# ---- fifo_rd_stream ----
==> config.mk <==
export PLATFORM = sky130hd
export DESIGN_NAME = fifo_rd_stream
export DESIGN_NICKNAME = d
export VERILOG_FILES = /design/src/rtl/shared_pkg.sv /design/src/rtl/fifo_rd_stream.sv
export SDC_FILE = /design/constraint.sdc
export NUM_CORES = 1
export LEC_CHECK = 0
export CAP_MARGIN = 10
export CORE_ASPECT_RATIO = 0.5
export CORE_MARGIN = 5
export CORE_UTILIZATION = 40
export DETAILED_ROUTE_END_ITERATION = 16
export GPL_TIMING_DRIVEN = 0
export MAX_ROUTING_LAYER = met4
export PLACE_DENSITY = 0.62
export SLEW_MARGIN = 40
export SYNTH_ARGS = -nofsm -noshare
export SYNTH_HDL_FRONTEND = slang
export SYNTH_SLANG_ARGS = --single-unit
export TNS_END_PERCENT = 100
==> constraint.sdc <==
create_clock -name clk -period 2.3 [get_ports clk]
set_input_delay 0.345 -clock clk [delete_from_list [all_inputs] [get_ports clk]]
set_output_delay 0.345 -clock clk [all_outputs]
set_load 0.1 [all_outputs]
==> src/rtl/shared_pkg.sv <==
// Shared constants for the FIFO read-stream path: data width, output
// buffer depth, statistics counter width and a pointer-wrap helper.
package shared_pkg;

    localparam int FIFO_WIDTH    = 16;
    localparam int BUF_DEPTH     = 3;
    localparam int CNT_W_DEFAULT = 16;

    // Last valid index of the 3-entry output buffer.
    localparam logic [1:0] PTR_LAST = 2'd2;

    // Advance a buffer pointer, wrapping from the last entry back to 0.
    function automatic logic [1:0] ptr_inc(input logic [1:0] ptr);
        logic [1:0] nxt;
        if (ptr == PTR_LAST) begin
            nxt = 2'd0;
        end else begin
            nxt = ptr + 2'd1;
        end
        return nxt;
    endfunction

endpackage

==> src/rtl/fifo_rd_stream.sv <==
// Drains a registered-output FIFO into a valid/ready stream through a
// 3-entry circular buffer. A read accepted at one edge lands in the
// buffer on the next edge; three entries cover that round trip so the
// stream runs at one word per cycle without the read request ever
// looking at m_ready. Also keeps a transfer counter and a sticky
// underflow flag.
module fifo_rd_stream
    import shared_pkg::*;
#(
    parameter int DATA_W    = FIFO_WIDTH,
    parameter int BUF_DEPTH = shared_pkg::BUF_DEPTH,
    parameter int CNT_W     = CNT_W_DEFAULT
) (
    input  logic              clk,
    input  logic              rst,
    input  logic              fifo_empty,
    input  logic [DATA_W-1:0] fifo_data_out,
    input  logic              fifo_underflow,
    output logic              fifo_rd_en,
    output logic              m_valid,
    input  logic              m_ready,
    output logic [DATA_W-1:0] m_data,
    input  logic              clr_stat,
    output logic [CNT_W-1:0]  words_out,
    output logic              underflow_seen
);

    logic [DATA_W-1:0] buf_r [BUF_DEPTH];
    logic [1:0]        occ_r;
    logic [1:0]        rd_ptr_r;
    logic [1:0]        wr_ptr_r;
    logic              inflight_r;
    logic [CNT_W-1:0]  words_out_r;
    logic              underflow_seen_r;

    logic              rd_acc_s;
    logic              pop_s;
    logic              land_s;
    logic [2:0]        committed_s;

    // Entries already held plus the one still on its way from the FIFO.
    assign committed_s = {1'b0, occ_r} + {2'b00, inflight_r};

    // Read request: only when a free slot is guaranteed for the returning word.
    always_comb begin
        fifo_rd_en = 1'b0;
        if (!rst && !fifo_empty && (committed_s < 3'(BUF_DEPTH))) begin
            fifo_rd_en = 1'b1;
        end else begin
            fifo_rd_en = 1'b0;
        end
    end

    assign rd_acc_s = fifo_rd_en && !fifo_empty;
    assign pop_s    = (occ_r != 2'd0) && m_ready;
    assign land_s   = inflight_r;

    // Buffer storage, pointers, occupancy and the in-flight read marker.
    always_ff @(posedge clk or posedge rst) begin
        if (rst) begin
            for (int i = 0; i < BUF_DEPTH; i++) begin
                buf_r[i] <= '0;
            end
            occ_r      <= 2'd0;
            rd_ptr_r   <= 2'd0;
            wr_ptr_r   <= 2'd0;
            inflight_r <= 1'b0;
        end else begin
            inflight_r <= rd_acc_s;
            if (land_s) begin
                buf_r[wr_ptr_r] <= fifo_data_out;
                wr_ptr_r        <= ptr_inc(wr_ptr_r);
            end
            if (pop_s) begin
                rd_ptr_r <= ptr_inc(rd_ptr_r);
            end
            case ({land_s, pop_s})
                2'b10:   occ_r <= occ_r + 2'd1;
                2'b01:   occ_r <= occ_r - 2'd1;
                default: occ_r <= occ_r;
            endcase
        end
    end

    // Transfer counter (clear beats increment) and sticky underflow (set beats clear).
    always_ff @(posedge clk or posedge rst) begin
        if (rst) begin
            words_out_r      <= '0;
            underflow_seen_r <= 1'b0;
        end else begin
            if (clr_stat) begin
                words_out_r <= '0;
            end else if (pop_s) begin
                words_out_r <= words_out_r + CNT_W'(1);
            end
            if (fifo_underflow) begin
                underflow_seen_r <= 1'b1;
            end else if (clr_stat) begin
                underflow_seen_r <= 1'b0;
            end
        end
    end

    assign m_valid        = (occ_r != 2'd0);
    assign m_data         = buf_r[rd_ptr_r];
    assign words_out      = words_out_r;
    assign underflow_seen = underflow_seen_r;

`ifdef SIM
    // A word must never land into a full buffer.
    a_no_land_when_full: assert property (@(posedge clk) disable iff (rst)
        !(inflight_r && (occ_r == 2'd3)));
`endif

endmodule
# ---- mem_arbiter_flat ----
### src/rtl/mem_arbiter_if.sv
// mem_arbiter_if: requester and main-memory signals of the memory arbiter.
interface mem_arbiter_if #(
  parameter int ADDR_W = 32,
  parameter int LINE_W = 128
) ();
  logic              i_req;
  logic [ADDR_W-1:0] i_addr;
  logic              i_ack;
  logic [LINE_W-1:0] i_rdata;
  logic              d_req;
  logic              d_we;
  logic [ADDR_W-1:0] d_addr;
  logic [LINE_W-1:0] d_wdata;
  logic              d_ack;
  logic [LINE_W-1:0] d_rdata;
  logic              mem_req;
  logic              mem_we;
  logic [ADDR_W-1:0] mem_addr;
  logic [LINE_W-1:0] mem_wdata;
  logic [LINE_W-1:0] mem_rdata;
  logic              mem_ready;
  modport slave (
    input  i_req, i_addr, d_req, d_we, d_addr, d_wdata, mem_rdata, mem_ready,
    output i_ack, i_rdata, d_ack, d_rdata, mem_req, mem_we, mem_addr, mem_wdata
  );
  modport master (
    output i_req, i_addr, d_req, d_we, d_addr, d_wdata, mem_rdata, mem_ready,
    input  i_ack, i_rdata, d_ack, d_rdata, mem_req, mem_we, mem_addr, mem_wdata
  );
endinterface

### src/rtl/mem_arbiter.sv
// mem_arbiter: shares main memory between I and D line controllers, D priority with I anti-starvation.
module mem_arbiter #(
  parameter int ADDR_W       = 32,
  parameter int LINE_W       = 128,
  parameter int STARVE_LIMIT = 4
) (
  input logic         clock,
  input logic         reset,
  mem_arbiter_if.slave bus
);
  localparam int SW = $clog2(STARVE_LIMIT + 1);
  localparam logic [SW-1:0] LIM = SW'(STARVE_LIMIT);
  localparam logic [1:0] IDLE = 2'd0, BUSY_I = 2'd1, BUSY_D = 2'd2, RESP = 2'd3;
  logic [1:0]        state_q, state_d;
  logic              owner_q, owner_d;
  logic              we_q, we_d;
  logic [ADDR_W-1:0] addr_q, addr_d;
  logic [LINE_W-1:0] wdata_q, wdata_d;
  logic [LINE_W-1:0] i_rdata_q, i_rdata_d;
  logic [LINE_W-1:0] d_rdata_q, d_rdata_d;
  logic [SW-1:0]     starve_q, starve_d;
  logic              grant_i, grant_d, busy;
  always_comb begin
    grant_i   = bus.i_req && (!bus.d_req || starve_q == LIM);
    grant_d   = bus.d_req && !grant_i;
    busy      = state_q == BUSY_I || state_q == BUSY_D;
    state_d   = state_q;
    owner_d   = owner_q;
    we_d      = we_q;
    addr_d    = addr_q;
    wdata_d   = wdata_q;
    i_rdata_d = i_rdata_q;
    d_rdata_d = d_rdata_q;
    starve_d  = starve_q;
    if (state_q == IDLE) begin
      if (grant_i || grant_d) begin
        state_d = grant_i ? BUSY_I : BUSY_D;
        owner_d = grant_d;
        we_d    = grant_d && bus.d_we;
        addr_d  = grant_i ? bus.i_addr : bus.d_addr;
        wdata_d = grant_d ? bus.d_wdata : '0;
      end
      // count D wins only while I is actually waiting
      starve_d = (grant_i || !bus.i_req) ? '0 :
                 (grant_d && starve_q != LIM) ? starve_q + SW'(1) : starve_q;
    end else if (busy && bus.mem_ready) begin
      state_d   = RESP;
      i_rdata_d = !owner_q ? bus.mem_rdata : i_rdata_q;
      d_rdata_d = (owner_q && !we_q) ? bus.mem_rdata : d_rdata_q;
    end else if (state_q == RESP) begin
      state_d = IDLE;
    end
  end
  always_ff @(posedge clock) begin
    if (reset) begin
      state_q   <= IDLE;
      owner_q   <= 1'b0;
      we_q      <= 1'b0;
      addr_q    <= '0;
      wdata_q   <= '0;
      i_rdata_q <= '0;
      d_rdata_q <= '0;
      starve_q  <= '0;
    end else begin
      state_q   <= state_d;
      owner_q   <= owner_d;
      we_q      <= we_d;
      addr_q    <= addr_d;
      wdata_q   <= wdata_d;
      i_rdata_q <= i_rdata_d;
      d_rdata_q <= d_rdata_d;
      starve_q  <= starve_d;
    end
  end
  assign bus.mem_req   = busy;
  assign bus.mem_we    = we_q;
  assign bus.mem_addr  = addr_q;
  assign bus.mem_wdata = wdata_q;
  assign bus.i_ack     = state_q == RESP && !owner_q;
  assign bus.d_ack     = state_q == RESP && owner_q;
  assign bus.i_rdata   = i_rdata_q;
  assign bus.d_rdata   = d_rdata_q;
endmodule

### src/flat_wrapper.sv
// flat-port wrapper written by rule: the top's interface ports become plain ports
module mem_arbiter_flat 
#(
  parameter int ADDR_W       = 32,
  parameter int LINE_W       = 128,
  parameter int STARVE_LIMIT = 4
)
  (clock, reset, bus_i_req, bus_i_addr, bus_d_req, bus_d_we, bus_d_addr, bus_d_wdata, bus_mem_rdata, bus_mem_ready, bus_i_ack, bus_i_rdata, bus_d_ack, bus_d_rdata, bus_mem_req, bus_mem_we, bus_mem_addr, bus_mem_wdata);
  mem_arbiter_if #(.ADDR_W(ADDR_W), .LINE_W(LINE_W)) bus_i ();
  input logic clock;
  input logic reset;
  input wire logic [$bits(bus_i.i_req)-1:0] bus_i_req;
  input wire logic [$bits(bus_i.i_addr)-1:0] bus_i_addr;
  input wire logic [$bits(bus_i.d_req)-1:0] bus_d_req;
  input wire logic [$bits(bus_i.d_we)-1:0] bus_d_we;
  input wire logic [$bits(bus_i.d_addr)-1:0] bus_d_addr;
  input wire logic [$bits(bus_i.d_wdata)-1:0] bus_d_wdata;
  input wire logic [$bits(bus_i.mem_rdata)-1:0] bus_mem_rdata;
  input wire logic [$bits(bus_i.mem_ready)-1:0] bus_mem_ready;
  output wire logic [$bits(bus_i.i_ack)-1:0] bus_i_ack;
  output wire logic [$bits(bus_i.i_rdata)-1:0] bus_i_rdata;
  output wire logic [$bits(bus_i.d_ack)-1:0] bus_d_ack;
  output wire logic [$bits(bus_i.d_rdata)-1:0] bus_d_rdata;
  output wire logic [$bits(bus_i.mem_req)-1:0] bus_mem_req;
  output wire logic [$bits(bus_i.mem_we)-1:0] bus_mem_we;
  output wire logic [$bits(bus_i.mem_addr)-1:0] bus_mem_addr;
  output wire logic [$bits(bus_i.mem_wdata)-1:0] bus_mem_wdata;
  assign bus_i.i_req = bus_i_req;
  assign bus_i.i_addr = bus_i_addr;
  assign bus_i.d_req = bus_d_req;
  assign bus_i.d_we = bus_d_we;
  assign bus_i.d_addr = bus_d_addr;
  assign bus_i.d_wdata = bus_d_wdata;
  assign bus_i.mem_rdata = bus_mem_rdata;
  assign bus_i.mem_ready = bus_mem_ready;
  assign bus_i_ack = bus_i.i_ack;
  assign bus_i_rdata = bus_i.i_rdata;
  assign bus_d_ack = bus_i.d_ack;
  assign bus_d_rdata = bus_i.d_rdata;
  assign bus_mem_req = bus_i.mem_req;
  assign bus_mem_we = bus_i.mem_we;
  assign bus_mem_addr = bus_i.mem_addr;
  assign bus_mem_wdata = bus_i.mem_wdata;
  mem_arbiter #(.ADDR_W(ADDR_W), .LINE_W(LINE_W), .STARVE_LIMIT(STARVE_LIMIT)) u_core (.clock(clock), .reset(reset), .bus(bus_i));
endmodule
### config.mk
export PLATFORM = sky130hd
export DESIGN_NAME = mem_arbiter_flat
export DESIGN_NICKNAME = d
export VERILOG_FILES = /design/src/rtl/mem_arbiter_if.sv /design/src/rtl/mem_arbiter.sv /design/src/flat_wrapper.sv
export SDC_FILE = /design/constraint.sdc
export NUM_CORES = 1
export LEC_CHECK = 0
export CORE_AREA = 4 4 291 293
export DETAILED_ROUTE_END_ITERATION = 6
export DIE_AREA = 0 0 295 297
export MAX_ROUTING_LAYER = met4
export PLACE_DENSITY = 0.48
export SYNTH_ARGS = -nofsm -noshare
export SYNTH_HDL_FRONTEND = slang
export SYNTH_SLANG_ARGS = --single-unit
### constraint.sdc
create_clock -name clock -period 1.62 [get_ports clock]
set_input_delay 0.162 -clock clock [delete_from_list [all_inputs] [get_ports clock]]
set_output_delay 0.162 -clock clock [all_outputs]
set_load 0.01 [all_outputs]

==> screenshots <==
Supply network.
image #1
Scale bar: 100 µm. Pins as bars on the die edge.
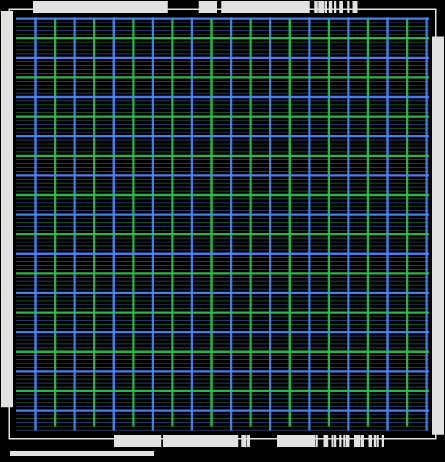
image #2
Scale bar: 50 µm. Pins as bars on the die edge.
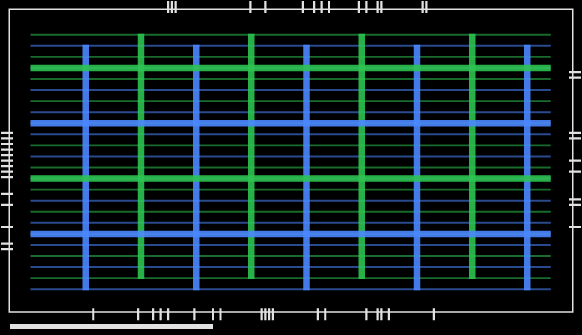
Of these, largest die: image #1
Of these, most pins: image #1
| picture | from |
|---|---|
| image #2 | fifo_rd_stream |
| image #1 | mem_arbiter_flat |

==> fifo_rd_stream/port_trees.png <==
Scale bar: 50 µm.
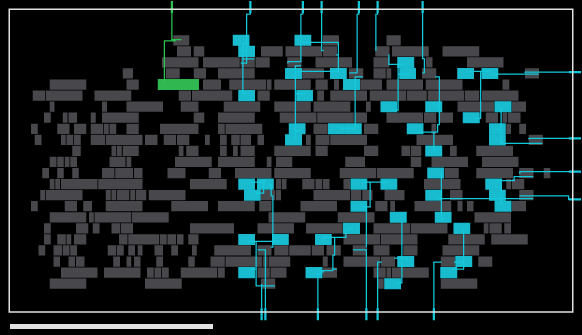
Cyan stands for fifo_data_out, direction input, edge 6 north, 6 south, 4 east, end cells 48, buffers 16, wire 578 µm. Green stands for fifo_rd_en, direction output, edge north, end cells 1, buffers 1, wire 22.2 µm.

==> results_dict.tcl, fifo_rd_stream <==
# collected from the flow reports
set metrics [dict create \
    outcome "finished clean" \
    met1Wirelength_um 3450 \
    n_all_buffers 70 \
    overall_global_routing_resource_usage_pct 16.4 \
    fp.dieH_um 74.1 \
    top_post_synthesis_cells_by_area "sky130_fd_sc_hd__dfrtp_1 55%, sky130_fd_sc_hd__mux2_2 16%, sky130_fd_sc_hd__mux2i_1 4.9%" \
    num-nonclk-inverters 6 \
    root_buffer "sky130_fd_sc_hd__clkbuf_16" \
    drive_gt1_share_pct 40.1 \
    tritoncts_num_sinks 72 \
    drv_slew 0 \
    multiInputCombCellCount 180 \
    htreeDepth 3 \
    crit_path_start_kind "flip-flop" \
    final_layout_clock_cell_area_share_pct 7.60 \
    max_slew_margin_pct 48.6 \
    cts.repair.resized 28 \
    post-synth-top-count-cell "sky130_fd_sc_hd__dfrtp_1" \
    dp_hpwl_um 5100 \
    synth_compound_gate_area_share_pct 6.40 \
    grt_pass1_vias 2523 \
    synth.logic.top_family "multiplexers" \
    worst_r2r_endpoint "buf_r[34]$_DFFE_PP0P_" \
    netlist_instances 270 \
    layoutNonFillerInstCount 456 \
    max_flop_register "buf_r" \
    detailedRoute.firstIterationViolations 97 \
    holdCritPathClass "input port to asynchronous set/reset pin" \
    clkTransAtPathRegs_ns 0.06 \
    met2RoutedLength_um 3650 \
    clock.fmax_mhz 458 \
    ys_chip_area_um2 3290 \
    synthDistinctLibCells 34 \
    netlist_top_cells_count "72 x sky130_fd_sc_hd__dfrtp_1, 48 x sky130_fd_sc_hd__mux2_2, 27 x sky130_fd_sc_hd__nand2_1" \
    post_synth_fa_ha_maj_area_fraction_pct 1.52 \
    yosysWarningCount 0 \
    critPathCaptureType "primary output" \
    finalWorstPathRequiredPeriod_ns 2.19 \
    crit_path_end "m_data[3]" \
    setup_viol_count_final 0 \
    row_count 23 \
    netlist.top_cell.by_area "sky130_fd_sc_hd__dfrtp_1" \
    worst_hold_slack_ns 0.401 \
    syn_to_final_growth_pct 32.7 \
    cts_tree "done" \
    crit_cells 7 \
    ys_sh_xor_pct 3.20 \
    first_pass_grt_wire_length_um 12700 \
    port_buffers 55 \
    n_sequential_cell 72 \
    grt_max_degree 61 \
    critical_path.top_delay_family "buffers and inverters" \
    synth-async-reset-ratio_pct 100 \
    timing.clock.skew_ns 0.00596 \
    critical_path_peak_fanout 10 \
]
==> mem_arbiter_flat/util_map.png <==
Scale bar: 100 µm. The die is cut into 30 by 30 equal tiles; black is low, pale yellow is high, 0 to 100% covered.
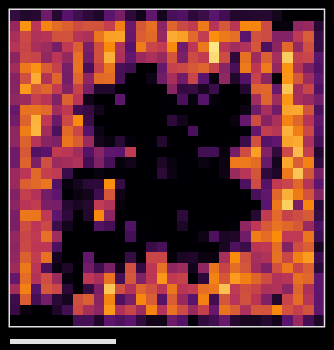
23% of the tiles are nearly empty. 4.2% of the tiles are over 75% full. The fullest tile reaches 95%. The mean over all tiles is 32%. The emptiest ninth of the die: center.

==> results_dict.tcl, mem_arbiter_flat <==
# collected from the flow reports
set metrics [dict create \
    outcome "finished, violations left" \
    violations "setup timing" \
    critical_path.top_delay_family "buffers and inverters" \
    layoutNonFillerInstCount 3721 \
    grt_max_degree 74 \
    floorplan.core_area_um2 81800 \
    n_sequential_cell 423 \
    synth_compound_gate_area_share_pct 23.8 \
    final_design_area_no_fill_um2 29600 \
    worst_hold_slack_ns 0.161 \
    globalRouteOverflowTotal 0 \
    synth.logic.top_family "AND-OR/OR-AND gates" \
    worst_slack_ns -0.104 \
    n_all_buffers 926 \
    post-route-period-util_pct 106 \
    io-pin-count 746 \
    port_buffers 745 \
    postSynthAreaPerCell_um2 8.70 \
    layout.clock_buffers 72 \
    critical_path_peak_fanout 9 \
    met3_resource_use_gr_pct 5.26 \
    use_met2_pct 31.4 \
    syn_area_um2 15800 \
    detailed_route_wl_um 86900 \
    setup_viol_count_final 186 \
    top_post_synthesis_cells_by_area "sky130_fd_sc_hd__dfxtp_1 54%, sky130_fd_sc_hd__a21oi_1 8.2%, sky130_fd_sc_hd__a32oi_1 7.2%" \
    synthDominantCellAreaShare_pct 53.7 \
    clkLatencyLatePin_ns 0.58 \
    route.met3.wl_um 7140 \
    drv_slew 0 \
    timing.clock.skew_ns 0.0152 \
    htreeDepth 2 \
    yosys.area_share.simple_pct 15.8 \
    hold_path_cell_cnt 3 \
    cts_hold_repair.buffers 1 \
    mostFrequentLayoutCell "sky130_fd_sc_hd__dfxtp_1" \
    met2RoutedLength_um 44100 \
    num-nonclk-inverters 5 \
    vias_per_cell 4.69 \
    timing.critical_path.arrival_ns 2.24 \
    syn_to_final_growth_pct 87.8 \
    regToRegSetupSlack_ns -0.10 \
    global_route.peak_usage_layer "met2" \
    worstSetupPathType "flip-flop to flip-flop" \
    final_core_utilization_pct 36.2 \
    place_worst_setup_slack_ns -0.177 \
    max_slew_margin_pct 68.5 \
    post_synth_edffs 0 \
    drcViolationCount 0 \
    cts-root-to-sink-buffers 3 \
    post-cts-setup-buffers 19 \
    min-delay-start "bus_mem_rdata[73]" \
    yosys-mux-area-fraction_pct 0.0634 \
    dp_cells 3533 \
    sh_seq_area_pct 28.6 \
    final_layout_clock_cell_area_share_pct 6.03 \
]

# ---- ram_port_arbiter_flat ----
==> ram_port_arbiter_flat/port_trees.png <==
Scale bar: 50 µm.
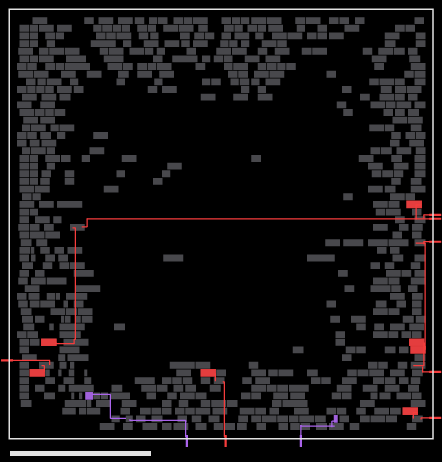

### src/rtl/rsa_ram_pkg.sv
// Shared definitions for the RSA RAM port arbiter: requester indices,
// the one-hot grant vector type and a small grant decode helper.
package rsa_ram_pkg;

    // Number of requesters sharing the RAM
    localparam int REQ_N    = 2;

    // Requester indices
    localparam int REQ_CORE = 0;   // IDDMM core
    localparam int REQ_HOST = 1;   // host operand loader

    // One-hot grant vector, bit i set when requester i owns the channel
    typedef logic [REQ_N-1:0] grant_t;

    localparam grant_t GRANT_NONE = 2'b00;
    localparam grant_t GRANT_CORE = 2'b01;
    localparam grant_t GRANT_HOST = 2'b10;
    localparam grant_t GRANT_BOTH = 2'b11;

    // Index of the granted requester; an empty grant decodes to the core so
    // that idle-channel muxes still select a defined payload.
    function automatic logic grant_idx(input grant_t g);
        logic idx;
        idx = g[REQ_HOST];
        return idx;
    endfunction

endpackage

### src/rtl/ram_port_arbiter_if.sv
// Requester-side bundle of the RAM port arbiter: packed write and read
// request channels of both requesters plus the shared read response bus.
// master = requester side, slave = arbiter side.
interface ram_port_arbiter_if #(
    parameter int WIDTH   = 64,
    parameter int WIDTHAD = 7
);
    import rsa_ram_pkg::*;

    // Write channel, requester i payload at [i*W +: W]
    logic [REQ_N-1:0]         wr_valid;
    grant_t                   wr_ready;
    logic [REQ_N*WIDTHAD-1:0] wr_addr;
    logic [REQ_N*WIDTH-1:0]   wr_data;

    // Read request channel
    logic [REQ_N-1:0]         rd_valid;
    grant_t                   rd_ready;
    logic [REQ_N*WIDTHAD-1:0] rd_addr;

    // Read response, one-hot strobe on a shared data bus
    grant_t                   rd_rvalid;
    logic [WIDTH-1:0]         rd_rdata;

    modport master (
        output wr_valid, wr_addr, wr_data,
        output rd_valid, rd_addr,
        input  wr_ready, rd_ready,
        input  rd_rvalid, rd_rdata
    );

    modport slave (
        input  wr_valid, wr_addr, wr_data,
        input  rd_valid, rd_addr,
        output wr_ready, rd_ready,
        output rd_rvalid, rd_rdata
    );

endinterface

### src/rtl/rr_arb2.sv
// Two-input round-robin arbiter. The grant is combinational from the request
// vector and a one-bit priority pointer; the pointer flips to the other
// requester only when a granted transfer takes place (advance_i).
module rr_arb2
    import rsa_ram_pkg::*;
(
    input  logic             clk,
    input  logic             rst,
    input  logic [REQ_N-1:0] req_i,
    input  logic             advance_i,
    output grant_t           grant_o
);

    // 0: core favoured on contention, 1: host favoured
    logic ptr_q;
    logic ptr_d;

    // Grant selection; forced empty while reset is asserted
    always_comb begin
        grant_o = GRANT_NONE;
        if (rst) begin
            grant_o = GRANT_NONE;
        end else begin
            case (req_i)
                GRANT_CORE: grant_o = GRANT_CORE;
                GRANT_HOST: grant_o = GRANT_HOST;
                GRANT_BOTH: grant_o = ptr_q ? GRANT_HOST : GRANT_CORE;
                default:    grant_o = GRANT_NONE;
            endcase
        end
    end

    // Pointer next state: after a transfer, favour the requester that lost
    always_comb begin
        ptr_d = ptr_q;
        if (advance_i && (grant_o != GRANT_NONE)) begin
            ptr_d = ~grant_idx(grant_o);
        end else begin
            ptr_d = ptr_q;
        end
    end

    // Pointer register, restarts favouring the core
    always_ff @(posedge clk) begin
        if (rst) begin
            ptr_q <= 1'b0;
        end else begin
            ptr_q <= ptr_d;
        end
    end

endmodule

### src/rtl/ram_port_arbiter.sv
// Shares one simple dual-port RAM (one write port, one registered read port)
// between the IDDMM core (requester 0) and the host operand loader
// (requester 1). Write and read channels are arbitrated independently with
// their own round-robin arbiter; read data returns to the granted requester
// exactly one cycle after the grant.
//
// Optional feature macro: RAM_ARB_RD_BYPASS_EN
//   defined   - a read granted in the same cycle as a write to the same
//               address returns the newly written data (write-first).
//   undefined - such a read returns the old RAM contents (read-first) and no
//               extra registers are built.
module ram_port_arbiter
    import rsa_ram_pkg::*;
#(
    parameter int WIDTH   = 64,
    parameter int WIDTHAD = 7
) (
    input  logic               clk,
    input  logic               rst,
    ram_port_arbiter_if.slave  req_if,
    output logic               ram_wren_o,
    output logic [WIDTHAD-1:0] ram_wraddress_o,
    output logic [WIDTH-1:0]   ram_data_o,
    output logic [WIDTHAD-1:0] ram_rdaddress_o,
    input  logic [WIDTH-1:0]   ram_q_i
);

    grant_t             wr_grant_s;
    grant_t             rd_grant_s;
    logic               wr_fire_s;
    logic               rd_fire_s;
    grant_t             rsp_sel_d;
    grant_t             rsp_sel_q;
    logic [WIDTH-1:0]   rd_data_s;
    grant_t             rd_rvalid_s;
    logic [WIDTH-1:0]   rd_rdata_s;

    // ------------------------------------------------------------------
    // Arbiters
    // ------------------------------------------------------------------
    rr_arb2 u_wr_arb (
        .clk       (clk),
        .rst       (rst),
        .req_i     (req_if.wr_valid),
        .advance_i (wr_fire_s),
        .grant_o   (wr_grant_s)
    );

    rr_arb2 u_rd_arb (
        .clk       (clk),
        .rst       (rst),
        .req_i     (req_if.rd_valid),
        .advance_i (rd_fire_s),
        .grant_o   (rd_grant_s)
    );

    assign req_if.wr_ready = wr_grant_s;
    assign req_if.rd_ready = rd_grant_s;

    // Transfer detection on both channels
    always_comb begin
        wr_fire_s = |(req_if.wr_valid & wr_grant_s);
        rd_fire_s = |(req_if.rd_valid & rd_grant_s);
    end

    // ------------------------------------------------------------------
    // Write path: winner's payload always drives the RAM, wren gates it
    // ------------------------------------------------------------------

    // Write port mux
    always_comb begin
        ram_wren_o = wr_fire_s;
        if (grant_idx(wr_grant_s) == 1'b1) begin
            ram_wraddress_o = req_if.wr_addr[REQ_HOST*WIDTHAD +: WIDTHAD];
            ram_data_o      = req_if.wr_data[REQ_HOST*WIDTH +: WIDTH];
        end else begin
            ram_wraddress_o = req_if.wr_addr[REQ_CORE*WIDTHAD +: WIDTHAD];
            ram_data_o      = req_if.wr_data[REQ_CORE*WIDTH +: WIDTH];
        end
    end

    // ------------------------------------------------------------------
    // Read path
    // ------------------------------------------------------------------

    // Read address mux
    always_comb begin
        if (grant_idx(rd_grant_s) == 1'b1) begin
            ram_rdaddress_o = req_if.rd_addr[REQ_HOST*WIDTHAD +: WIDTHAD];
        end else begin
            ram_rdaddress_o = req_if.rd_addr[REQ_CORE*WIDTHAD +: WIDTHAD];
        end
    end

    // Response owner for the data the RAM returns next cycle
    always_comb begin
        rsp_sel_d = GRANT_NONE;
        if (rd_fire_s) begin
            rsp_sel_d = rd_grant_s;
        end else begin
            rsp_sel_d = GRANT_NONE;
        end
    end

    // Response owner register; reset drops anything in flight
    always_ff @(posedge clk) begin
        if (rst) begin
            rsp_sel_q <= GRANT_NONE;
        end else begin
            rsp_sel_q <= rsp_sel_d;
        end
    end

`ifdef RAM_ARB_RD_BYPASS_EN
    logic             hit_d;
    logic             hit_q;
    logic [WIDTH-1:0] byp_data_q;

    // Same-cycle write/read collision on one address
    always_comb begin
        hit_d = wr_fire_s & rd_fire_s & (ram_wraddress_o == ram_rdaddress_o);
    end

    // Remember the colliding write data for the response cycle
    always_ff @(posedge clk) begin
        if (rst) begin
            hit_q      <= 1'b0;
            byp_data_q <= '0;
        end else begin
            hit_q <= hit_d;
            if (hit_d) begin
                byp_data_q <= ram_data_o;
            end
        end
    end

    // Collision returns the fresh write data instead of the stale RAM word
    always_comb begin
        if (hit_q) begin
            rd_data_s = byp_data_q;
        end else begin
            rd_data_s = ram_q_i;
        end
    end
`else
    // RAM output passes straight through (read-first on collision)
    always_comb begin
        rd_data_s = ram_q_i;
    end
`endif

    // Response bus; quiet while in reset or with nothing in flight
    always_comb begin
        rd_rvalid_s = GRANT_NONE;
        rd_rdata_s  = '0;
        if (rst) begin
            rd_rvalid_s = GRANT_NONE;
            rd_rdata_s  = '0;
        end else if (rsp_sel_q != GRANT_NONE) begin
            rd_rvalid_s = rsp_sel_q;
            rd_rdata_s  = rd_data_s;
        end else begin
            rd_rvalid_s = GRANT_NONE;
            rd_rdata_s  = '0;
        end
    end

    assign req_if.rd_rvalid = rd_rvalid_s;
    assign req_if.rd_rdata  = rd_rdata_s;

endmodule

### src/flat_wrapper.sv
// flat-port wrapper written by rule: the top's interface ports become plain ports
module ram_port_arbiter_flat import rsa_ram_pkg::*;
#(
    parameter int WIDTH   = 64,
    parameter int WIDTHAD = 7
)
  (clk, rst, ram_wren_o, ram_wraddress_o, ram_data_o, ram_rdaddress_o, ram_q_i, req_if_wr_valid, req_if_wr_addr, req_if_wr_data, req_if_rd_valid, req_if_rd_addr, req_if_wr_ready, req_if_rd_ready, req_if_rd_rvalid, req_if_rd_rdata);
  ram_port_arbiter_if #(.WIDTH(WIDTH), .WIDTHAD(WIDTHAD)) req_if_i ();
  input  logic clk;
  input  logic rst;
  output logic ram_wren_o;
  output logic [WIDTHAD-1:0] ram_wraddress_o;
  output logic [WIDTH-1:0] ram_data_o;
  output logic [WIDTHAD-1:0] ram_rdaddress_o;
  input  logic [WIDTH-1:0] ram_q_i;
  input wire logic [$bits(req_if_i.wr_valid)-1:0] req_if_wr_valid;
  input wire logic [$bits(req_if_i.wr_addr)-1:0] req_if_wr_addr;
  input wire logic [$bits(req_if_i.wr_data)-1:0] req_if_wr_data;
  input wire logic [$bits(req_if_i.rd_valid)-1:0] req_if_rd_valid;
  input wire logic [$bits(req_if_i.rd_addr)-1:0] req_if_rd_addr;
  output wire logic [$bits(req_if_i.wr_ready)-1:0] req_if_wr_ready;
  output wire logic [$bits(req_if_i.rd_ready)-1:0] req_if_rd_ready;
  output wire logic [$bits(req_if_i.rd_rvalid)-1:0] req_if_rd_rvalid;
  output wire logic [$bits(req_if_i.rd_rdata)-1:0] req_if_rd_rdata;
  assign req_if_i.wr_valid = req_if_wr_valid;
  assign req_if_i.wr_addr = req_if_wr_addr;
  assign req_if_i.wr_data = req_if_wr_data;
  assign req_if_i.rd_valid = req_if_rd_valid;
  assign req_if_i.rd_addr = req_if_rd_addr;
  assign req_if_wr_ready = req_if_i.wr_ready;
  assign req_if_rd_ready = req_if_i.rd_ready;
  assign req_if_rd_rvalid = req_if_i.rd_rvalid;
  assign req_if_rd_rdata = req_if_i.rd_rdata;
  ram_port_arbiter #(.WIDTH(WIDTH), .WIDTHAD(WIDTHAD)) u_core (.clk(clk), .rst(rst), .req_if(req_if_i), .ram_wren_o(ram_wren_o), .ram_wraddress_o(ram_wraddress_o), .ram_data_o(ram_data_o), .ram_rdaddress_o(ram_rdaddress_o), .ram_q_i(ram_q_i));
endmodule
### config.mk
export PLATFORM = sky130hd
export DESIGN_NAME = ram_port_arbiter_flat
export DESIGN_NICKNAME = d
export VERILOG_FILES = /design/src/rtl/rsa_ram_pkg.sv /design/src/rtl/ram_port_arbiter_if.sv /design/src/rtl/rr_arb2.sv /design/src/rtl/ram_port_arbiter.sv /design/src/flat_wrapper.sv
export SDC_FILE = /design/constraint.sdc
export NUM_CORES = 1
export LEC_CHECK = 0
export ABC_CLOCK_PERIOD_IN_PS = 1700
export CORE_AREA = 2 2 148 150
export CTS_CLUSTER_SIZE = 12
export DETAILED_ROUTE_END_ITERATION = 7
export DIE_AREA = 0 0 150 152
export GPL_TIMING_DRIVEN = 0
export HOLD_SLACK_MARGIN = 0.03
export SYNTH_ARGS = -nofsm -noshare
export SYNTH_HDL_FRONTEND = slang
export SYNTH_SLANG_ARGS = --single-unit
### constraint.sdc
create_clock -name clk -period 1.7 [get_ports clk]
set_clock_uncertainty 0.1 [all_clocks]
set_input_delay 0.34 -clock clk [delete_from_list [all_inputs] [get_ports clk]]
set_output_delay 0.34 -clock clk [all_outputs]
set_load 0.05 [all_outputs]
# ---- dart_turn_ctrl ----
===== src/rtl/dart_pkg.sv =====
// Shared definitions for the dart game turn scheduler.
//   - FSM state encoding
//   - default throws-per-turn and round limit
//   - remain_led full/empty patterns for the default throw count
//   - score width used by the score units
package dart_pkg;

   localparam int DEF_THROWS     = 3;
   localparam int DEF_MAX_ROUNDS = 10;
   localparam int SCORE_W        = 10;

   localparam logic [DEF_THROWS-1:0] LED_FULL  = '1;
   localparam logic [DEF_THROWS-1:0] LED_EMPTY = '0;

   typedef enum logic [2:0] {
      ST_IDLE     = 3'd0,
      ST_WAIT_HIT = 3'd1,
      ST_SUB      = 3'd2,
      ST_HOLD     = 3'd3,
      ST_SWITCH   = 3'd4,
      ST_GAMEOVER = 3'd5
   } state_t;

endpackage


===== src/rtl/dart_throw_counter.sv =====
// Remaining-throws thermometer and round counter.
// Ports:
//   clk, reset            : clock, synchronous active-high reset
//   load_full             : refill remain_led to all ones
//   shift                 : consume one throw (shift right)
//   clear                 : drop all remaining throws (bust)
//   round_inc             : advance round, saturating at MAX_ROUNDS
//   remain_led [THROWS]   : thermometer of throws left
//   round [RW]            : current round, 1-based
module dart_throw_counter
   import dart_pkg::*;
#(
   parameter int THROWS     = DEF_THROWS,
   parameter int MAX_ROUNDS = DEF_MAX_ROUNDS,
   parameter int RW         = 4
) (
   input  logic              clk,
   input  logic              reset,
   input  logic              load_full,
   input  logic              shift,
   input  logic              clear,
   input  logic              round_inc,
   output logic [THROWS-1:0] remain_led,
   output logic [RW-1:0]     round
);

   localparam logic [RW-1:0] ROUND_MAX = RW'(MAX_ROUNDS);
   localparam logic [RW-1:0] ROUND_ONE = RW'(1);

   logic [THROWS-1:0] led_q, led_d;
   logic [RW-1:0]     round_q, round_d;

   always_comb begin
      led_d   = led_q;
      round_d = round_q;
      // clear (bust) dominates; the controller never asserts more than one,
      // but the ordering keeps the behaviour defined if it ever did.
      if (clear)
         led_d = '0;
      else if (shift)
         led_d = led_q >> 1;
      else if (load_full)
         led_d = '1;
      if (round_inc && (round_q < ROUND_MAX))
         round_d = round_q + ROUND_ONE;
   end

   always_ff @(posedge clk) begin
      if (reset) begin
         led_q   <= '1;
         round_q <= ROUND_ONE;
      end else begin
         led_q   <= led_d;
         round_q <= round_d;
      end
   end

   assign remain_led = led_q;
   assign round      = round_q;

endmodule


===== src/rtl/dart_turn_ctrl.sv =====
// Turn/round scheduler for the two-player dart game.
// Owns each throw, issues subtract requests to the shared score unit over a
// req/ack handshake, counts throws and rounds, and declares game over on a
// zero score or on round-limit expiry.
// Ports:
//   clk, reset                 : clock, synchronous active-high reset
//   start                      : begin game from IDLE
//   hit_valid, hit_value       : decoded dart hit (value 0 = miss)
//   resume, switch             : operator continue / hand-over pulses
//   sub_req/sub_player/sub_value : subtract request to score unit
//   sub_ack, sub_zero, sub_bust  : completion and result flags
//   score0, score1             : current scores for the round-limit decision
//   player, remain_led, round  : display state
//   game_over, winner, tie     : end-of-game flags
module dart_turn_ctrl
   import dart_pkg::*;
#(
   parameter int THROWS     = DEF_THROWS,
   parameter int MAX_ROUNDS = DEF_MAX_ROUNDS,
   parameter int RW         = 4
) (
   input  logic               clk,
   input  logic               reset,
   input  logic               start,
   input  logic               hit_valid,
   input  logic [3:0]         hit_value,
   input  logic               resume,
   input  logic               switch,
   output logic               sub_req,
   output logic               sub_player,
   output logic [3:0]         sub_value,
   input  logic               sub_ack,
   input  logic               sub_zero,
   input  logic               sub_bust,
   input  logic [SCORE_W-1:0] score0,
   input  logic [SCORE_W-1:0] score1,
   output logic               player,
   output logic [THROWS-1:0]  remain_led,
   output logic [RW-1:0]      round,
   output logic               game_over,
   output logic               winner,
   output logic               tie
);

   localparam logic [RW-1:0] ROUND_MAX = RW'(MAX_ROUNDS);

   state_t     state_q, state_d;
   logic       sub_req_q, sub_req_d;
   logic       sub_player_q, sub_player_d;
   logic [3:0] sub_value_q, sub_value_d;
   logic       player_q, player_d;
   logic       game_over_q, game_over_d;
   logic       winner_q, winner_d;
   logic       tie_q, tie_d;

   logic load_full, shift, clear, round_inc;

   dart_throw_counter #(
      .THROWS     (THROWS),
      .MAX_ROUNDS (MAX_ROUNDS),
      .RW         (RW)
   ) u_cnt (
      .clk        (clk),
      .reset      (reset),
      .load_full  (load_full),
      .shift      (shift),
      .clear      (clear),
      .round_inc  (round_inc),
      .remain_led (remain_led),
      .round      (round)
   );

   always_comb begin
      state_d      = state_q;
      sub_req_d    = sub_req_q;
      sub_player_d = sub_player_q;
      sub_value_d  = sub_value_q;
      player_d     = player_q;
      game_over_d  = game_over_q;
      winner_d     = winner_q;
      tie_d        = tie_q;
      load_full    = 1'b0;
      shift        = 1'b0;
      clear        = 1'b0;
      round_inc    = 1'b0;

      unique case (state_q)
         ST_IDLE: begin
            if (start) state_d = ST_WAIT_HIT;
         end

         ST_WAIT_HIT: begin
            // Misses still go through the score unit so every throw costs
            // one handshake and one LED.
            if (hit_valid) begin
               sub_req_d    = 1'b1;
               sub_player_d = player_q;
               sub_value_d  = hit_value;
               state_d      = ST_SUB;
            end
         end

         ST_SUB: begin
            if (sub_ack) begin
               sub_req_d = 1'b0;
               if (sub_zero) begin
                  // A checkout beats a simultaneous bust flag.
                  game_over_d = 1'b1;
                  winner_d    = player_q;
                  tie_d       = 1'b0;
                  load_full   = 1'b1;
                  state_d     = ST_GAMEOVER;
               end else if (sub_bust) begin
                  clear   = 1'b1;
                  state_d = ST_SWITCH;
               end else begin
                  shift   = 1'b1;
                  state_d = ((remain_led >> 1) == '0) ? ST_SWITCH : ST_HOLD;
               end
            end
         end

         ST_HOLD: begin
            if (resume) state_d = ST_WAIT_HIT;
         end

         ST_SWITCH: begin
            if (switch) begin
               load_full = 1'b1;
               if (player_q && (round == ROUND_MAX)) begin
                  // Round limit: lower remaining score wins.
                  game_over_d = 1'b1;
                  tie_d       = (score0 == score1);
                  winner_d    = (score1 < score0);
                  state_d     = ST_GAMEOVER;
               end else begin
                  round_inc = player_q;
                  player_d  = ~player_q;
                  state_d   = ST_WAIT_HIT;
               end
            end
         end

         ST_GAMEOVER: ;

         default: state_d = ST_IDLE;
      endcase
   end

   always_ff @(posedge clk) begin
      if (reset) begin
         state_q      <= ST_IDLE;
         sub_req_q    <= 1'b0;
         sub_player_q <= 1'b0;
         sub_value_q  <= 4'd0;
         player_q     <= 1'b0;
         game_over_q  <= 1'b0;
         winner_q     <= 1'b0;
         tie_q        <= 1'b0;
      end else begin
         state_q      <= state_d;
         sub_req_q    <= sub_req_d;
         sub_player_q <= sub_player_d;
         sub_value_q  <= sub_value_d;
         player_q     <= player_d;
         game_over_q  <= game_over_d;
         winner_q     <= winner_d;
         tie_q        <= tie_d;
      end
   end

   assign sub_req    = sub_req_q;
   assign sub_player = sub_player_q;
   assign sub_value  = sub_value_q;
   assign player     = player_q;
   assign game_over  = game_over_q;
   assign winner     = winner_q;
   assign tie        = tie_q;

endmodule


===== config.mk =====
export PLATFORM = sky130hd
export DESIGN_NAME = dart_turn_ctrl
export DESIGN_NICKNAME = d
export VERILOG_FILES = /design/src/rtl/dart_pkg.sv /design/src/rtl/dart_throw_counter.sv /design/src/rtl/dart_turn_ctrl.sv
export SDC_FILE = /design/constraint.sdc
export NUM_CORES = 1
export LEC_CHECK = 0
export ABC_AREA = 1
export CAP_MARGIN = 20
export CORE_MARGIN = 3
export CORE_UTILIZATION = 47
export CTS_CLUSTER_DIAMETER = 80
export DETAILED_ROUTE_END_ITERATION = 8
export PLACE_DENSITY = 0.95
export SKIP_CTS_REPAIR_TIMING = 1
export SYNTH_ARGS = -nofsm -noshare
export SYNTH_HDL_FRONTEND = slang
export SYNTH_SLANG_ARGS = --single-unit
export TNS_END_PERCENT = 50

===== constraint.sdc =====
create_clock -name clk -period 2.39 [get_ports clk]
set_input_delay 0.239 -clock clk [delete_from_list [all_inputs] [get_ports clk]]
set_output_delay 0.239 -clock clk [all_outputs]
set_load 0.02 [all_outputs]

# ---- load_store_unit ----
## src/rtl/load_store_unit.sv

```systemverilog
// load_store_unit
//   Bridges the single-cycle core's data memory port onto a ready/valid,
//   byte-laned data bus. It stalls the core while a transfer is in flight.
//   Ports:
//     clock, reset                 core clock, synchronous active-high reset
//     read_enable, write_enable    load / store request from control
//     data_format                  funct3 (B, H, W, BU, HU)
//     address, write_data          ALU byte address, right-aligned rs2 data
//     read_data                    extended load result (valid in DONE)
//     stall                        hold PC/regfile this cycle
//     misaligned, bus_error        one-cycle fault pulses
//     bus_*                        ready/valid data bus master side
module load_store_unit #(
  parameter int unsigned TIMEOUT_CYCLES = 16
) (
  input  logic        clock,
  input  logic        reset,
  input  logic        read_enable,
  input  logic        write_enable,
  input  logic [2:0]  data_format,
  input  logic [31:0] address,
  input  logic [31:0] write_data,
  output logic [31:0] read_data,
  output logic        stall,
  output logic        misaligned,
  output logic        bus_error,
  output logic        bus_valid,
  input  logic        bus_ready,
  output logic [31:0] bus_address,
  output logic        bus_write,
  output logic [3:0]  bus_byte_enable,
  output logic [31:0] bus_write_data,
  input  logic [31:0] bus_read_data
);

  typedef enum logic [1:0] {IDLE, REQUEST, DONE} state_t;
  typedef enum logic [1:0] {SZ_B, SZ_H, SZ_W} size_t;

  state_t      state, state_next;
  size_t       size;
  logic        req, aligned, timeout;
  logic [3:0]  be_new;
  logic [31:0] wd_new, load_ext;
  logic [2:0]  fmt_q;
  logic [1:0]  off_q;
  logic [7:0]  cnt;
  logic [7:0]  ld_byte;
  logic [15:0] ld_half;

  assign req = read_enable | write_enable;

  // Low two funct3 bits pick the size; 011/110/111 fall into word.
  always_comb begin
    case (data_format[1:0])
      2'b00:   size = SZ_B;
      2'b01:   size = SZ_H;
      default: size = SZ_W;
    endcase
  end

  always_comb begin
    aligned = 1'b1;
    be_new  = 4'b1111;
    wd_new  = write_data;
    case (size)
      SZ_B: begin
        be_new = 4'b0001 << address[1:0];
        wd_new = {4{write_data[7:0]}};
      end
      SZ_H: begin
        aligned = ~address[0];
        be_new  = 4'b0011 << address[1:0];
        wd_new  = {2{write_data[15:0]}};
      end
      default: aligned = (address[1:0] == 2'b00);
    endcase
  end

  // Load lane extraction uses the format/offset latched at launch.
  assign ld_byte = 8'(bus_read_data >> {off_q, 3'b000});
  assign ld_half = off_q[1] ? bus_read_data[31:16] : bus_read_data[15:0];

  always_comb begin
    case (fmt_q)
      3'b000:  load_ext = {{24{ld_byte[7]}}, ld_byte};
      3'b001:  load_ext = {{16{ld_half[15]}}, ld_half};
      3'b100:  load_ext = {24'h0, ld_byte};
      3'b101:  load_ext = {16'h0, ld_half};
      default: load_ext = bus_read_data;
    endcase
  end

  assign timeout = (state == REQUEST) && !bus_ready &&
                   (cnt == 8'(TIMEOUT_CYCLES - 1));

  always_comb begin
    state_next = state;
    stall      = 1'b0;
    misaligned = 1'b0;
    bus_valid  = 1'b0;
    case (state)
      IDLE: begin
        if (req && aligned) begin
          stall      = 1'b1;
          state_next = REQUEST;
        end else if (req) begin
          misaligned = 1'b1;
        end
      end
      REQUEST: begin
        stall     = 1'b1;
        bus_valid = 1'b1;
        if (bus_ready || timeout) state_next = DONE;
      end
      // Commit cycle: never relaunch, req still belongs to this instruction.
      DONE:    state_next = IDLE;
      default: state_next = IDLE;
    endcase
  end

  always_ff @(posedge clock) begin
    if (reset) begin
      state           <= IDLE;
      bus_address     <= '0;
      bus_write       <= 1'b0;
      bus_byte_enable <= '0;
      bus_write_data  <= '0;
      read_data       <= '0;
      bus_error       <= 1'b0;
      cnt             <= '0;
      fmt_q           <= '0;
      off_q           <= '0;
    end else begin
      state     <= state_next;
      bus_error <= timeout;
      case (state)
        IDLE: begin
          if (req && aligned) begin
            bus_address     <= {address[31:2], 2'b00};
            bus_write       <= ~read_enable;  // both set -> load
            bus_byte_enable <= be_new;
            bus_write_data  <= wd_new;
            fmt_q           <= data_format;
            off_q           <= address[1:0];
          end
        end
        REQUEST: begin
          if (bus_ready) begin
            if (!bus_write) read_data <= load_ext;
            cnt <= '0;
          end else if (timeout) begin
            cnt <= '0;
          end else begin
            cnt <= cnt + 8'd1;
          end
        end
        default: ;
      endcase
    end
  end

endmodule

```

## config.mk

```make
export PLATFORM = sky130hd
export DESIGN_NAME = load_store_unit
export DESIGN_NICKNAME = d
export VERILOG_FILES = /design/src/rtl/load_store_unit.sv
export SDC_FILE = /design/constraint.sdc
export NUM_CORES = 1
export LEC_CHECK = 0
export ABC_AREA = 0
export CAP_MARGIN = 20
export CORE_MARGIN = 1
export CORE_UTILIZATION = 39
export DETAILED_ROUTE_END_ITERATION = 7
export PLACE_DENSITY = 0.73
export SKIP_CTS_REPAIR_TIMING = 1
export SYNTH_ARGS = -nofsm -noshare
export SYNTH_HDL_FRONTEND = slang
export SYNTH_SLANG_ARGS = --single-unit
```

## constraint.sdc

```tcl
create_clock -name clock -period 1.6 [get_ports clock]
set_input_delay 0.32 -clock clock [delete_from_list [all_inputs] [get_ports clock]]
set_output_delay 0.32 -clock clock [all_outputs]
set_load 0.05 [all_outputs]
```

# ---- sine_gen_param ----
$ cat src/rtl/sine_gen_pkg.sv
// ---------------------------------------------------------------------------
// sine_gen_pkg
// Shared definitions for the sine generator: output shaping mode encodings,
// frequency-shift clamp limits, the default peak amplitude and a helper that
// clamps a requested shift into the range the oscillator can tolerate.
// ---------------------------------------------------------------------------
package sine_gen_pkg;

  typedef enum logic [1:0] {
    MODE_BIPOLAR   = 2'd0,  // two's-complement sample
    MODE_OFFSET    = 2'd1,  // offset-binary (MSB inverted)
    MODE_FULL_RECT = 2'd2,  // absolute value
    MODE_HALF_RECT = 2'd3   // negative half forced to zero
  } mode_e;

  // Smallest legal shift; the largest is W - K_MAX_MARGIN.
  localparam logic [3:0] K_MIN        = 4'd1;
  localparam int unsigned K_MAX_MARGIN = 2;

  localparam logic [15:0] AMP_DEFAULT = 16'h7530;

  // Clamp a requested shift into K_MIN .. w-K_MAX_MARGIN. The upper limit is
  // also capped at 15 since the shift port is only four bits wide.
  function automatic logic [3:0] clamp_k(input logic [3:0] k, input int unsigned w);
    int unsigned k_max;
    k_max = w - K_MAX_MARGIN;
    if (k_max > 32'd15) k_max = 32'd15;
    if (k < K_MIN)
      return K_MIN;
    else if (32'(k) > k_max)
      return 4'(k_max);
    else
      return k;
  endfunction

endpackage

$ cat src/rtl/sine_gen_wave_shaper.sv
// ---------------------------------------------------------------------------
// wave_shaper
// Purely combinational output shaping for one oscillator channel.
//   sample_i [OW-1:0]  signed two's-complement sample (top bits of the state)
//   mode_i   [1:0]     shaping mode, encoded as sine_gen_pkg::mode_e
//   shaped_o [OW-1:0]  shaped sample
// ---------------------------------------------------------------------------
module wave_shaper
  import sine_gen_pkg::*;
#(
  parameter int OW = 8
) (
  input  logic [OW-1:0] sample_i,
  input  logic [1:0]    mode_i,
  output logic [OW-1:0] shaped_o
);

  localparam logic [OW-1:0] MOST_NEG = {1'b1, {(OW-1){1'b0}}};
  localparam logic [OW-1:0] MOST_POS = {1'b0, {(OW-1){1'b1}}};

  // NOTE: combinational outputs get a default first so no path leaves them
  // unassigned, which would otherwise infer a latch.
  always_comb begin
    shaped_o = sample_i;
    case (mode_e'(mode_i))
      MODE_BIPOLAR:   shaped_o = sample_i;
      MODE_OFFSET:    shaped_o = {~sample_i[OW-1], sample_i[OW-2:0]};
      MODE_FULL_RECT: begin
        // The most-negative code has no positive counterpart; saturate it.
        if (sample_i == MOST_NEG)
          shaped_o = MOST_POS;
        else if (sample_i[OW-1])
          shaped_o = -sample_i;
      end
      MODE_HALF_RECT: begin
        if (sample_i[OW-1]) shaped_o = '0;
      end
      default: shaped_o = sample_i;
    endcase
  end

endmodule

$ cat src/rtl/sine_gen_param.sv
// ---------------------------------------------------------------------------
// sine_gen_param
// Parameterised sine oscillator built on the coupled "magic circle"
// recurrence: sin += cos >>> k; cos -= sin_new >>> k. One oscillator step is
// taken every div+1 enabled cycles; each step produces a registered, shaped
// output sample with a one-cycle valid pulse, and a zc pulse on the step where
// the sine crosses zero going upwards. The shift k only takes effect at such
// a crossing so frequency changes never produce a phase glitch.
//
// Ports
//   clk       rising-edge clock
//   rst       synchronous active-high reset (overrides en)
//   en        run enable; low freezes all state
//   div[DW]   sample-rate divider
//   k[4]      frequency shift, clamped to 1..W-2 when latched
//   mode[2]   output shaping mode (see sine_gen_pkg::mode_e)
//   wave[OW]  shaped sine sample, registered
//   valid     one-cycle pulse when wave updates
//   zc        one-cycle pulse on a rising zero crossing of the sine
//   cos_wave  shaped cosine sample (only with SINE_GEN_COS_OUT_EN defined)
//
// Build option: define SINE_GEN_COS_OUT_EN to add the cos_wave output.
// ---------------------------------------------------------------------------
module sine_gen_param
  import sine_gen_pkg::*;
#(
  parameter int          W   = 16,
  parameter int          OW  = 8,
  parameter logic [W-1:0] AMP = W'(AMP_DEFAULT),
  parameter int          DW  = 8
) (
  input  logic          clk,
  input  logic          rst,
  input  logic          en,
  input  logic [DW-1:0] div,
  input  logic [3:0]    k,
  input  logic [1:0]    mode,
  output logic [OW-1:0] wave,
  output logic          valid,
  output logic          zc
`ifdef SINE_GEN_COS_OUT_EN
  ,
  output logic [OW-1:0] cos_wave
`endif
);

  logic signed [W-1:0] sin_q, sin_d;
  logic signed [W-1:0] cos_q, cos_d;
  logic [DW-1:0]       div_cnt_q, div_cnt_d;
  logic [3:0]          k_q, k_d;
  logic [OW-1:0]       wave_q, wave_d;
  logic                valid_q;
  logic                zc_q;
  logic                tick;
  logic                rise_zc;

  always_comb begin
    tick  = en && (div_cnt_q == div);
    // Arithmetic shifts and natural W-bit wrap; the cosine uses the freshly
    // updated sine, which keeps the recurrence stable.
    sin_d = sin_q + (cos_q >>> k_q);
    cos_d = cos_q - (sin_d >>> k_q);
    rise_zc = tick && sin_q[W-1] && !sin_d[W-1];

    div_cnt_d = div_cnt_q;
    if (en) begin
      // A divider lowered below the running count restarts the count.
      if (tick || (div_cnt_q > div))
        div_cnt_d = '0;
      else
        div_cnt_d = div_cnt_q + DW'(1);
    end

    k_d = rise_zc ? clamp_k(k, W) : k_q;
  end

  wave_shaper #(.OW(OW)) u_sin_shaper (
    .sample_i (sin_d[W-1 -: OW]),
    .mode_i   (mode),
    .shaped_o (wave_d)
  );

  // NOTE: sequential state uses non-blocking assignments so every register
  // samples the same pre-edge values regardless of statement order.
  always_ff @(posedge clk) begin
    if (rst) begin
      sin_q     <= '0;
      cos_q     <= AMP;
      div_cnt_q <= '0;
      k_q       <= clamp_k(k, W);
      wave_q    <= '0;
      valid_q   <= 1'b0;
      zc_q      <= 1'b0;
    end else begin
      valid_q   <= tick;
      zc_q      <= rise_zc;
      div_cnt_q <= div_cnt_d;
      k_q       <= k_d;
      if (tick) begin
        sin_q  <= sin_d;
        cos_q  <= cos_d;
        wave_q <= wave_d;
      end
    end
  end

  assign wave  = wave_q;
  assign valid = valid_q;
  assign zc    = zc_q;

`ifdef SINE_GEN_COS_OUT_EN
  logic [OW-1:0] cos_wave_q, cos_wave_d;

  wave_shaper #(.OW(OW)) u_cos_shaper (
    .sample_i (cos_d[W-1 -: OW]),
    .mode_i   (mode),
    .shaped_o (cos_wave_d)
  );

  always_ff @(posedge clk) begin
    if (rst)
      cos_wave_q <= '0;
    else if (tick)
      cos_wave_q <= cos_wave_d;
  end

  assign cos_wave = cos_wave_q;
`endif

endmodule

$ cat config.mk
export PLATFORM = sky130hd
export DESIGN_NAME = sine_gen_param
export DESIGN_NICKNAME = d
export VERILOG_FILES = /design/src/rtl/sine_gen_pkg.sv /design/src/rtl/sine_gen_wave_shaper.sv /design/src/rtl/sine_gen_param.sv
export SDC_FILE = /design/constraint.sdc
export NUM_CORES = 1
export LEC_CHECK = 0
export CAP_MARGIN = 25
export CORE_MARGIN = 5
export CORE_UTILIZATION = 30
export DETAILED_ROUTE_END_ITERATION = 6
export PLACE_DENSITY = 0.57
export SYNTH_ARGS = -nofsm -noshare
export SYNTH_HDL_FRONTEND = slang
export SYNTH_HIERARCHICAL = 1
export SYNTH_SLANG_ARGS = --single-unit
$ cat constraint.sdc
create_clock -name clk -period 13.84 [get_ports clk]
set_clock_uncertainty 0.1 [all_clocks]
set_input_delay 2.768 -clock clk [delete_from_list [all_inputs] [get_ports clk]]
set_output_delay 2.768 -clock clk [all_outputs]
set_load 0.005 [all_outputs]
==> sine_gen_param/congestion_map.png <==
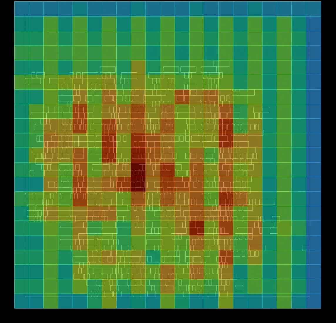
layer with the highest usage: met2
met3 Resource Use GR: 1.93%
overall global routing resource usage: 13.8%
GR Util met2: 21.1%

==> results_dict.tcl, sine_gen_param <==
# collected from the flow reports
set metrics [dict create \
    logic_gate_fraction_of_the_total_cell_area_pct 67.5 \
    clkTransAtPathRegs_ns 0.08 \
    worst_hold_slack_ns 0.357 \
    first_pass_grt_wire_length_um 24700 \
    clkLatencyLatePin_ns 0.31 \
    grt_setup_unrepaired "no" \
    synth.logic.top_family "AND-OR/OR-AND gates" \
    worst_r2r_startpoint "k_q[1]$_SDFFCE_PN0P_" \
    worst_r2r_endpoint "cos_q[15]$_SDFFE_PP0P_" \
    ys_sh_xor_pct 4.78 \
    met1Wirelength_um 7510 \
    hold_path_cell_cnt 2 \
    internal-power_w 0.000277 \
    layout.area.comb_um2 4050 \
    outcome "finished clean" \
    clock_power_w 0.000131 \
    critical_path_peak_fanout 37 \
    yosys.area_share.simple_pct 21.2 \
    detailedRoute.firstIterationViolations 482 \
    power.static_leakage_nw 2.26 \
    cts_hold_repair.buffers 0 \
    seq_cell_power_w 0.000161 \
    syn_area_um2 5470 \
    sequential_share_of_the_synthesized_area_pct 20.5 \
    syn_to_final_growth_pct 9.76 \
    place_congestion 0.898 \
    power_density_over_cell_area_nw_per_um2 69.7 \
    detailed_route_wl_um 15000 \
    core_util_floorplan_pct 30.5 \
    top_post_synthesis_cells_by_area "sky130_fd_sc_hd__dfxtp_1 18%, sky130_fd_sc_hd__ha_1 9.1%, sky130_fd_sc_hd__a21oi_1 7.0%" \
    post-synth-top-count-cell "sky130_fd_sc_hd__nand2_1" \
    fp.dieArea_um2 21000 \
    yosys-mux-area-fraction_pct 12.3 \
    global_route.usage.met1_pct 20.5 \
    highest-signal-layer "met4" \
]
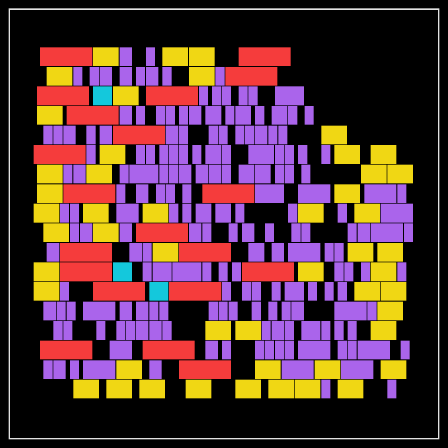
(dart_turn_ctrl/class_map.png)
Yellow stands for remaining buffers and delay cells, cells 49. Purple stands for remaining logic cells, cells 186. Red stands for sequential cells, cells 20. Cyan stands for clock-net drivers, cells 3.

==> results_dict.tcl, dart_turn_ctrl <==
# collected from the flow reports
set metrics [dict create \
    outcome "finished clean" \
    final_net_count 305 \
    syn-num-nets 253 \
    n_sequential_cell 20 \
    worstMarginPinSlew_ns 0.391 \
    layoutNonFillerInstCount 288 \
    worst-r2r-cell-count 8 \
    postSynthAreaPerCell_um2 6.48 \
    number_of_warnings_in_the_stage_logs 27 \
    post_synth_edffs 0 \
    synth-async-reset-ratio_pct 0 \
    sequential_share_of_the_synthesized_area_pct 29.7 \
    crit_required_ns 2.15 \
    clock_power_w 0.000155 \
    critical_path_peak_fanout 6 \
    power.group.top "combinational logic" \
    crit_path_end "round[1]" \
    row_count 18 \
    use_met2_pct 32.0 \
    core_util_floorplan_pct 52.0 \
    layout.area.comb_um2 763 \
    min-delay-start "game_over$_SDFFE_PP0P_" \
    worst_setup_path_startpoint "u_cnt.round[1]$_SDFFE_PP0P_" \
    final_design_area_no_fill_um2 1880 \
    pwr-share-clk_pct 14.3 \
    floorplan.core_area_um2 2590 \
    worst_r2r_startpoint "u_cnt.round[0]$_SDFFE_PP1P_" \
    antenna_found_initial 0 \
    post_synth_fa_ha_maj_area_fraction_pct 11.1 \
    vias 1356 \
    highest-signal-layer "met4" \
    peakVddDrop_mv 0.651 \
    route.met3.wl_um 247 \
    worst_r2r_endpoint "u_cnt.round[1]$_SDFFE_PP0P_" \
    final_core_utilization_pct 72.4 \
    tapCellCount 30 \
]
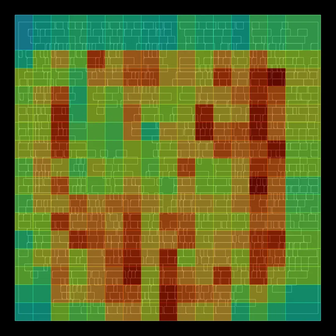
(load_store_unit/congestion_map.png)
overall global routing resource usage: 24.6%
GR Util met2: 41.9%

==> load_store_unit/util_map.png <==
Scale bar: 20 µm. The die is cut into 12 by 12 equal tiles; black is low, pale yellow is high, 0 to 100% covered.
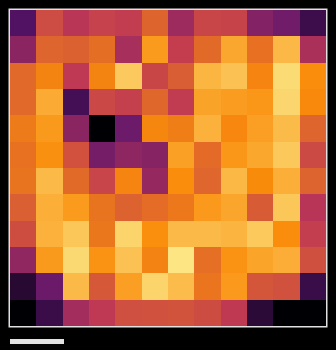
37% of the tiles are over 75% full. The mean over all tiles is 63%. The fullest tile reaches 94%. 2.8% of the tiles are nearly empty.
Core Util, Final: 69.0%
core region area: 12800 µm²
starting density of the core: 40.3%

==> results_dict.tcl, load_store_unit <==
# collected from the flow reports
set metrics [dict create \
    outcome "finished, violations left" \
    violations "setup timing" \
    met1Wirelength_um 7710 \
    clock.fmax_mhz 534 \
    worst_r2r_startpoint "state[1]$_SDFFE_PP0P_" \
    fp.dieArea_um2 13700 \
    reg_top3 "bus_write_data: 32 flops, read_data: 32 flops, bus_address: 30 flops" \
    setup_viol_count_final 88 \
    drive_gt1_share_pct 29.8 \
    place_area_um2 7700 \
    cts-root-to-sink-buffers 2 \
    timing.critical_path.arrival_ns 1.55 \
    yosys_register_bits 115 \
    cells_along_the_critical_path "o21bai_4 > buf_6 > nor4_4 > buf_12" \
    post-route-period-util_pct 117 \
    number_of_warnings_in_the_stage_logs 28 \
    global_route.peak_usage_layer "met2" \
    worst-r2r-cell-count 8 \
    place_congestion 0.824 \
    worst_slack_ns -0.271 \
    numCtsBuffers 17 \
    highest-signal-layer "met4" \
    post_synth_edffs 0 \
    yosysCellCount 636 \
    critPathSlowestCell "sky130_fd_sc_hd__dfxtp_2" \
    worstHoldEndpoint "bus_write$_SDFFE_PP0P_" \
    clock_power_w 0.00390 \
    area.sequential_um2 2310 \
    synth_compound_gate_area_share_pct 20.5 \
    tritoncts_num_sinks 115 \
    crit_path_start_kind "flip-flop" \
    critical_path.top_delay_family "flip-flops" \
    fp.dieH_um 117 \
]
==> ram_port_arbiter_flat/floorplan.png <==
Scale bar: 50 µm. Pins as bars on the die edge.
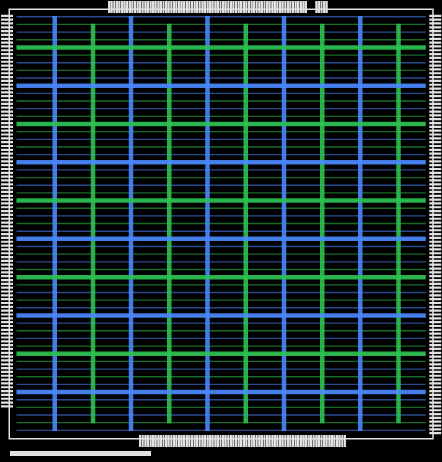
Blue stands for VSS. Green stands for VDD.
10 straps on met4. 375 signal pins sit on the boundary. 55 met1 rails follow the rows.

About ram_port_arbiter_flat/port_trees.png:
Purple stands for req_if_wr_ready, direction output, edge south, end cells 2, buffers 2, wire 67.0 µm. Red stands for ram_wraddress_o, direction output, edge 5 east, 1 south, 1 west, end cells 7, buffers 7, wire 297 µm.

==> results_dict.tcl, ram_port_arbiter_flat <==
# collected from the flow reports
set metrics [dict create \
    outcome "finished, violations left" \
    violations "setup timing" \
    setup_viol_count_final 140 \
    hold_path_cell_cnt 3 \
    yosys-mux-area-fraction_pct 59.1 \
    nonClkBufAreaFrac_pct 66.8 \
    final_core_utilization_pct 34.1 \
    cts_hold_repair.buffers 0 \
    ys_sh_xor_pct 0 \
    antenna_found_initial 3 \
    globalRouteOverflowTotal 0 \
    layout.clock_buffers 3 \
    tns_ns -33.00 \
    post-cts-setup-buffers 12 \
    clkTransAtPathRegs_ns 0.03 \
    netlist_instances 183 \
    top_post_synthesis_cells_by_area "sky130_fd_sc_hd__mux2_4 54%, sky130_fd_sc_hd__and2_1 21%, sky130_fd_sc_hd__buf_12 7.3%" \
    n_all_buffers 413 \
    power.share.switching_pct 42.0 \
    grt_pass1_vias 3311 \
    cpMostUsedCell "sky130_fd_sc_hd__buf_8" \
    n_sequential_cell 4 \
    worst_r2r_startpoint "u_core.u_wr_arb.ptr_q$_SDFFE_PP0P_" \
    met2RoutedLength_um 7780 \
    max_flop_register "u_core.rsp_sel_q" \
    floorplan.core_area_um2 21400 \
    worst_slack_ns -0.408 \
    timing.critical_path.buf_inv 3 \
    highest_count_cells_in_the_layout_ignoring_fill_and_taps "220 x sky130_fd_sc_hd__clkdlybuf4s50_1, 87 x sky130_fd_sc_hd__buf_8, 74 x sky130_fd_sc_hd__mux2_4" \
    multiInputCombCellCount 160 \
    highest-signal-layer "met5" \
    drive_gt1_share_pct 59.1 \
    post-route-period-util_pct 124 \
    critical_path_peak_fanout 7 \
    power.combinational.total_w 0.00257 \
    final_net_count 813 \
    post_synth_edffs 0 \
    detailedRoute.firstIterationViolations 44 \
    min-delay-start "rst" \
    ys_chip_area_um2 1920 \
    numCtsBuffers 3 \
    htreeDepth 1 \
    place_area_um2 6140 \
    max-cap-violations 0 \
    grt_max_degree 11 \
    yosys.area_share.simple_pct 24.7 \
    post_drt_wl_per_cell_um 16.9 \
    met3_resource_use_gr_pct 4.53 \
    number_of_warnings_in_the_stage_logs 29 \
    netlist.top_cell.by_area "sky130_fd_sc_hd__mux2_4" \
    post-layout-total-power_w 0.00304 \
    seq_cell_power_w 0.000107 \
    global_route.usage.met1_pct 12.3 \
    place_worst_setup_slack_ns -1.55 \
    ys.flop_type "sky130_fd_sc_hd__dfxtp_1" \
    clkLatencyLatePin_ns 0.22 \
    first_pass_grt_wire_length_um 20300 \
    timing.final.hold_violations 0 \
    finalWorstPathRequiredPeriod_ns 2.11 \
    worst_setup_path_startpoint "u_core.u_wr_arb.ptr_q$_SDFFE_PP0P_" \
    power.group.top "combinational logic" \
    crit_path_end "ram_wraddress_o[4]" \
    cts.repair.resized 1173 \
    worstHoldEndpoint "u_core.u_rd_arb.ptr_q$_SDFFE_PP0P_" \
    cts-root-to-sink-buffers 2 \
    critPathSlowestCell "sky130_fd_sc_hd__mux2_4" \
]

# ---- kamacore_decode_stage ----
==> kamacore_decode_stage/util_map.png <==
Scale bar: 100 µm. The die is cut into 35 by 35 equal tiles; black is low, pale yellow is high, 0 to 100% covered.
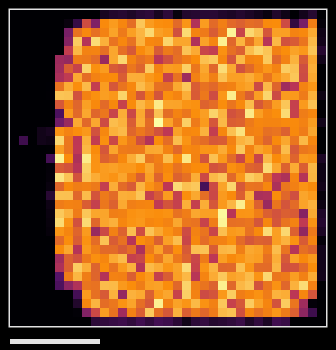

$ cat src/rtl/kamacore_pkg.sv
// Shared core definitions: data width, opcode map and per-opcode operand usage.
package kamacore_pkg;

    localparam int unsigned CPU_WIDTH = 32;

    localparam logic [6:0] OPCODE_R_TYPE = 7'b0110011;
    localparam logic [6:0] OPCODE_I_TYPE = 7'b0010011;
    localparam logic [6:0] OPCODE_LOAD   = 7'b0000011;
    localparam logic [6:0] OPCODE_STORE  = 7'b0100011;
    localparam logic [6:0] OPCODE_BRANCH = 7'b1100011;
    localparam logic [6:0] OPCODE_LUI    = 7'b0110111;
    localparam logic [6:0] OPCODE_AUIPC  = 7'b0010111;
    localparam logic [6:0] OPCODE_JAL    = 7'b1101111;
    localparam logic [6:0] OPCODE_JALR   = 7'b1100111;

    typedef logic [4:0] reg_idx_t;

    typedef struct packed {
        logic rs1;
        logic rs2;
        logic rd;
    } opnd_use_t;

    // Unknown opcodes read nothing and write nothing.
    function automatic opnd_use_t decode_use(input logic [6:0] opcode);
        opnd_use_t u;
        u = '0;
        case (opcode)
            OPCODE_R_TYPE: u = '{rs1: 1'b1, rs2: 1'b1, rd: 1'b1};
            OPCODE_I_TYPE: u = '{rs1: 1'b1, rs2: 1'b0, rd: 1'b1};
            OPCODE_LOAD:   u = '{rs1: 1'b1, rs2: 1'b0, rd: 1'b1};
            OPCODE_STORE:  u = '{rs1: 1'b1, rs2: 1'b1, rd: 1'b0};
            OPCODE_BRANCH: u = '{rs1: 1'b1, rs2: 1'b1, rd: 1'b0};
            OPCODE_LUI:    u = '{rs1: 1'b0, rs2: 1'b0, rd: 1'b1};
            OPCODE_AUIPC:  u = '{rs1: 1'b0, rs2: 1'b0, rd: 1'b1};
            OPCODE_JAL:    u = '{rs1: 1'b0, rs2: 1'b0, rd: 1'b1};
            OPCODE_JALR:   u = '{rs1: 1'b1, rs2: 1'b0, rd: 1'b1};
            default:       u = '0;
        endcase
        return u;
    endfunction

endpackage

$ cat src/rtl/kamacore_regfile.sv
// Integer register file: two combinational read ports with same-cycle write bypass,
// one synchronous write port, x0 hardwired to zero.
module kamacore_regfile
    import kamacore_pkg::*;
#(
    parameter int unsigned NUM_REGS = 32
) (
    input  logic                 i_clk,
    input  logic                 i_rst_n,
    input  reg_idx_t             i_raddr1,
    input  reg_idx_t             i_raddr2,
    output logic [CPU_WIDTH-1:0] o_rdata1,
    output logic [CPU_WIDTH-1:0] o_rdata2,
    input  logic                 i_we,
    input  reg_idx_t             i_waddr,
    input  logic [CPU_WIDTH-1:0] i_wdata
);

    logic [CPU_WIDTH-1:0] r_mem [NUM_REGS];
    logic                 w_wr_en;

    assign w_wr_en = i_we && (i_waddr != '0);

    always_ff @(posedge i_clk) begin
        if (!i_rst_n) begin
            for (int i = 0; i < NUM_REGS; i++) begin
                r_mem[i] <= '0;
            end
        end else if (w_wr_en) begin
            r_mem[i_waddr] <= i_wdata;
        end
    end

    always_comb begin
        o_rdata1 = r_mem[i_raddr1];
        if (i_raddr1 == '0) begin
            o_rdata1 = '0;
        end else if (w_wr_en && (i_waddr == i_raddr1)) begin
            o_rdata1 = i_wdata;
        end
    end

    always_comb begin
        o_rdata2 = r_mem[i_raddr2];
        if (i_raddr2 == '0) begin
            o_rdata2 = '0;
        end else if (w_wr_en && (i_waddr == i_raddr2)) begin
            o_rdata2 = i_wdata;
        end
    end

endmodule

$ cat src/rtl/kamacore_decode_stage.sv
// Decode/operand-fetch stage: register read, RAW scoreboard stall, one-entry output
// bundle towards execute.
module kamacore_decode_stage
    import kamacore_pkg::*;
#(
    parameter int unsigned NUM_REGS = 32
) (
    input  logic                 i_clk,
    input  logic                 i_rst_n,
    input  logic                 i_if_valid,
    output logic                 o_if_ready,
    input  logic [CPU_WIDTH-1:0] i_if_instruction,
    input  logic [CPU_WIDTH-1:0] i_if_pc,
    output logic                 o_ex_valid,
    input  logic                 i_ex_ready,
    output logic [CPU_WIDTH-1:0] o_ex_instruction,
    output logic [CPU_WIDTH-1:0] o_ex_pc,
    output logic [CPU_WIDTH-1:0] o_ex_source1,
    output logic [CPU_WIDTH-1:0] o_ex_source2,
    output reg_idx_t             o_ex_rd,
    output logic                 o_ex_rd_we,
    input  logic                 i_wb_valid,
    input  logic                 i_wb_we,
    input  reg_idx_t             i_wb_rd,
    input  logic [CPU_WIDTH-1:0] i_wb_data,
    input  logic                 i_flush
);

    logic                 r_ex_valid;
    logic [CPU_WIDTH-1:0] r_ex_instruction;
    logic [CPU_WIDTH-1:0] r_ex_pc;
    logic [CPU_WIDTH-1:0] r_ex_source1;
    logic [CPU_WIDTH-1:0] r_ex_source2;
    reg_idx_t             r_ex_rd;
    logic                 r_ex_rd_we;
    logic [NUM_REGS-1:0]  r_pending;

    logic [6:0]           w_opcode;
    reg_idx_t             w_rs1;
    reg_idx_t             w_rs2;
    reg_idx_t             w_rd;
    opnd_use_t            w_use;
    logic [CPU_WIDTH-1:0] w_rdata1;
    logic [CPU_WIDTH-1:0] w_rdata2;
    logic                 w_busy1;
    logic                 w_busy2;
    logic                 w_hazard;
    logic                 w_accept;
    logic                 w_handoff;
    logic [NUM_REGS-1:0]  w_pending_d;

    assign w_opcode = i_if_instruction[6:0];
    assign w_rd     = i_if_instruction[11:7];
    assign w_rs1    = i_if_instruction[19:15];
    assign w_rs2    = i_if_instruction[24:20];
    assign w_use    = decode_use(w_opcode);

    kamacore_regfile #(
        .NUM_REGS (NUM_REGS)
    ) u_regfile (
        .i_clk    (i_clk),
        .i_rst_n  (i_rst_n),
        .i_raddr1 (w_rs1),
        .i_raddr2 (w_rs2),
        .o_rdata1 (w_rdata1),
        .o_rdata2 (w_rdata2),
        .i_we     (i_wb_valid && i_wb_we),
        .i_waddr  (i_wb_rd),
        .i_wdata  (i_wb_data)
    );

    // A register is busy if an older writer is outstanding downstream (unless it retires
    // right now) or is the writer currently sitting in this stage.
    assign w_busy1 = (r_pending[w_rs1] && !(i_wb_valid && (i_wb_rd == w_rs1))) ||
                     (r_ex_valid && r_ex_rd_we && (r_ex_rd == w_rs1));
    assign w_busy2 = (r_pending[w_rs2] && !(i_wb_valid && (i_wb_rd == w_rs2))) ||
                     (r_ex_valid && r_ex_rd_we && (r_ex_rd == w_rs2));
    assign w_hazard = (w_use.rs1 && (w_rs1 != '0) && w_busy1) ||
                      (w_use.rs2 && (w_rs2 != '0) && w_busy2);

    assign o_if_ready = i_rst_n && !i_flush && !w_hazard && (!r_ex_valid || i_ex_ready);
    assign w_accept   = i_if_valid && o_if_ready;
    assign w_handoff  = r_ex_valid && i_ex_ready && !i_flush;

    // Clear before set so a handoff wins over a same-cycle retire of the same register.
    always_comb begin
        w_pending_d = r_pending;
        if (i_wb_valid) begin
            w_pending_d[i_wb_rd] = 1'b0;
        end
        if (w_handoff && r_ex_rd_we) begin
            w_pending_d[r_ex_rd] = 1'b1;
        end
        w_pending_d[0] = 1'b0;
    end

    always_ff @(posedge i_clk) begin
        if (!i_rst_n) begin
            r_ex_valid       <= 1'b0;
            r_ex_instruction <= '0;
            r_ex_pc          <= '0;
            r_ex_source1     <= '0;
            r_ex_source2     <= '0;
            r_ex_rd          <= '0;
            r_ex_rd_we       <= 1'b0;
            r_pending        <= '0;
        end else begin
            r_pending <= w_pending_d;
            if (i_flush) begin
                r_ex_valid <= 1'b0;
            end else if (w_accept) begin
                r_ex_valid       <= 1'b1;
                r_ex_instruction <= i_if_instruction;
                r_ex_pc          <= i_if_pc;
                r_ex_source1     <= w_use.rs1 ? w_rdata1 : '0;
                r_ex_source2     <= w_use.rs2 ? w_rdata2 : '0;
                r_ex_rd          <= w_rd;
                r_ex_rd_we       <= w_use.rd && (w_rd != '0);
            end else if (w_handoff) begin
                r_ex_valid <= 1'b0;
            end
        end
    end

    assign o_ex_valid       = r_ex_valid;
    assign o_ex_instruction = r_ex_instruction;
    assign o_ex_pc          = r_ex_pc;
    assign o_ex_source1     = r_ex_source1;
    assign o_ex_source2     = r_ex_source2;
    assign o_ex_rd          = r_ex_rd;
    assign o_ex_rd_we       = r_ex_rd_we;

endmodule
$ cat config.mk
export PLATFORM = sky130hd
export DESIGN_NAME = kamacore_decode_stage
export DESIGN_NICKNAME = d
export VERILOG_FILES = /design/src/rtl/kamacore_pkg.sv /design/src/rtl/kamacore_regfile.sv /design/src/rtl/kamacore_decode_stage.sv
export SDC_FILE = /design/constraint.sdc
export NUM_CORES = 2
export LEC_CHECK = 0
export CAP_MARGIN = 25
export CORE_MARGIN = 8
export CORE_UTILIZATION = 55
export CTS_CLUSTER_DIAMETER = 120
export DETAILED_ROUTE_END_ITERATION = 10
export PLACE_DENSITY_LB_ADDON = 0.25
export SETUP_SLACK_MARGIN = 0.02
export SYNTH_ARGS = -nofsm -noshare
export SYNTH_HDL_FRONTEND = slang
export SYNTH_SLANG_ARGS = --single-unit
export TNS_END_PERCENT = 100
$ cat constraint.sdc
create_clock -name i_clk -period 11.7 [get_ports i_clk]
set_clock_uncertainty 0.1 [all_clocks]
set_input_delay 2.34 -clock i_clk [delete_from_list [all_inputs] [get_ports i_clk]]
set_output_delay 2.34 -clock i_clk [all_outputs]
set_load 0.005 [all_outputs]
# ---- y86_seq_controller_flat ----
[src/rtl/y86_seq_controller_pkg.sv]
// y86_pkg: shared Y86-64 icode/stat constants, controller state type and helpers
package y86_pkg;
  localparam logic [3:0] IHALT = 4'h0, INOP = 4'h1, IRRMOVQ = 4'h2, IIRMOVQ = 4'h3;
  localparam logic [3:0] IRMMOVQ = 4'h4, IMRMOVQ = 4'h5, IOPQ = 4'h6, IJXX = 4'h7;
  localparam logic [3:0] ICALL = 4'h8, IRET = 4'h9, IPUSHQ = 4'hA, IPOPQ = 4'hB;
  localparam logic [2:0] AOK = 3'd1, HLT = 3'd2, ADR = 3'd3, INS = 3'd4;
  typedef enum logic [3:0] {IDLE, FETCH, DECODE, EXECUTE, MEMORY, WB, PCUP, HALT, ERROR} state_t;
  function automatic logic is_mem_icode(input logic [3:0] ic);
    return ic inside {IRMMOVQ, IMRMOVQ, ICALL, IRET, IPUSHQ, IPOPQ};
  endfunction
endpackage

[src/rtl/y86_seq_controller_if.sv]
// y86_seq_controller_if: stage handshake, enables, status and counters of the sequencer
interface y86_seq_controller_if #(parameter int CNT_W = 32);
  logic start, step_mode, instruct_err, mem_err, mem_ready;
  logic [3:0] icode;
  logic en_fetch, en_decode, en_execute, en_memory, en_wb, en_pc, busy;
  logic [2:0] stat;
  logic [CNT_W-1:0] cycle_cnt, instr_cnt;
  modport master (
    output start, step_mode, icode, instruct_err, mem_err, mem_ready,
    input  en_fetch, en_decode, en_execute, en_memory, en_wb, en_pc, busy, stat, cycle_cnt, instr_cnt
  );
  modport slave (
    input  start, step_mode, icode, instruct_err, mem_err, mem_ready,
    output en_fetch, en_decode, en_execute, en_memory, en_wb, en_pc, busy, stat, cycle_cnt, instr_cnt
  );
endinterface

[src/rtl/y86_seq_controller_mem_wait_timer.sv]
// y86_mem_wait_timer: counts MEMORY cycles, flags the last allowed cycle before an address error
module y86_mem_wait_timer #(parameter int MEM_TIMEOUT = 15) (
  input  logic clk,
  input  logic rst,
  input  logic clr,
  input  logic en,
  output logic timeout
);
  localparam int W = $clog2(MEM_TIMEOUT + 1);
  logic [W-1:0] cnt;
  always_ff @(posedge clk or posedge rst)
    if (rst) cnt <= '0;
    else if (clr) cnt <= '0;
    else if (en) cnt <= cnt + W'(1);
  // cnt holds completed MEMORY cycles, so this is high during the MEM_TIMEOUT-th one
  assign timeout = cnt == W'(MEM_TIMEOUT - 1);
endmodule

[src/rtl/y86_seq_controller.sv]
// y86_seq_controller: multi-cycle Y86-64 stage sequencer with memory stall, fault detection and counters
module y86_seq_controller
  import y86_pkg::*;
#(
  parameter int MEM_TIMEOUT = 15,
  parameter int CNT_W = 32
) (
  input logic clk,
  input logic reset,
  y86_seq_controller_if.slave bus
);
  state_t state, nxt;
  logic [2:0] nstat;
  logic [3:0] icode_q;
  logic timeout;
  y86_mem_wait_timer #(.MEM_TIMEOUT(MEM_TIMEOUT)) u_timer (
    .clk(clk),
    .rst(reset),
    .clr(state == EXECUTE),
    .en(state == MEMORY),
    .timeout(timeout)
  );
  always_comb begin
    nxt = state;
    nstat = bus.stat;
    case (state)
      IDLE: nxt = bus.start ? FETCH : IDLE;
      FETCH: begin
        nxt = bus.mem_err || bus.instruct_err ? ERROR : bus.icode == IHALT ? HALT : DECODE;
        nstat = bus.mem_err ? ADR : bus.instruct_err ? INS : bus.icode == IHALT ? HLT : bus.stat;
      end
      DECODE: nxt = EXECUTE;
      EXECUTE: nxt = MEMORY;
      MEMORY: begin
        // mem_err wins over a simultaneous mem_ready; non-memory icodes pass straight through
        if (!is_mem_icode(icode_q)) nxt = WB;
        else if (bus.mem_err || (!bus.mem_ready && timeout)) begin
          nxt = ERROR;
          nstat = ADR;
        end else if (bus.mem_ready) nxt = WB;
      end
      WB: nxt = PCUP;
      PCUP: nxt = bus.step_mode ? IDLE : FETCH;
      default: nxt = state;
    endcase
  end
  always_ff @(posedge clk or posedge reset)
    if (reset) begin
      state <= IDLE;
      icode_q <= '0;
      bus.stat <= AOK;
      bus.en_fetch <= 1'b0;
      bus.en_decode <= 1'b0;
      bus.en_execute <= 1'b0;
      bus.en_memory <= 1'b0;
      bus.en_wb <= 1'b0;
      bus.en_pc <= 1'b0;
      bus.busy <= 1'b0;
      bus.cycle_cnt <= '0;
      bus.instr_cnt <= '0;
    end else begin
      state <= nxt;
      bus.stat <= nstat;
      if (state == FETCH) icode_q <= bus.icode;
      bus.en_fetch <= nxt == FETCH;
      bus.en_decode <= nxt == DECODE;
      bus.en_execute <= nxt == EXECUTE;
      bus.en_memory <= nxt == MEMORY;
      bus.en_wb <= nxt == WB;
      bus.en_pc <= nxt == PCUP;
      bus.busy <= !(nxt inside {IDLE, HALT, ERROR});
      if (bus.busy && !(&bus.cycle_cnt)) bus.cycle_cnt <= bus.cycle_cnt + CNT_W'(1);
      if (state == PCUP && !(&bus.instr_cnt)) bus.instr_cnt <= bus.instr_cnt + CNT_W'(1);
    end
endmodule
[src/flat_wrapper.sv]
// flat-port wrapper written by rule: the top's interface ports become plain ports
module y86_seq_controller_flat import y86_pkg::*;
#(
  parameter int MEM_TIMEOUT = 15,
  parameter int CNT_W = 32
)
  (clk, reset, bus_start, bus_step_mode, bus_icode, bus_instruct_err, bus_mem_err, bus_mem_ready, bus_en_fetch, bus_en_decode, bus_en_execute, bus_en_memory, bus_en_wb, bus_en_pc, bus_busy, bus_stat, bus_cycle_cnt, bus_instr_cnt);
  y86_seq_controller_if #(.CNT_W(CNT_W)) bus_i ();
  input logic clk;
  input logic reset;
  input wire logic [$bits(bus_i.start)-1:0] bus_start;
  input wire logic [$bits(bus_i.step_mode)-1:0] bus_step_mode;
  input wire logic [$bits(bus_i.icode)-1:0] bus_icode;
  input wire logic [$bits(bus_i.instruct_err)-1:0] bus_instruct_err;
  input wire logic [$bits(bus_i.mem_err)-1:0] bus_mem_err;
  input wire logic [$bits(bus_i.mem_ready)-1:0] bus_mem_ready;
  output wire logic [$bits(bus_i.en_fetch)-1:0] bus_en_fetch;
  output wire logic [$bits(bus_i.en_decode)-1:0] bus_en_decode;
  output wire logic [$bits(bus_i.en_execute)-1:0] bus_en_execute;
  output wire logic [$bits(bus_i.en_memory)-1:0] bus_en_memory;
  output wire logic [$bits(bus_i.en_wb)-1:0] bus_en_wb;
  output wire logic [$bits(bus_i.en_pc)-1:0] bus_en_pc;
  output wire logic [$bits(bus_i.busy)-1:0] bus_busy;
  output wire logic [$bits(bus_i.stat)-1:0] bus_stat;
  output wire logic [$bits(bus_i.cycle_cnt)-1:0] bus_cycle_cnt;
  output wire logic [$bits(bus_i.instr_cnt)-1:0] bus_instr_cnt;
  assign bus_i.start = bus_start;
  assign bus_i.step_mode = bus_step_mode;
  assign bus_i.icode = bus_icode;
  assign bus_i.instruct_err = bus_instruct_err;
  assign bus_i.mem_err = bus_mem_err;
  assign bus_i.mem_ready = bus_mem_ready;
  assign bus_en_fetch = bus_i.en_fetch;
  assign bus_en_decode = bus_i.en_decode;
  assign bus_en_execute = bus_i.en_execute;
  assign bus_en_memory = bus_i.en_memory;
  assign bus_en_wb = bus_i.en_wb;
  assign bus_en_pc = bus_i.en_pc;
  assign bus_busy = bus_i.busy;
  assign bus_stat = bus_i.stat;
  assign bus_cycle_cnt = bus_i.cycle_cnt;
  assign bus_instr_cnt = bus_i.instr_cnt;
  y86_seq_controller #(.MEM_TIMEOUT(MEM_TIMEOUT), .CNT_W(CNT_W)) u_core (.clk(clk), .reset(reset), .bus(bus_i));
endmodule
[config.mk]
export PLATFORM = sky130hd
export DESIGN_NAME = y86_seq_controller_flat
export DESIGN_NICKNAME = d
export VERILOG_FILES = /design/src/rtl/y86_seq_controller_pkg.sv /design/src/rtl/y86_seq_controller_if.sv /design/src/rtl/y86_seq_controller_mem_wait_timer.sv /design/src/rtl/y86_seq_controller.sv /design/src/flat_wrapper.sv
export SDC_FILE = /design/constraint.sdc
export NUM_CORES = 1
export LEC_CHECK = 0
export ABC_AREA = 1
export CAP_MARGIN = 10
export CORE_ASPECT_RATIO = 1.2
export CORE_MARGIN = 1
export CORE_UTILIZATION = 59
export CTS_CLUSTER_SIZE = 30
export DETAILED_ROUTE_END_ITERATION = 10
export GPL_ROUTABILITY_DRIVEN = 0
export GPL_TIMING_DRIVEN = 0
export HOLD_SLACK_MARGIN = 0.12
export PLACE_DENSITY = 0.87
export SYNTH_ARGS = -nofsm -noshare
export SYNTH_HDL_FRONTEND = slang
export SYNTH_SLANG_ARGS = --single-unit
[constraint.sdc]
create_clock -name clk -period 6.4 [get_ports clk]
set_clock_uncertainty 0.05 [all_clocks]
set_input_delay 0.64 -clock clk [delete_from_list [all_inputs] [get_ports clk]]
set_output_delay 0.64 -clock clk [all_outputs]
set_load 0.1 [all_outputs]
# ---- rtc_timekeeper ----
## src/rtl/rtc_pkg.sv

```systemverilog
// Shared types, limits and field-update helpers for the real-time clock.
package rtc_pkg;

    typedef enum logic {
        SET = 1'b0,
        RUN = 1'b1
    } rtc_state_t;

    localparam int SEC_W = 6;
    localparam int MIN_W = 6;
    localparam int HR_W  = 5;

    localparam logic [SEC_W-1:0] SEC_MAX = 6'd59;
    localparam logic [MIN_W-1:0] MIN_MAX = 6'd59;
    localparam logic [HR_W-1:0]  HR_MAX  = 5'd23;
    localparam logic [HR_W-1:0]  HR_HALF = 5'd12;

    // Minutes + 1 with wrap at 60.
    function automatic logic [MIN_W-1:0] inc_min(input logic [MIN_W-1:0] v);
        return (v == MIN_MAX) ? '0 : v + MIN_W'(1);
    endfunction

    // Hours + 1 with wrap at 24.
    function automatic logic [HR_W-1:0] inc_hr(input logic [HR_W-1:0] v);
        return (v == HR_MAX) ? '0 : v + HR_W'(1);
    endfunction

    // Hour edit from the set buttons: optional +1 then optional +12, both mod 24,
    // so pressing both together yields (hr + 13) mod 24.
    function automatic logic [HR_W-1:0] edit_hr(input logic [HR_W-1:0] v,
                                                input logic do_inc,
                                                input logic do_flip);
        logic [HR_W-1:0] h1;
        h1 = do_inc ? inc_hr(v) : v;
        if (do_flip)
            return (h1 < HR_HALF) ? h1 + HR_HALF : h1 - HR_HALF;
        return h1;
    endfunction

endpackage

```

## src/rtl/btn_sync_edge.sv

```systemverilog
// Button synchroniser with rising-edge detector: SYNC_STAGES flops, one history
// flop, and a single-cycle pulse per press regardless of hold time.
module btn_sync_edge #(
    parameter int SYNC_STAGES = 2
) (
    input  logic clk,
    input  logic rst,
    input  logic in,
    output logic pulse
);

    logic [SYNC_STAGES-1:0] sync_reg;
    logic                   hist_reg;

    // Shift the raw level through the synchroniser and remember the last stage.
    always_ff @(posedge clk or negedge rst) begin
        if (!rst) begin
            sync_reg <= '0;
            hist_reg <= 1'b0;
        end else begin
            sync_reg <= {sync_reg[SYNC_STAGES-2:0], in};
            hist_reg <= sync_reg[SYNC_STAGES-1];
        end
    end

    assign pulse = sync_reg[SYNC_STAGES-1] & ~hist_reg;

endmodule

```

## src/rtl/rtc_timekeeper.sv

```systemverilog
// 24-hour real-time clock with run/set controller and 12-hour display outputs.
// CLK_DIV >= 2 clk cycles per second; SYNC_STAGES >= 2.
// Optional alarm comparator enabled by defining RTC_ALARM_EN.
module rtc_timekeeper
    import rtc_pkg::*;
#(
    parameter int CLK_DIV     = 50000,
    parameter int SYNC_STAGES = 2,
    parameter bit START_RUN   = 1'b0
) (
    input  logic       clk,
    input  logic       rst,
    input  logic       mode,
    input  logic       set_min,
    input  logic       set_hr,
    input  logic       am_pm,
    output logic [5:0] sec,
    output logic [5:0] min,
    output logic [4:0] hr,
    output logic [3:0] hr12,
    output logic       pm,
    output logic       running,
    output logic       tick
`ifdef RTC_ALARM_EN
    ,
    input  logic       alarm_sel,
    input  logic       alarm_on,
    output logic       alarm
`endif
);

    localparam int             PW       = $clog2(CLK_DIV);
    localparam logic [PW-1:0]  PRE_LAST = PW'(CLK_DIV - 1);
    localparam rtc_state_t     RST_ST   = START_RUN ? RUN : SET;

    // Button order: 0 mode, 1 set_min, 2 set_hr, 3 am_pm.
    logic [3:0] btn_raw;
    logic [3:0] btn_pulse;
    assign btn_raw = {am_pm, set_hr, set_min, mode};

    for (genvar gi = 0; gi < 4; gi++) begin : g_btn
        btn_sync_edge #(.SYNC_STAGES(SYNC_STAGES)) u_sync (
            .clk  (clk),
            .rst  (rst),
            .in   (btn_raw[gi]),
            .pulse(btn_pulse[gi])
        );
    end

    logic mode_p, min_p, hr_p, ap_p;
    assign mode_p = btn_pulse[0];
    assign min_p  = btn_pulse[1];
    assign hr_p   = btn_pulse[2];
    assign ap_p   = btn_pulse[3];

    rtc_state_t state_reg, state_next;

    logic [PW-1:0]    pre_reg;
    logic [SEC_W-1:0] sec_reg;
    logic [MIN_W-1:0] min_reg;
    logic [HR_W-1:0]  hr_reg;
    logic             tick_reg;
    logic             edit_alarm;

    // State register.
    always_ff @(posedge clk or negedge rst) begin
        if (!rst) state_reg <= RST_ST;
        else      state_reg <= state_next;
    end

    // A mode pulse is the only way between SET and RUN.
    always_comb begin
        state_next = state_reg;
        if (mode_p) state_next = (state_reg == SET) ? RUN : SET;
    end

    // Controller outputs.
    always_comb begin
        running = (state_reg == RUN);
    end

    // Prescaler and time-of-day counters; a mode pulse in RUN wins over a tick.
    always_ff @(posedge clk or negedge rst) begin
        if (!rst) begin
            pre_reg  <= '0;
            sec_reg  <= '0;
            min_reg  <= '0;
            hr_reg   <= '0;
            tick_reg <= 1'b0;
        end else begin
            tick_reg <= 1'b0;
            if (state_reg == RUN) begin
                if (mode_p) begin
                    pre_reg <= '0;
                    sec_reg <= '0;
                end else if (pre_reg == PRE_LAST) begin
                    pre_reg  <= '0;
                    tick_reg <= 1'b1;
                    if (sec_reg == SEC_MAX) begin
                        sec_reg <= '0;
                        if (min_reg == MIN_MAX) begin
                            min_reg <= '0;
                            hr_reg  <= inc_hr(hr_reg);
                        end else begin
                            min_reg <= min_reg + MIN_W'(1);
                        end
                    end else begin
                        sec_reg <= sec_reg + SEC_W'(1);
                    end
                end else begin
                    pre_reg <= pre_reg + PW'(1);
                end
            end else begin
                pre_reg <= '0;
                sec_reg <= '0;
                if (!edit_alarm) begin
                    if (min_p) min_reg <= inc_min(min_reg);
                    hr_reg <= edit_hr(hr_reg, hr_p, ap_p);
                end
            end
        end
    end

`ifdef RTC_ALARM_EN
    logic [SYNC_STAGES-1:0] sel_sync_reg;
    logic [SYNC_STAGES-1:0] on_sync_reg;
    logic [MIN_W-1:0]       alarm_min_reg;
    logic [HR_W-1:0]        alarm_hr_reg;
    logic                   alarm_reg;

    // Level synchronisers for the alarm select and enable switches.
    always_ff @(posedge clk or negedge rst) begin
        if (!rst) begin
            sel_sync_reg <= '0;
            on_sync_reg  <= '0;
        end else begin
            sel_sync_reg <= {sel_sync_reg[SYNC_STAGES-2:0], alarm_sel};
            on_sync_reg  <= {on_sync_reg[SYNC_STAGES-2:0], alarm_on};
        end
    end

    assign edit_alarm = (state_reg == SET) & sel_sync_reg[SYNC_STAGES-1];

    // Alarm time edits and the registered minute-long match output.
    always_ff @(posedge clk or negedge rst) begin
        if (!rst) begin
            alarm_min_reg <= '0;
            alarm_hr_reg  <= '0;
            alarm_reg     <= 1'b0;
        end else begin
            if (edit_alarm) begin
                if (min_p) alarm_min_reg <= inc_min(alarm_min_reg);
                alarm_hr_reg <= edit_hr(alarm_hr_reg, hr_p, ap_p);
            end
            alarm_reg <= running & on_sync_reg[SYNC_STAGES-1] &
                         (hr_reg == alarm_hr_reg) & (min_reg == alarm_min_reg);
        end
    end

    assign alarm = alarm_reg;
`else
    assign edit_alarm = 1'b0;
`endif

    // 12-hour display view of the hour counter.
    always_comb begin
        logic [HR_W-1:0] h_mod;
        h_mod = (hr_reg >= HR_HALF) ? hr_reg - HR_HALF : hr_reg;
        pm    = (hr_reg >= HR_HALF);
        hr12  = (h_mod == '0) ? 4'd12 : h_mod[3:0];
    end

    assign sec  = sec_reg;
    assign min  = min_reg;
    assign hr   = hr_reg;
    assign tick = tick_reg;

endmodule

```

## config.mk

```make
export PLATFORM = sky130hd
export DESIGN_NAME = rtc_timekeeper
export DESIGN_NICKNAME = d
export VERILOG_FILES = /design/src/rtl/rtc_pkg.sv /design/src/rtl/btn_sync_edge.sv /design/src/rtl/rtc_timekeeper.sv
export SDC_FILE = /design/constraint.sdc
export NUM_CORES = 1
export LEC_CHECK = 0
export CORE_MARGIN = 2
export CORE_UTILIZATION = 50
export CTS_CLUSTER_SIZE = 40
export DETAILED_ROUTE_END_ITERATION = 7
export PLACE_DENSITY = 0.75
export SETUP_SLACK_MARGIN = 0.4
export SLEW_MARGIN = 40
export SYNTH_ARGS = -nofsm -noshare
export SYNTH_HDL_FRONTEND = slang
export SYNTH_HIERARCHICAL = 1
export SYNTH_SLANG_ARGS = --single-unit
```

## constraint.sdc

```tcl
create_clock -name clk -period 2 [get_ports clk]
set_input_delay 0.2 -clock clk [delete_from_list [all_inputs] [get_ports clk]]
set_output_delay 0.2 -clock clk [all_outputs]
set_load 0.01 [all_outputs]
```

# ---- vme_cycle_decode ----
`src/rtl/vme_cycle_decode.sv`:
```
// vme_cycle_decode: front end of the VME slave interface.
// Synchronizes AS/DS/DTACK to FASTCLK, qualifies slot and address modifier,
// drives the STROBE/WRITE_B/DEVICE/COMMAND bus for downstream device blocks,
// and aborts with BERR when no device acknowledges within TIMEOUT_CYCLES.
//
// Optional feature macro: GA_PARITY_CHECK_EN
//   When defined, adds GAP_B input and GA_PERR output; the slot only matches
//   when {GA, ~GAP_B} has odd parity.
//
// Handshake: the master opens a cycle with AS low, then DS low for the data
// phase. STROBE is the data-phase qualifier; a device completes the phase by
// pulling the shared DTACK line low, and the master ends it by raising DS.
// A new cycle is only accepted once both AS and DS have returned high.

module vme_cycle_decode #(
    parameter int          SYNC_STAGES    = 2,
    parameter int          TIMEOUT_CYCLES = 255,
    parameter logic [5:0]  AM_A24_DATA    = 6'h39,
    parameter logic [5:0]  AM_A24_SUPER   = 6'h3D
) (
    input  logic        FASTCLK,
    input  logic        RST,
    input  logic        VME_AS_B,
    input  logic [1:0]  VME_DS_B,
    input  logic        VME_WRITE_B,
    input  logic [5:0]  VME_AM,
    input  logic [22:0] VME_ADDR,
    input  logic [4:0]  GA,
    input  logic        DTACK_FB_B,
`ifdef GA_PARITY_CHECK_EN
    input  logic        GAP_B,
    output logic        GA_PERR,
`endif
    output logic        STROBE,
    output logic        WRITE_B,
    output logic [15:0] DEVICE,
    output logic [9:0]  COMMAND,
    output logic        BERR_B,
    output logic        TIMEOUT,
    output logic [2:0]  state_dbg
);

    typedef enum logic [2:0] {
        IDLE    = 3'd0,
        LATCH   = 3'd1,
        WAIT_DS = 3'd2,
        STRB    = 3'd3,
        ABORT   = 3'd4,
        RELEASE = 3'd5
    } state_t;

    localparam logic [9:0] TO_LIM = 10'(TIMEOUT_CYCLES);

    state_t state, state_n;

    logic [SYNC_STAGES-1:0] as_sr, ds_sr, dtack_sr;
    logic sync_as, sync_ds, sync_dtack;

    logic [9:0]  cnt, cnt_n, cnt_inc;
    logic        strobe_n, write_b_n, berr_b_n, timeout_n;
    logic [15:0] device_n;
    logic [9:0]  command_n;
    logic        match;
    logic        slot_ok, am_ok, parity_ok;

    // A18..A16 and A1 are not part of the decode.
    logic unused_addr;
    assign unused_addr = ^{VME_ADDR[17:15], VME_ADDR[0]};

    assign sync_as    = as_sr[SYNC_STAGES-1];
    assign sync_ds    = ds_sr[SYNC_STAGES-1];
    assign sync_dtack = dtack_sr[SYNC_STAGES-1];
    assign state_dbg  = state;

    // Synchronizer chains; idle level is 1 (all strobes inactive).
    always_ff @(posedge FASTCLK) begin
        if (RST) begin
            as_sr    <= '1;
            ds_sr    <= '1;
            dtack_sr <= '1;
        end else begin
            as_sr    <= {as_sr[SYNC_STAGES-2:0], VME_AS_B};
            ds_sr    <= {ds_sr[SYNC_STAGES-2:0], &VME_DS_B};
            dtack_sr <= {dtack_sr[SYNC_STAGES-2:0], DTACK_FB_B};
        end
    end

`ifdef GA_PARITY_CHECK_EN
    assign parity_ok = ^{GA, ~GAP_B};

    // Parity status is refreshed every cycle so a bad backplane pin is visible.
    always_ff @(posedge FASTCLK) begin
        if (RST) begin
            GA_PERR <= 1'b0;
        end else begin
            GA_PERR <= ~parity_ok;
        end
    end
`else
    assign parity_ok = 1'b1;
`endif

    // Address/AM are stable by the time synced AS has reached the FSM.
    assign slot_ok = (VME_ADDR[22:18] == GA) && (GA != 5'd0);
    assign am_ok   = (VME_AM == AM_A24_DATA) || (VME_AM == AM_A24_SUPER);
    assign match   = slot_ok && am_ok && parity_ok;

    // Saturating increment so the counter can never wrap past the limit.
    assign cnt_inc = (cnt < TO_LIM) ? cnt + 10'd1 : cnt;

    // State and registered bus outputs.
    always_ff @(posedge FASTCLK) begin
        if (RST) begin
            state   <= IDLE;
            cnt     <= 10'd0;
            STROBE  <= 1'b0;
            WRITE_B <= 1'b1;
            DEVICE  <= 16'd0;
            COMMAND <= 10'd0;
            BERR_B  <= 1'b1;
            TIMEOUT <= 1'b0;
        end else begin
            state   <= state_n;
            cnt     <= cnt_n;
            STROBE  <= strobe_n;
            WRITE_B <= write_b_n;
            DEVICE  <= device_n;
            COMMAND <= command_n;
            BERR_B  <= berr_b_n;
            TIMEOUT <= timeout_n;
        end
    end

    // Next-state and next-output decode; outputs hold unless a state changes them.
    always_comb begin
        state_n   = state;
        cnt_n     = cnt;
        strobe_n  = STROBE;
        write_b_n = WRITE_B;
        device_n  = DEVICE;
        command_n = COMMAND;
        berr_b_n  = BERR_B;
        timeout_n = 1'b0;

        case (state)
            IDLE: begin
                if (!sync_as) begin
                    state_n = LATCH;
                end
            end

            LATCH: begin
                if (match) begin
                    device_n  = 16'h0001 << VME_ADDR[14:11];
                    command_n = VME_ADDR[10:1];
                    write_b_n = VME_WRITE_B;
                    state_n   = WAIT_DS;
                end else begin
                    device_n  = 16'd0;
                    state_n   = RELEASE;
                end
            end

            WAIT_DS: begin
                if (sync_as) begin
                    // Master gave up before the data phase.
                    device_n  = 16'd0;
                    command_n = 10'd0;
                    write_b_n = 1'b1;
                    state_n   = IDLE;
                end else if (!sync_ds) begin
                    strobe_n = 1'b1;
                    cnt_n    = 10'd0;
                    state_n  = STRB;
                end
            end

            STRB: begin
                if (sync_ds) begin
                    // Master ended the data phase; this wins over a timeout.
                    strobe_n = 1'b0;
                    device_n = 16'd0;
                    state_n  = RELEASE;
                end else if (sync_dtack) begin
                    cnt_n = cnt_inc;
                    if (cnt_inc == TO_LIM) begin
                        strobe_n  = 1'b0;
                        berr_b_n  = 1'b0;
                        timeout_n = 1'b1;
                        state_n   = ABORT;
                    end
                end
            end

            ABORT: begin
                if (sync_ds) begin
                    berr_b_n = 1'b1;
                    state_n  = RELEASE;
                end
            end

            RELEASE: begin
                if (sync_as && sync_ds) begin
                    device_n  = 16'd0;
                    command_n = 10'd0;
                    write_b_n = 1'b1;
                    state_n   = IDLE;
                end
            end

            default: begin
                state_n = IDLE;
            end
        endcase
    end

endmodule

```
`config.mk`:
```
export PLATFORM = sky130hd
export DESIGN_NAME = vme_cycle_decode
export DESIGN_NICKNAME = d
export VERILOG_FILES = /design/src/rtl/vme_cycle_decode.sv
export SDC_FILE = /design/constraint.sdc
export NUM_CORES = 1
export LEC_CHECK = 0
export CAP_MARGIN = 30
export CORE_UTILIZATION = 48
export DETAILED_ROUTE_END_ITERATION = 16
export PLACE_DENSITY = 0.81
export SYNTH_ARGS = -nofsm -noshare
export SYNTH_HDL_FRONTEND = slang
export SYNTH_SLANG_ARGS = --single-unit
```
`constraint.sdc`:
```
create_clock -name FASTCLK -period 3 [get_ports FASTCLK]
set_input_delay 0.3 -clock FASTCLK [delete_from_list [all_inputs] [get_ports FASTCLK]]
set_output_delay 0.3 -clock FASTCLK [all_outputs]
set_load 0.1 [all_outputs]
```

==> notes/layouts.md <==
Pictures saved along the way, in no particular order.

Supply network.
picture 1
Scale bar: 100 µm. Pins as bars on the die edge.
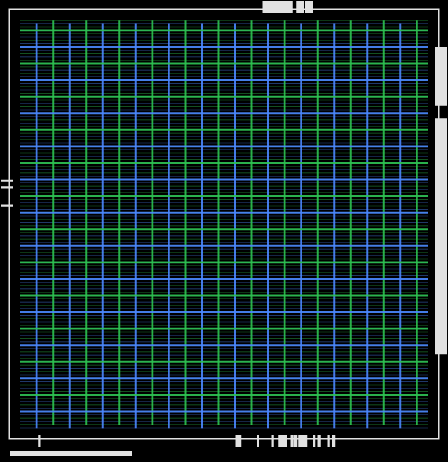
picture 2
Scale bar: 20 µm. Pins as bars on the die edge.
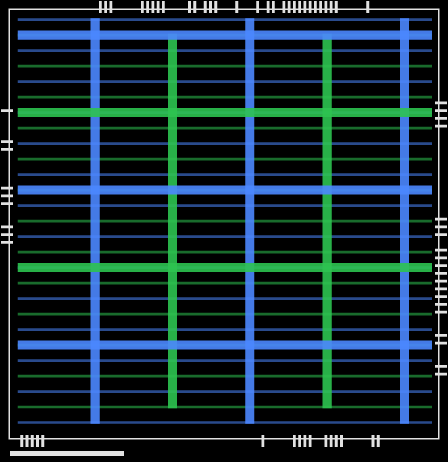
picture 3
Scale bar: 20 µm. Pins as bars on the die edge.
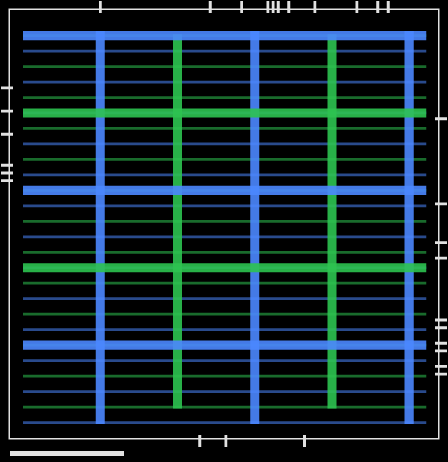
picture 4
Scale bar: 20 µm. Pins as bars on the die edge.
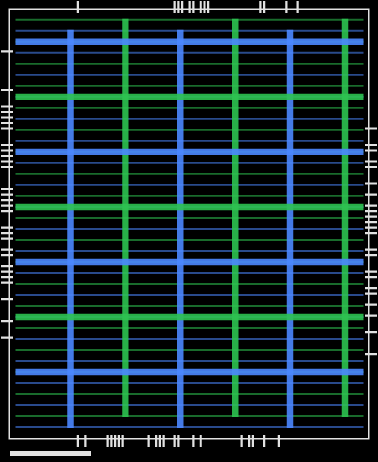
picture 3 -> rtc_timekeeper
picture 4 -> y86_seq_controller_flat
picture 2 -> vme_cycle_decode
picture 1 -> kamacore_decode_stage
The one with the fewest pins is picture 3.

==> vme_cycle_decode/port_trees.png <==
Scale bar: 20 µm.
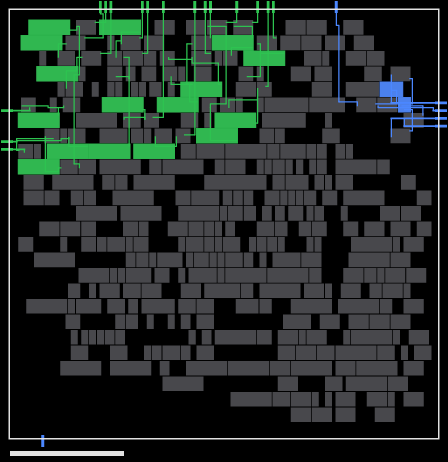
Blue stands for VME_AM, direction input, edge 4 east, 1 south, 1 north, end cells 2, buffers 5, wire 85.3 µm. Green stands for DEVICE, direction output, edge 13 north, 3 west, end cells 16, buffers 16, wire 349 µm.

==> results_dict.tcl, vme_cycle_decode <==
# collected from the flow reports
set metrics [dict create \
    outcome "finished clean" \
    top_post_synthesis_cells_by_area "sky130_fd_sc_hd__dfxtp_1 38%, sky130_fd_sc_hd__nor2_1 5.9%, sky130_fd_sc_hd__mux2i_1 4.7%" \
    global_route.peak_usage_layer "met2" \
    power.combinational.total_w 0.000985 \
    layout.area.comb_um2 1430 \
    floorplan.die.width_um 75.1 \
    largest_register_ffs 16 \
    syn_to_final_growth_pct 29.4 \
    power.share.switching_pct 43.7 \
    drive_gt1_share_pct 15.2 \
    ys_chip_area_um2 2570 \
    setup_viol_count_final 0 \
    worst_hold_slack_ns 0.415 \
    place_area_um2 3200 \
    nonClkBufAreaFrac_pct 20.5 \
    drcViolationCount 0 \
    crit_path_end "state_dbg[2]$_SDFFE_PP0P_" \
    ys.flop_type "sky130_fd_sc_hd__dfxtp_1" \
    first_pass_grt_wire_length_um 8690 \
    dp_cells 411 \
    highest-signal-layer "met4" \
    internal-power_w 0.00127 \
    clock.fmax_mhz 405 \
    sh_seq_area_pct 29.5 \
    clkTransAtPathRegs_ns 0.09 \
    timing.critical_path.buf_inv 0 \
    htreeDepth 2 \
    tritoncts_num_sinks 49 \
    power.share.sequential_pct 35.0 \
    cts_hold_repair.buffers 0 \
    global_route.usage.met1_pct 27.4 \
    critical_path.top_delay_family "simple AND/OR/NAND/NOR gates" \
    max_flop_register "DEVICE" \
    numCtsBuffers 5 \
    synth_compound_gate_area_share_pct 19.9 \
    cells_along_the_critical_path "ha_1 > nand4_2 > o21ai_4 > mux2_4 > nand4b_1 > or4_1 > o21ai_1" \
    route.met3.wl_um 339 \
    root_buffer "sky130_fd_sc_hd__clkbuf_8" \
    multiInputCombCellCount 213 \
    biggestCellCategory "multi-input combinational cells" \
    worst_slack_ns 0.533 \
]
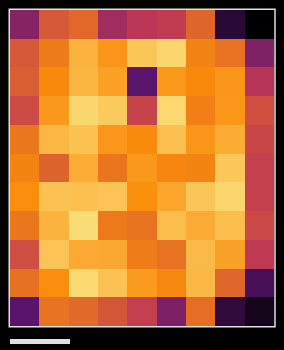
(y86_seq_controller_flat/util_map.png)
Scale bar: 20 µm. The die is cut into 9 by 11 equal tiles; black is low, pale yellow is high, 0 to 100% covered.
The fullest tile reaches 93%. 46% of the tiles are over 75% full. 1.0% of the tiles are nearly empty. The mean over all tiles is 68%.
starting density of the core: 61.2%
core region area: 8660 µm²

==> results_dict.tcl, y86_seq_controller_flat <==
# collected from the flow reports
set metrics [dict create \
    io-pin-count 85 \
    area.sequential_um2 2130 \
    detailed_route_wl_um 14000 \
    crit_path_start_kind "flip-flop" \
    synth.logic.top_family "simple AND/OR/NAND/NOR gates" \
    combPwrFrac_pct 2.2 \
    grt_setup_unrepaired "no" \
    regToRegSetupSlack_ns 4.32 \
    fp.dieArea_um2 9360 \
    syn-num-nets 785 \
    synthDistinctLibCells 34 \
    cts-root-to-sink-buffers 2 \
    power.combinational.total_w 0.0000214 \
    port_buffers 84 \
    biggestCellCategory "multi-input combinational cells" \
    netlist.top_cell.by_area "sky130_fd_sc_hd__dfrtp_1" \
    cpPeakStageDelay_ns 1.21 \
    outcome "finished clean" \
    layout.area.comb_um2 2740 \
    multiInputCombCellCount 587 \
    mostFrequentLayoutCell "sky130_fd_sc_hd__nand2_1" \
    netlist_instances 770 \
    sequential_share_of_the_synthesized_area_pct 40.2 \
    cts_hold_repair.buffers 0 \
    finalWorstPathRequiredPeriod_ns 2.76 \
    netlist_top_cells_count "313 x sky130_fd_sc_hd__nand2_1, 88 x sky130_fd_sc_hd__nor2_1, 84 x sky130_fd_sc_hd__dfrtp_1" \
    yosys-mux-area-fraction_pct 0 \
    globalRouteOverflowTotal 0 \
    post-cts-setup-buffers 0 \
    final_net_count 881 \
    n_all_buffers 97 \
    final_core_utilization_pct 75.2 \
    drive_gt1_share_pct 6.20 \
    critical_path.top_delay_family "buffers and inverters" \
    timing.final.hold_violations 0 \
    post_synth_fa_ha_maj_area_fraction_pct 0.945 \
    fp.dieH_um 106 \
    max_slew_margin_pct 33.6 \
    num-nonclk-inverters 86 \
    grt_pass1_vias 5309 \
    ant_nets 0 \
    use_met2_pct 53.6 \
    cts_tree "done" \
    min-delay-start "u_core.bus.stat[0]$_DFFE_PP1P_" \
    numCtsBuffers 9 \
    global_route.usage.met1_pct 38.9 \
    yosysWarningCount 0 \
    layout.clock_buffers 15 \
    crit_path_end "bus_instr_cnt[21]" \
    drv_slew 0 \
    floorplan.die.width_um 88.5 \
    vias_per_cell 5.54 \
    global_route.peak_usage_layer "met2" \
    overall_global_routing_resource_usage_pct 32.3 \
    yosys_register_bits 85 \
    power.group.top "sequential cells" \
    highest-signal-layer "met4" \
    clock.fmax_mhz 362 \
    worstHoldEndpoint "u_core.bus.stat[0]$_DFFE_PP1P_" \
    ys.flop_type "sky130_fd_sc_hd__dfrtp_1" \
]
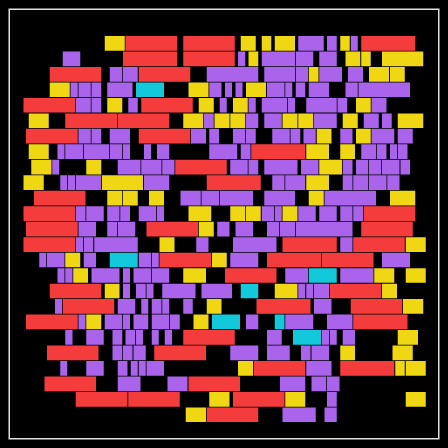
(rtc_timekeeper/class_map.png)
Purple stands for remaining logic cells, cells 196. Yellow stands for remaining buffers and delay cells, cells 73. Cyan stands for clock drivers and dummy loads, cells 7. Red stands for sequential cells, cells 47.

==> rtc_timekeeper/congestion_map.png <==
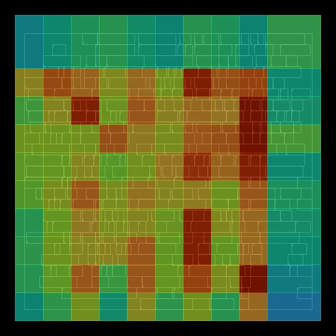
GR Util met2: 37.0%
post-DR wirelength/cell: 15.1 µm
fraction of met1 tracks used by global routing: 26.7%
met3 Resource Use GR: 5.22%

==> results_dict.tcl, rtc_timekeeper <==
# collected from the flow reports
set metrics [dict create \
    outcome "finished, violations left" \
    violations "setup timing" \
    overall_global_routing_resource_usage_pct 21.9 \
    cpPeakStageDelay_ns 0.54 \
    worstSetupPathType "flip-flop to flip-flop" \
    cells_along_the_critical_path "or4b_4 > nor4_4 > buf_4 > nand4_1 > mux2_2 > o211ai_1" \
    detailedRoute.firstIterationViolations 100 \
    worst_hold_slack_ns 0.333 \
    vias 2142 \
    grt_setup_unrepaired "yes" \
    min-delay-start "set_min" \
    critPathCaptureType "flip-flop" \
    worstMarginPinSlew_ns 0.400 \
    setup_viol_count_final 2 \
    critical_path.top_delay_family "simple AND/OR/NAND/NOR gates" \
    syn_area_um2 2540 \
    biggestCellCategory "multi-input combinational cells" \
    numCtsBuffers 5 \
    htreeDepth 2 \
    worst-r2r-cell-count 6 \
    seq_cell_power_w 0.00129 \
    final_layout_fill_cell_count 362 \
    globalRouteOverflowTotal 0 \
    synthDistinctLibCells 48 \
    worst_setup_path_startpoint "pre_reg[7]$_DFF_PN0_" \
    power.group.top "combinational logic" \
    dp_cells 374 \
    internal-power_w 0.00247 \
    fp.dieArea_um2 5660 \
    peakVddDrop_mv 0.598 \
    clkLatencyLatePin_ns 0.30 \
    met2RoutedLength_um 3030 \
    multiInputCombCellCount 184 \
    tritoncts_num_sinks 47 \
    antenna_found_initial 0 \
    cts.repair.resized 46 \
    core_util_floorplan_pct 52.6 \
    layout.clock_buffers 5 \
    synthDominantCellAreaShare_pct 46.4 \
    drcViolationCount 0 \
    worst_slack_ns -0.0313 \
    num-nonclk-inverters 12 \
    synth.logic.top_family "simple AND/OR/NAND/NOR gates" \
    netlist_instances 254 \
    timing.critical_path.arrival_ns 2.24 \
    final_layout_clock_cell_area_share_pct 2.34 \
    drv_slew 0 \
    yosysCellCount 254 \
    drive_gt1_share_pct 35.6 \
    drt-pass1-iter-count 4 \
    sh_seq_area_pct 33.6 \
    logic_gate_fraction_of_the_total_cell_area_pct 42.0 \
    finalWorstPathRequiredPeriod_ns 2.03 \
    fp.dieH_um 75.2 \
    power.share.sequential_pct 32.0 \
    route.met3.wl_um 235 \
    cts_tree "done" \
    ant_nets 0 \
]
==> kamacore_decode_stage/port_trees.png <==
Scale bar: 100 µm.
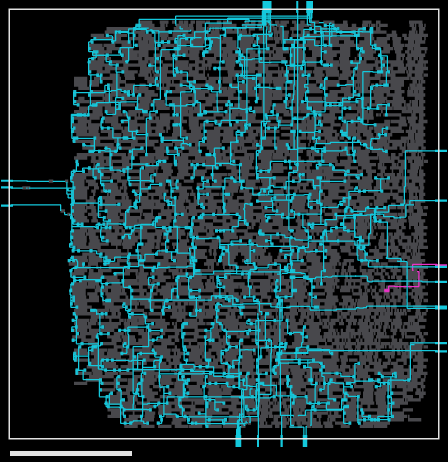
Magenta stands for i_if_valid, direction input, edge east, end cells 1, buffers 1, wire 73.0 µm. Cyan stands for i_wb_data, direction input, edge 13 north, 8 east, 8 south, 3 west, end cells 1056, buffers 48, wire 13100 µm.
number of top-level design ports: 244
I/O Buffers: 243

About kamacore_decode_stage/util_map.png:
17% of the tiles are nearly empty. The fullest tile reaches 100%. 33% of the tiles are over 75% full. The mean over all tiles is 55%.

==> results_dict.tcl, kamacore_decode_stage <==
# collected from the flow reports
set metrics [dict create \
    grt_setup_unrepaired "no" \
    outcome "finished clean" \
    pwr-share-clk_pct 38.9 \
    grt_pass1_vias 41600 \
    place_congestion 0.930 \
    drcViolationCount 0 \
    global_route.usage.met1_pct 44.5 \
    floorplan.core_area_um2 112000 \
    hold_path_cell_cnt 2 \
    regToRegSetupSlack_ns 7.66 \
    yosysCellCount 4370 \
    power.group.top "sequential cells" \
    crit_required_ns 9.26 \
    critPathCaptureType "primary output" \
    vias_per_cell 7.06 \
]


==> layout pictures side by side <==
Cell density map.
shot_01.png
Scale bar: 50 µm. The die is cut into 15 by 15 equal tiles; black is low, pale yellow is high, 0 to 100% covered.
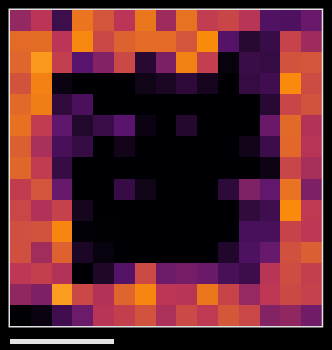
shot_02.png
Scale bar: 20 µm. The die is cut into 8 by 8 equal tiles; black is low, pale yellow is high, 0 to 100% covered.
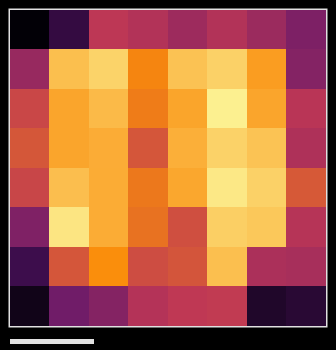
shot_03.png
Scale bar: 20 µm. The die is cut into 8 by 8 equal tiles; black is low, pale yellow is high, 0 to 100% covered.
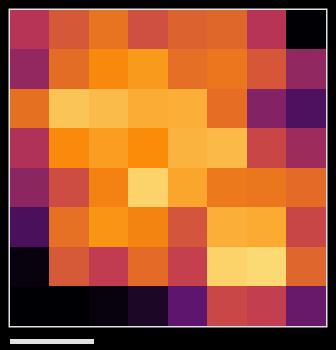
shot_04.png
Scale bar: 50 µm. The die is cut into 15 by 15 equal tiles; black is low, pale yellow is high, 0 to 100% covered.
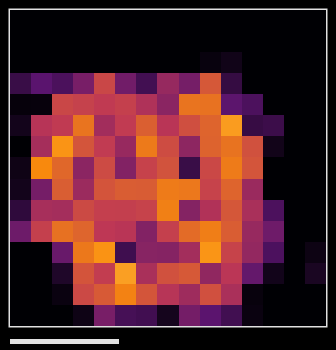
shot_05.png
Scale bar: 20 µm. The die is cut into 12 by 12 equal tiles; black is low, pale yellow is high, 0 to 100% covered.
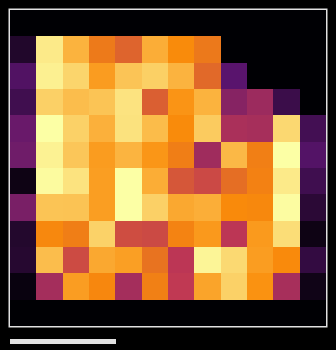
shot_06.png
Scale bar: 50 µm. The die is cut into 14 by 7 equal tiles; black is low, pale yellow is high, 0 to 100% covered.
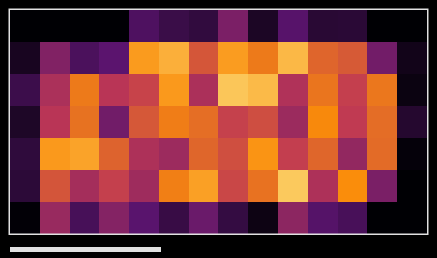
For ram_port_arbiter_flat, see shot_01.png.
For dart_turn_ctrl, see shot_05.png.
For vme_cycle_decode, see shot_03.png.
For sine_gen_param, see shot_04.png.
For rtc_timekeeper, see shot_02.png.
For fifo_rd_stream, see shot_06.png.
- smallest die: shot_05.png


==> notes/layouts.md <==
Pictures saved along the way, in no particular order.

Congestion heat map.
(a)
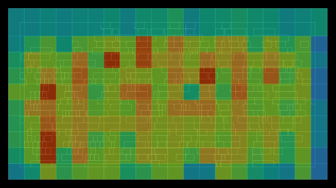
(b)
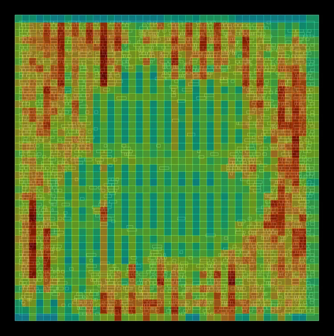
(c)
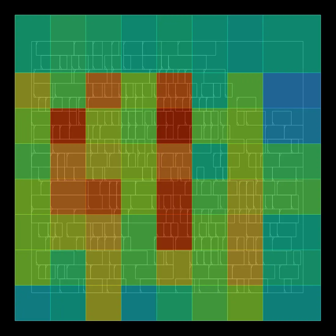
(d)
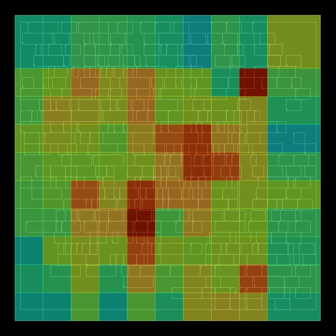
(e)
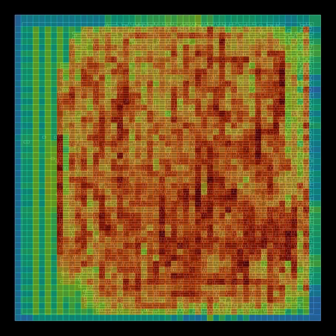
(f)
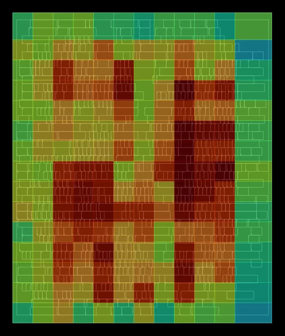
dart_turn_ctrl is (c).
kamacore_decode_stage is (e).
y86_seq_controller_flat is (f).
vme_cycle_decode is (d).
fifo_rd_stream is (a).
mem_arbiter_flat is (b).
- least wire per cell: (c)
- lowest utilization: (b)

No activity file was given, so power comes from the tool's default toggle rates.
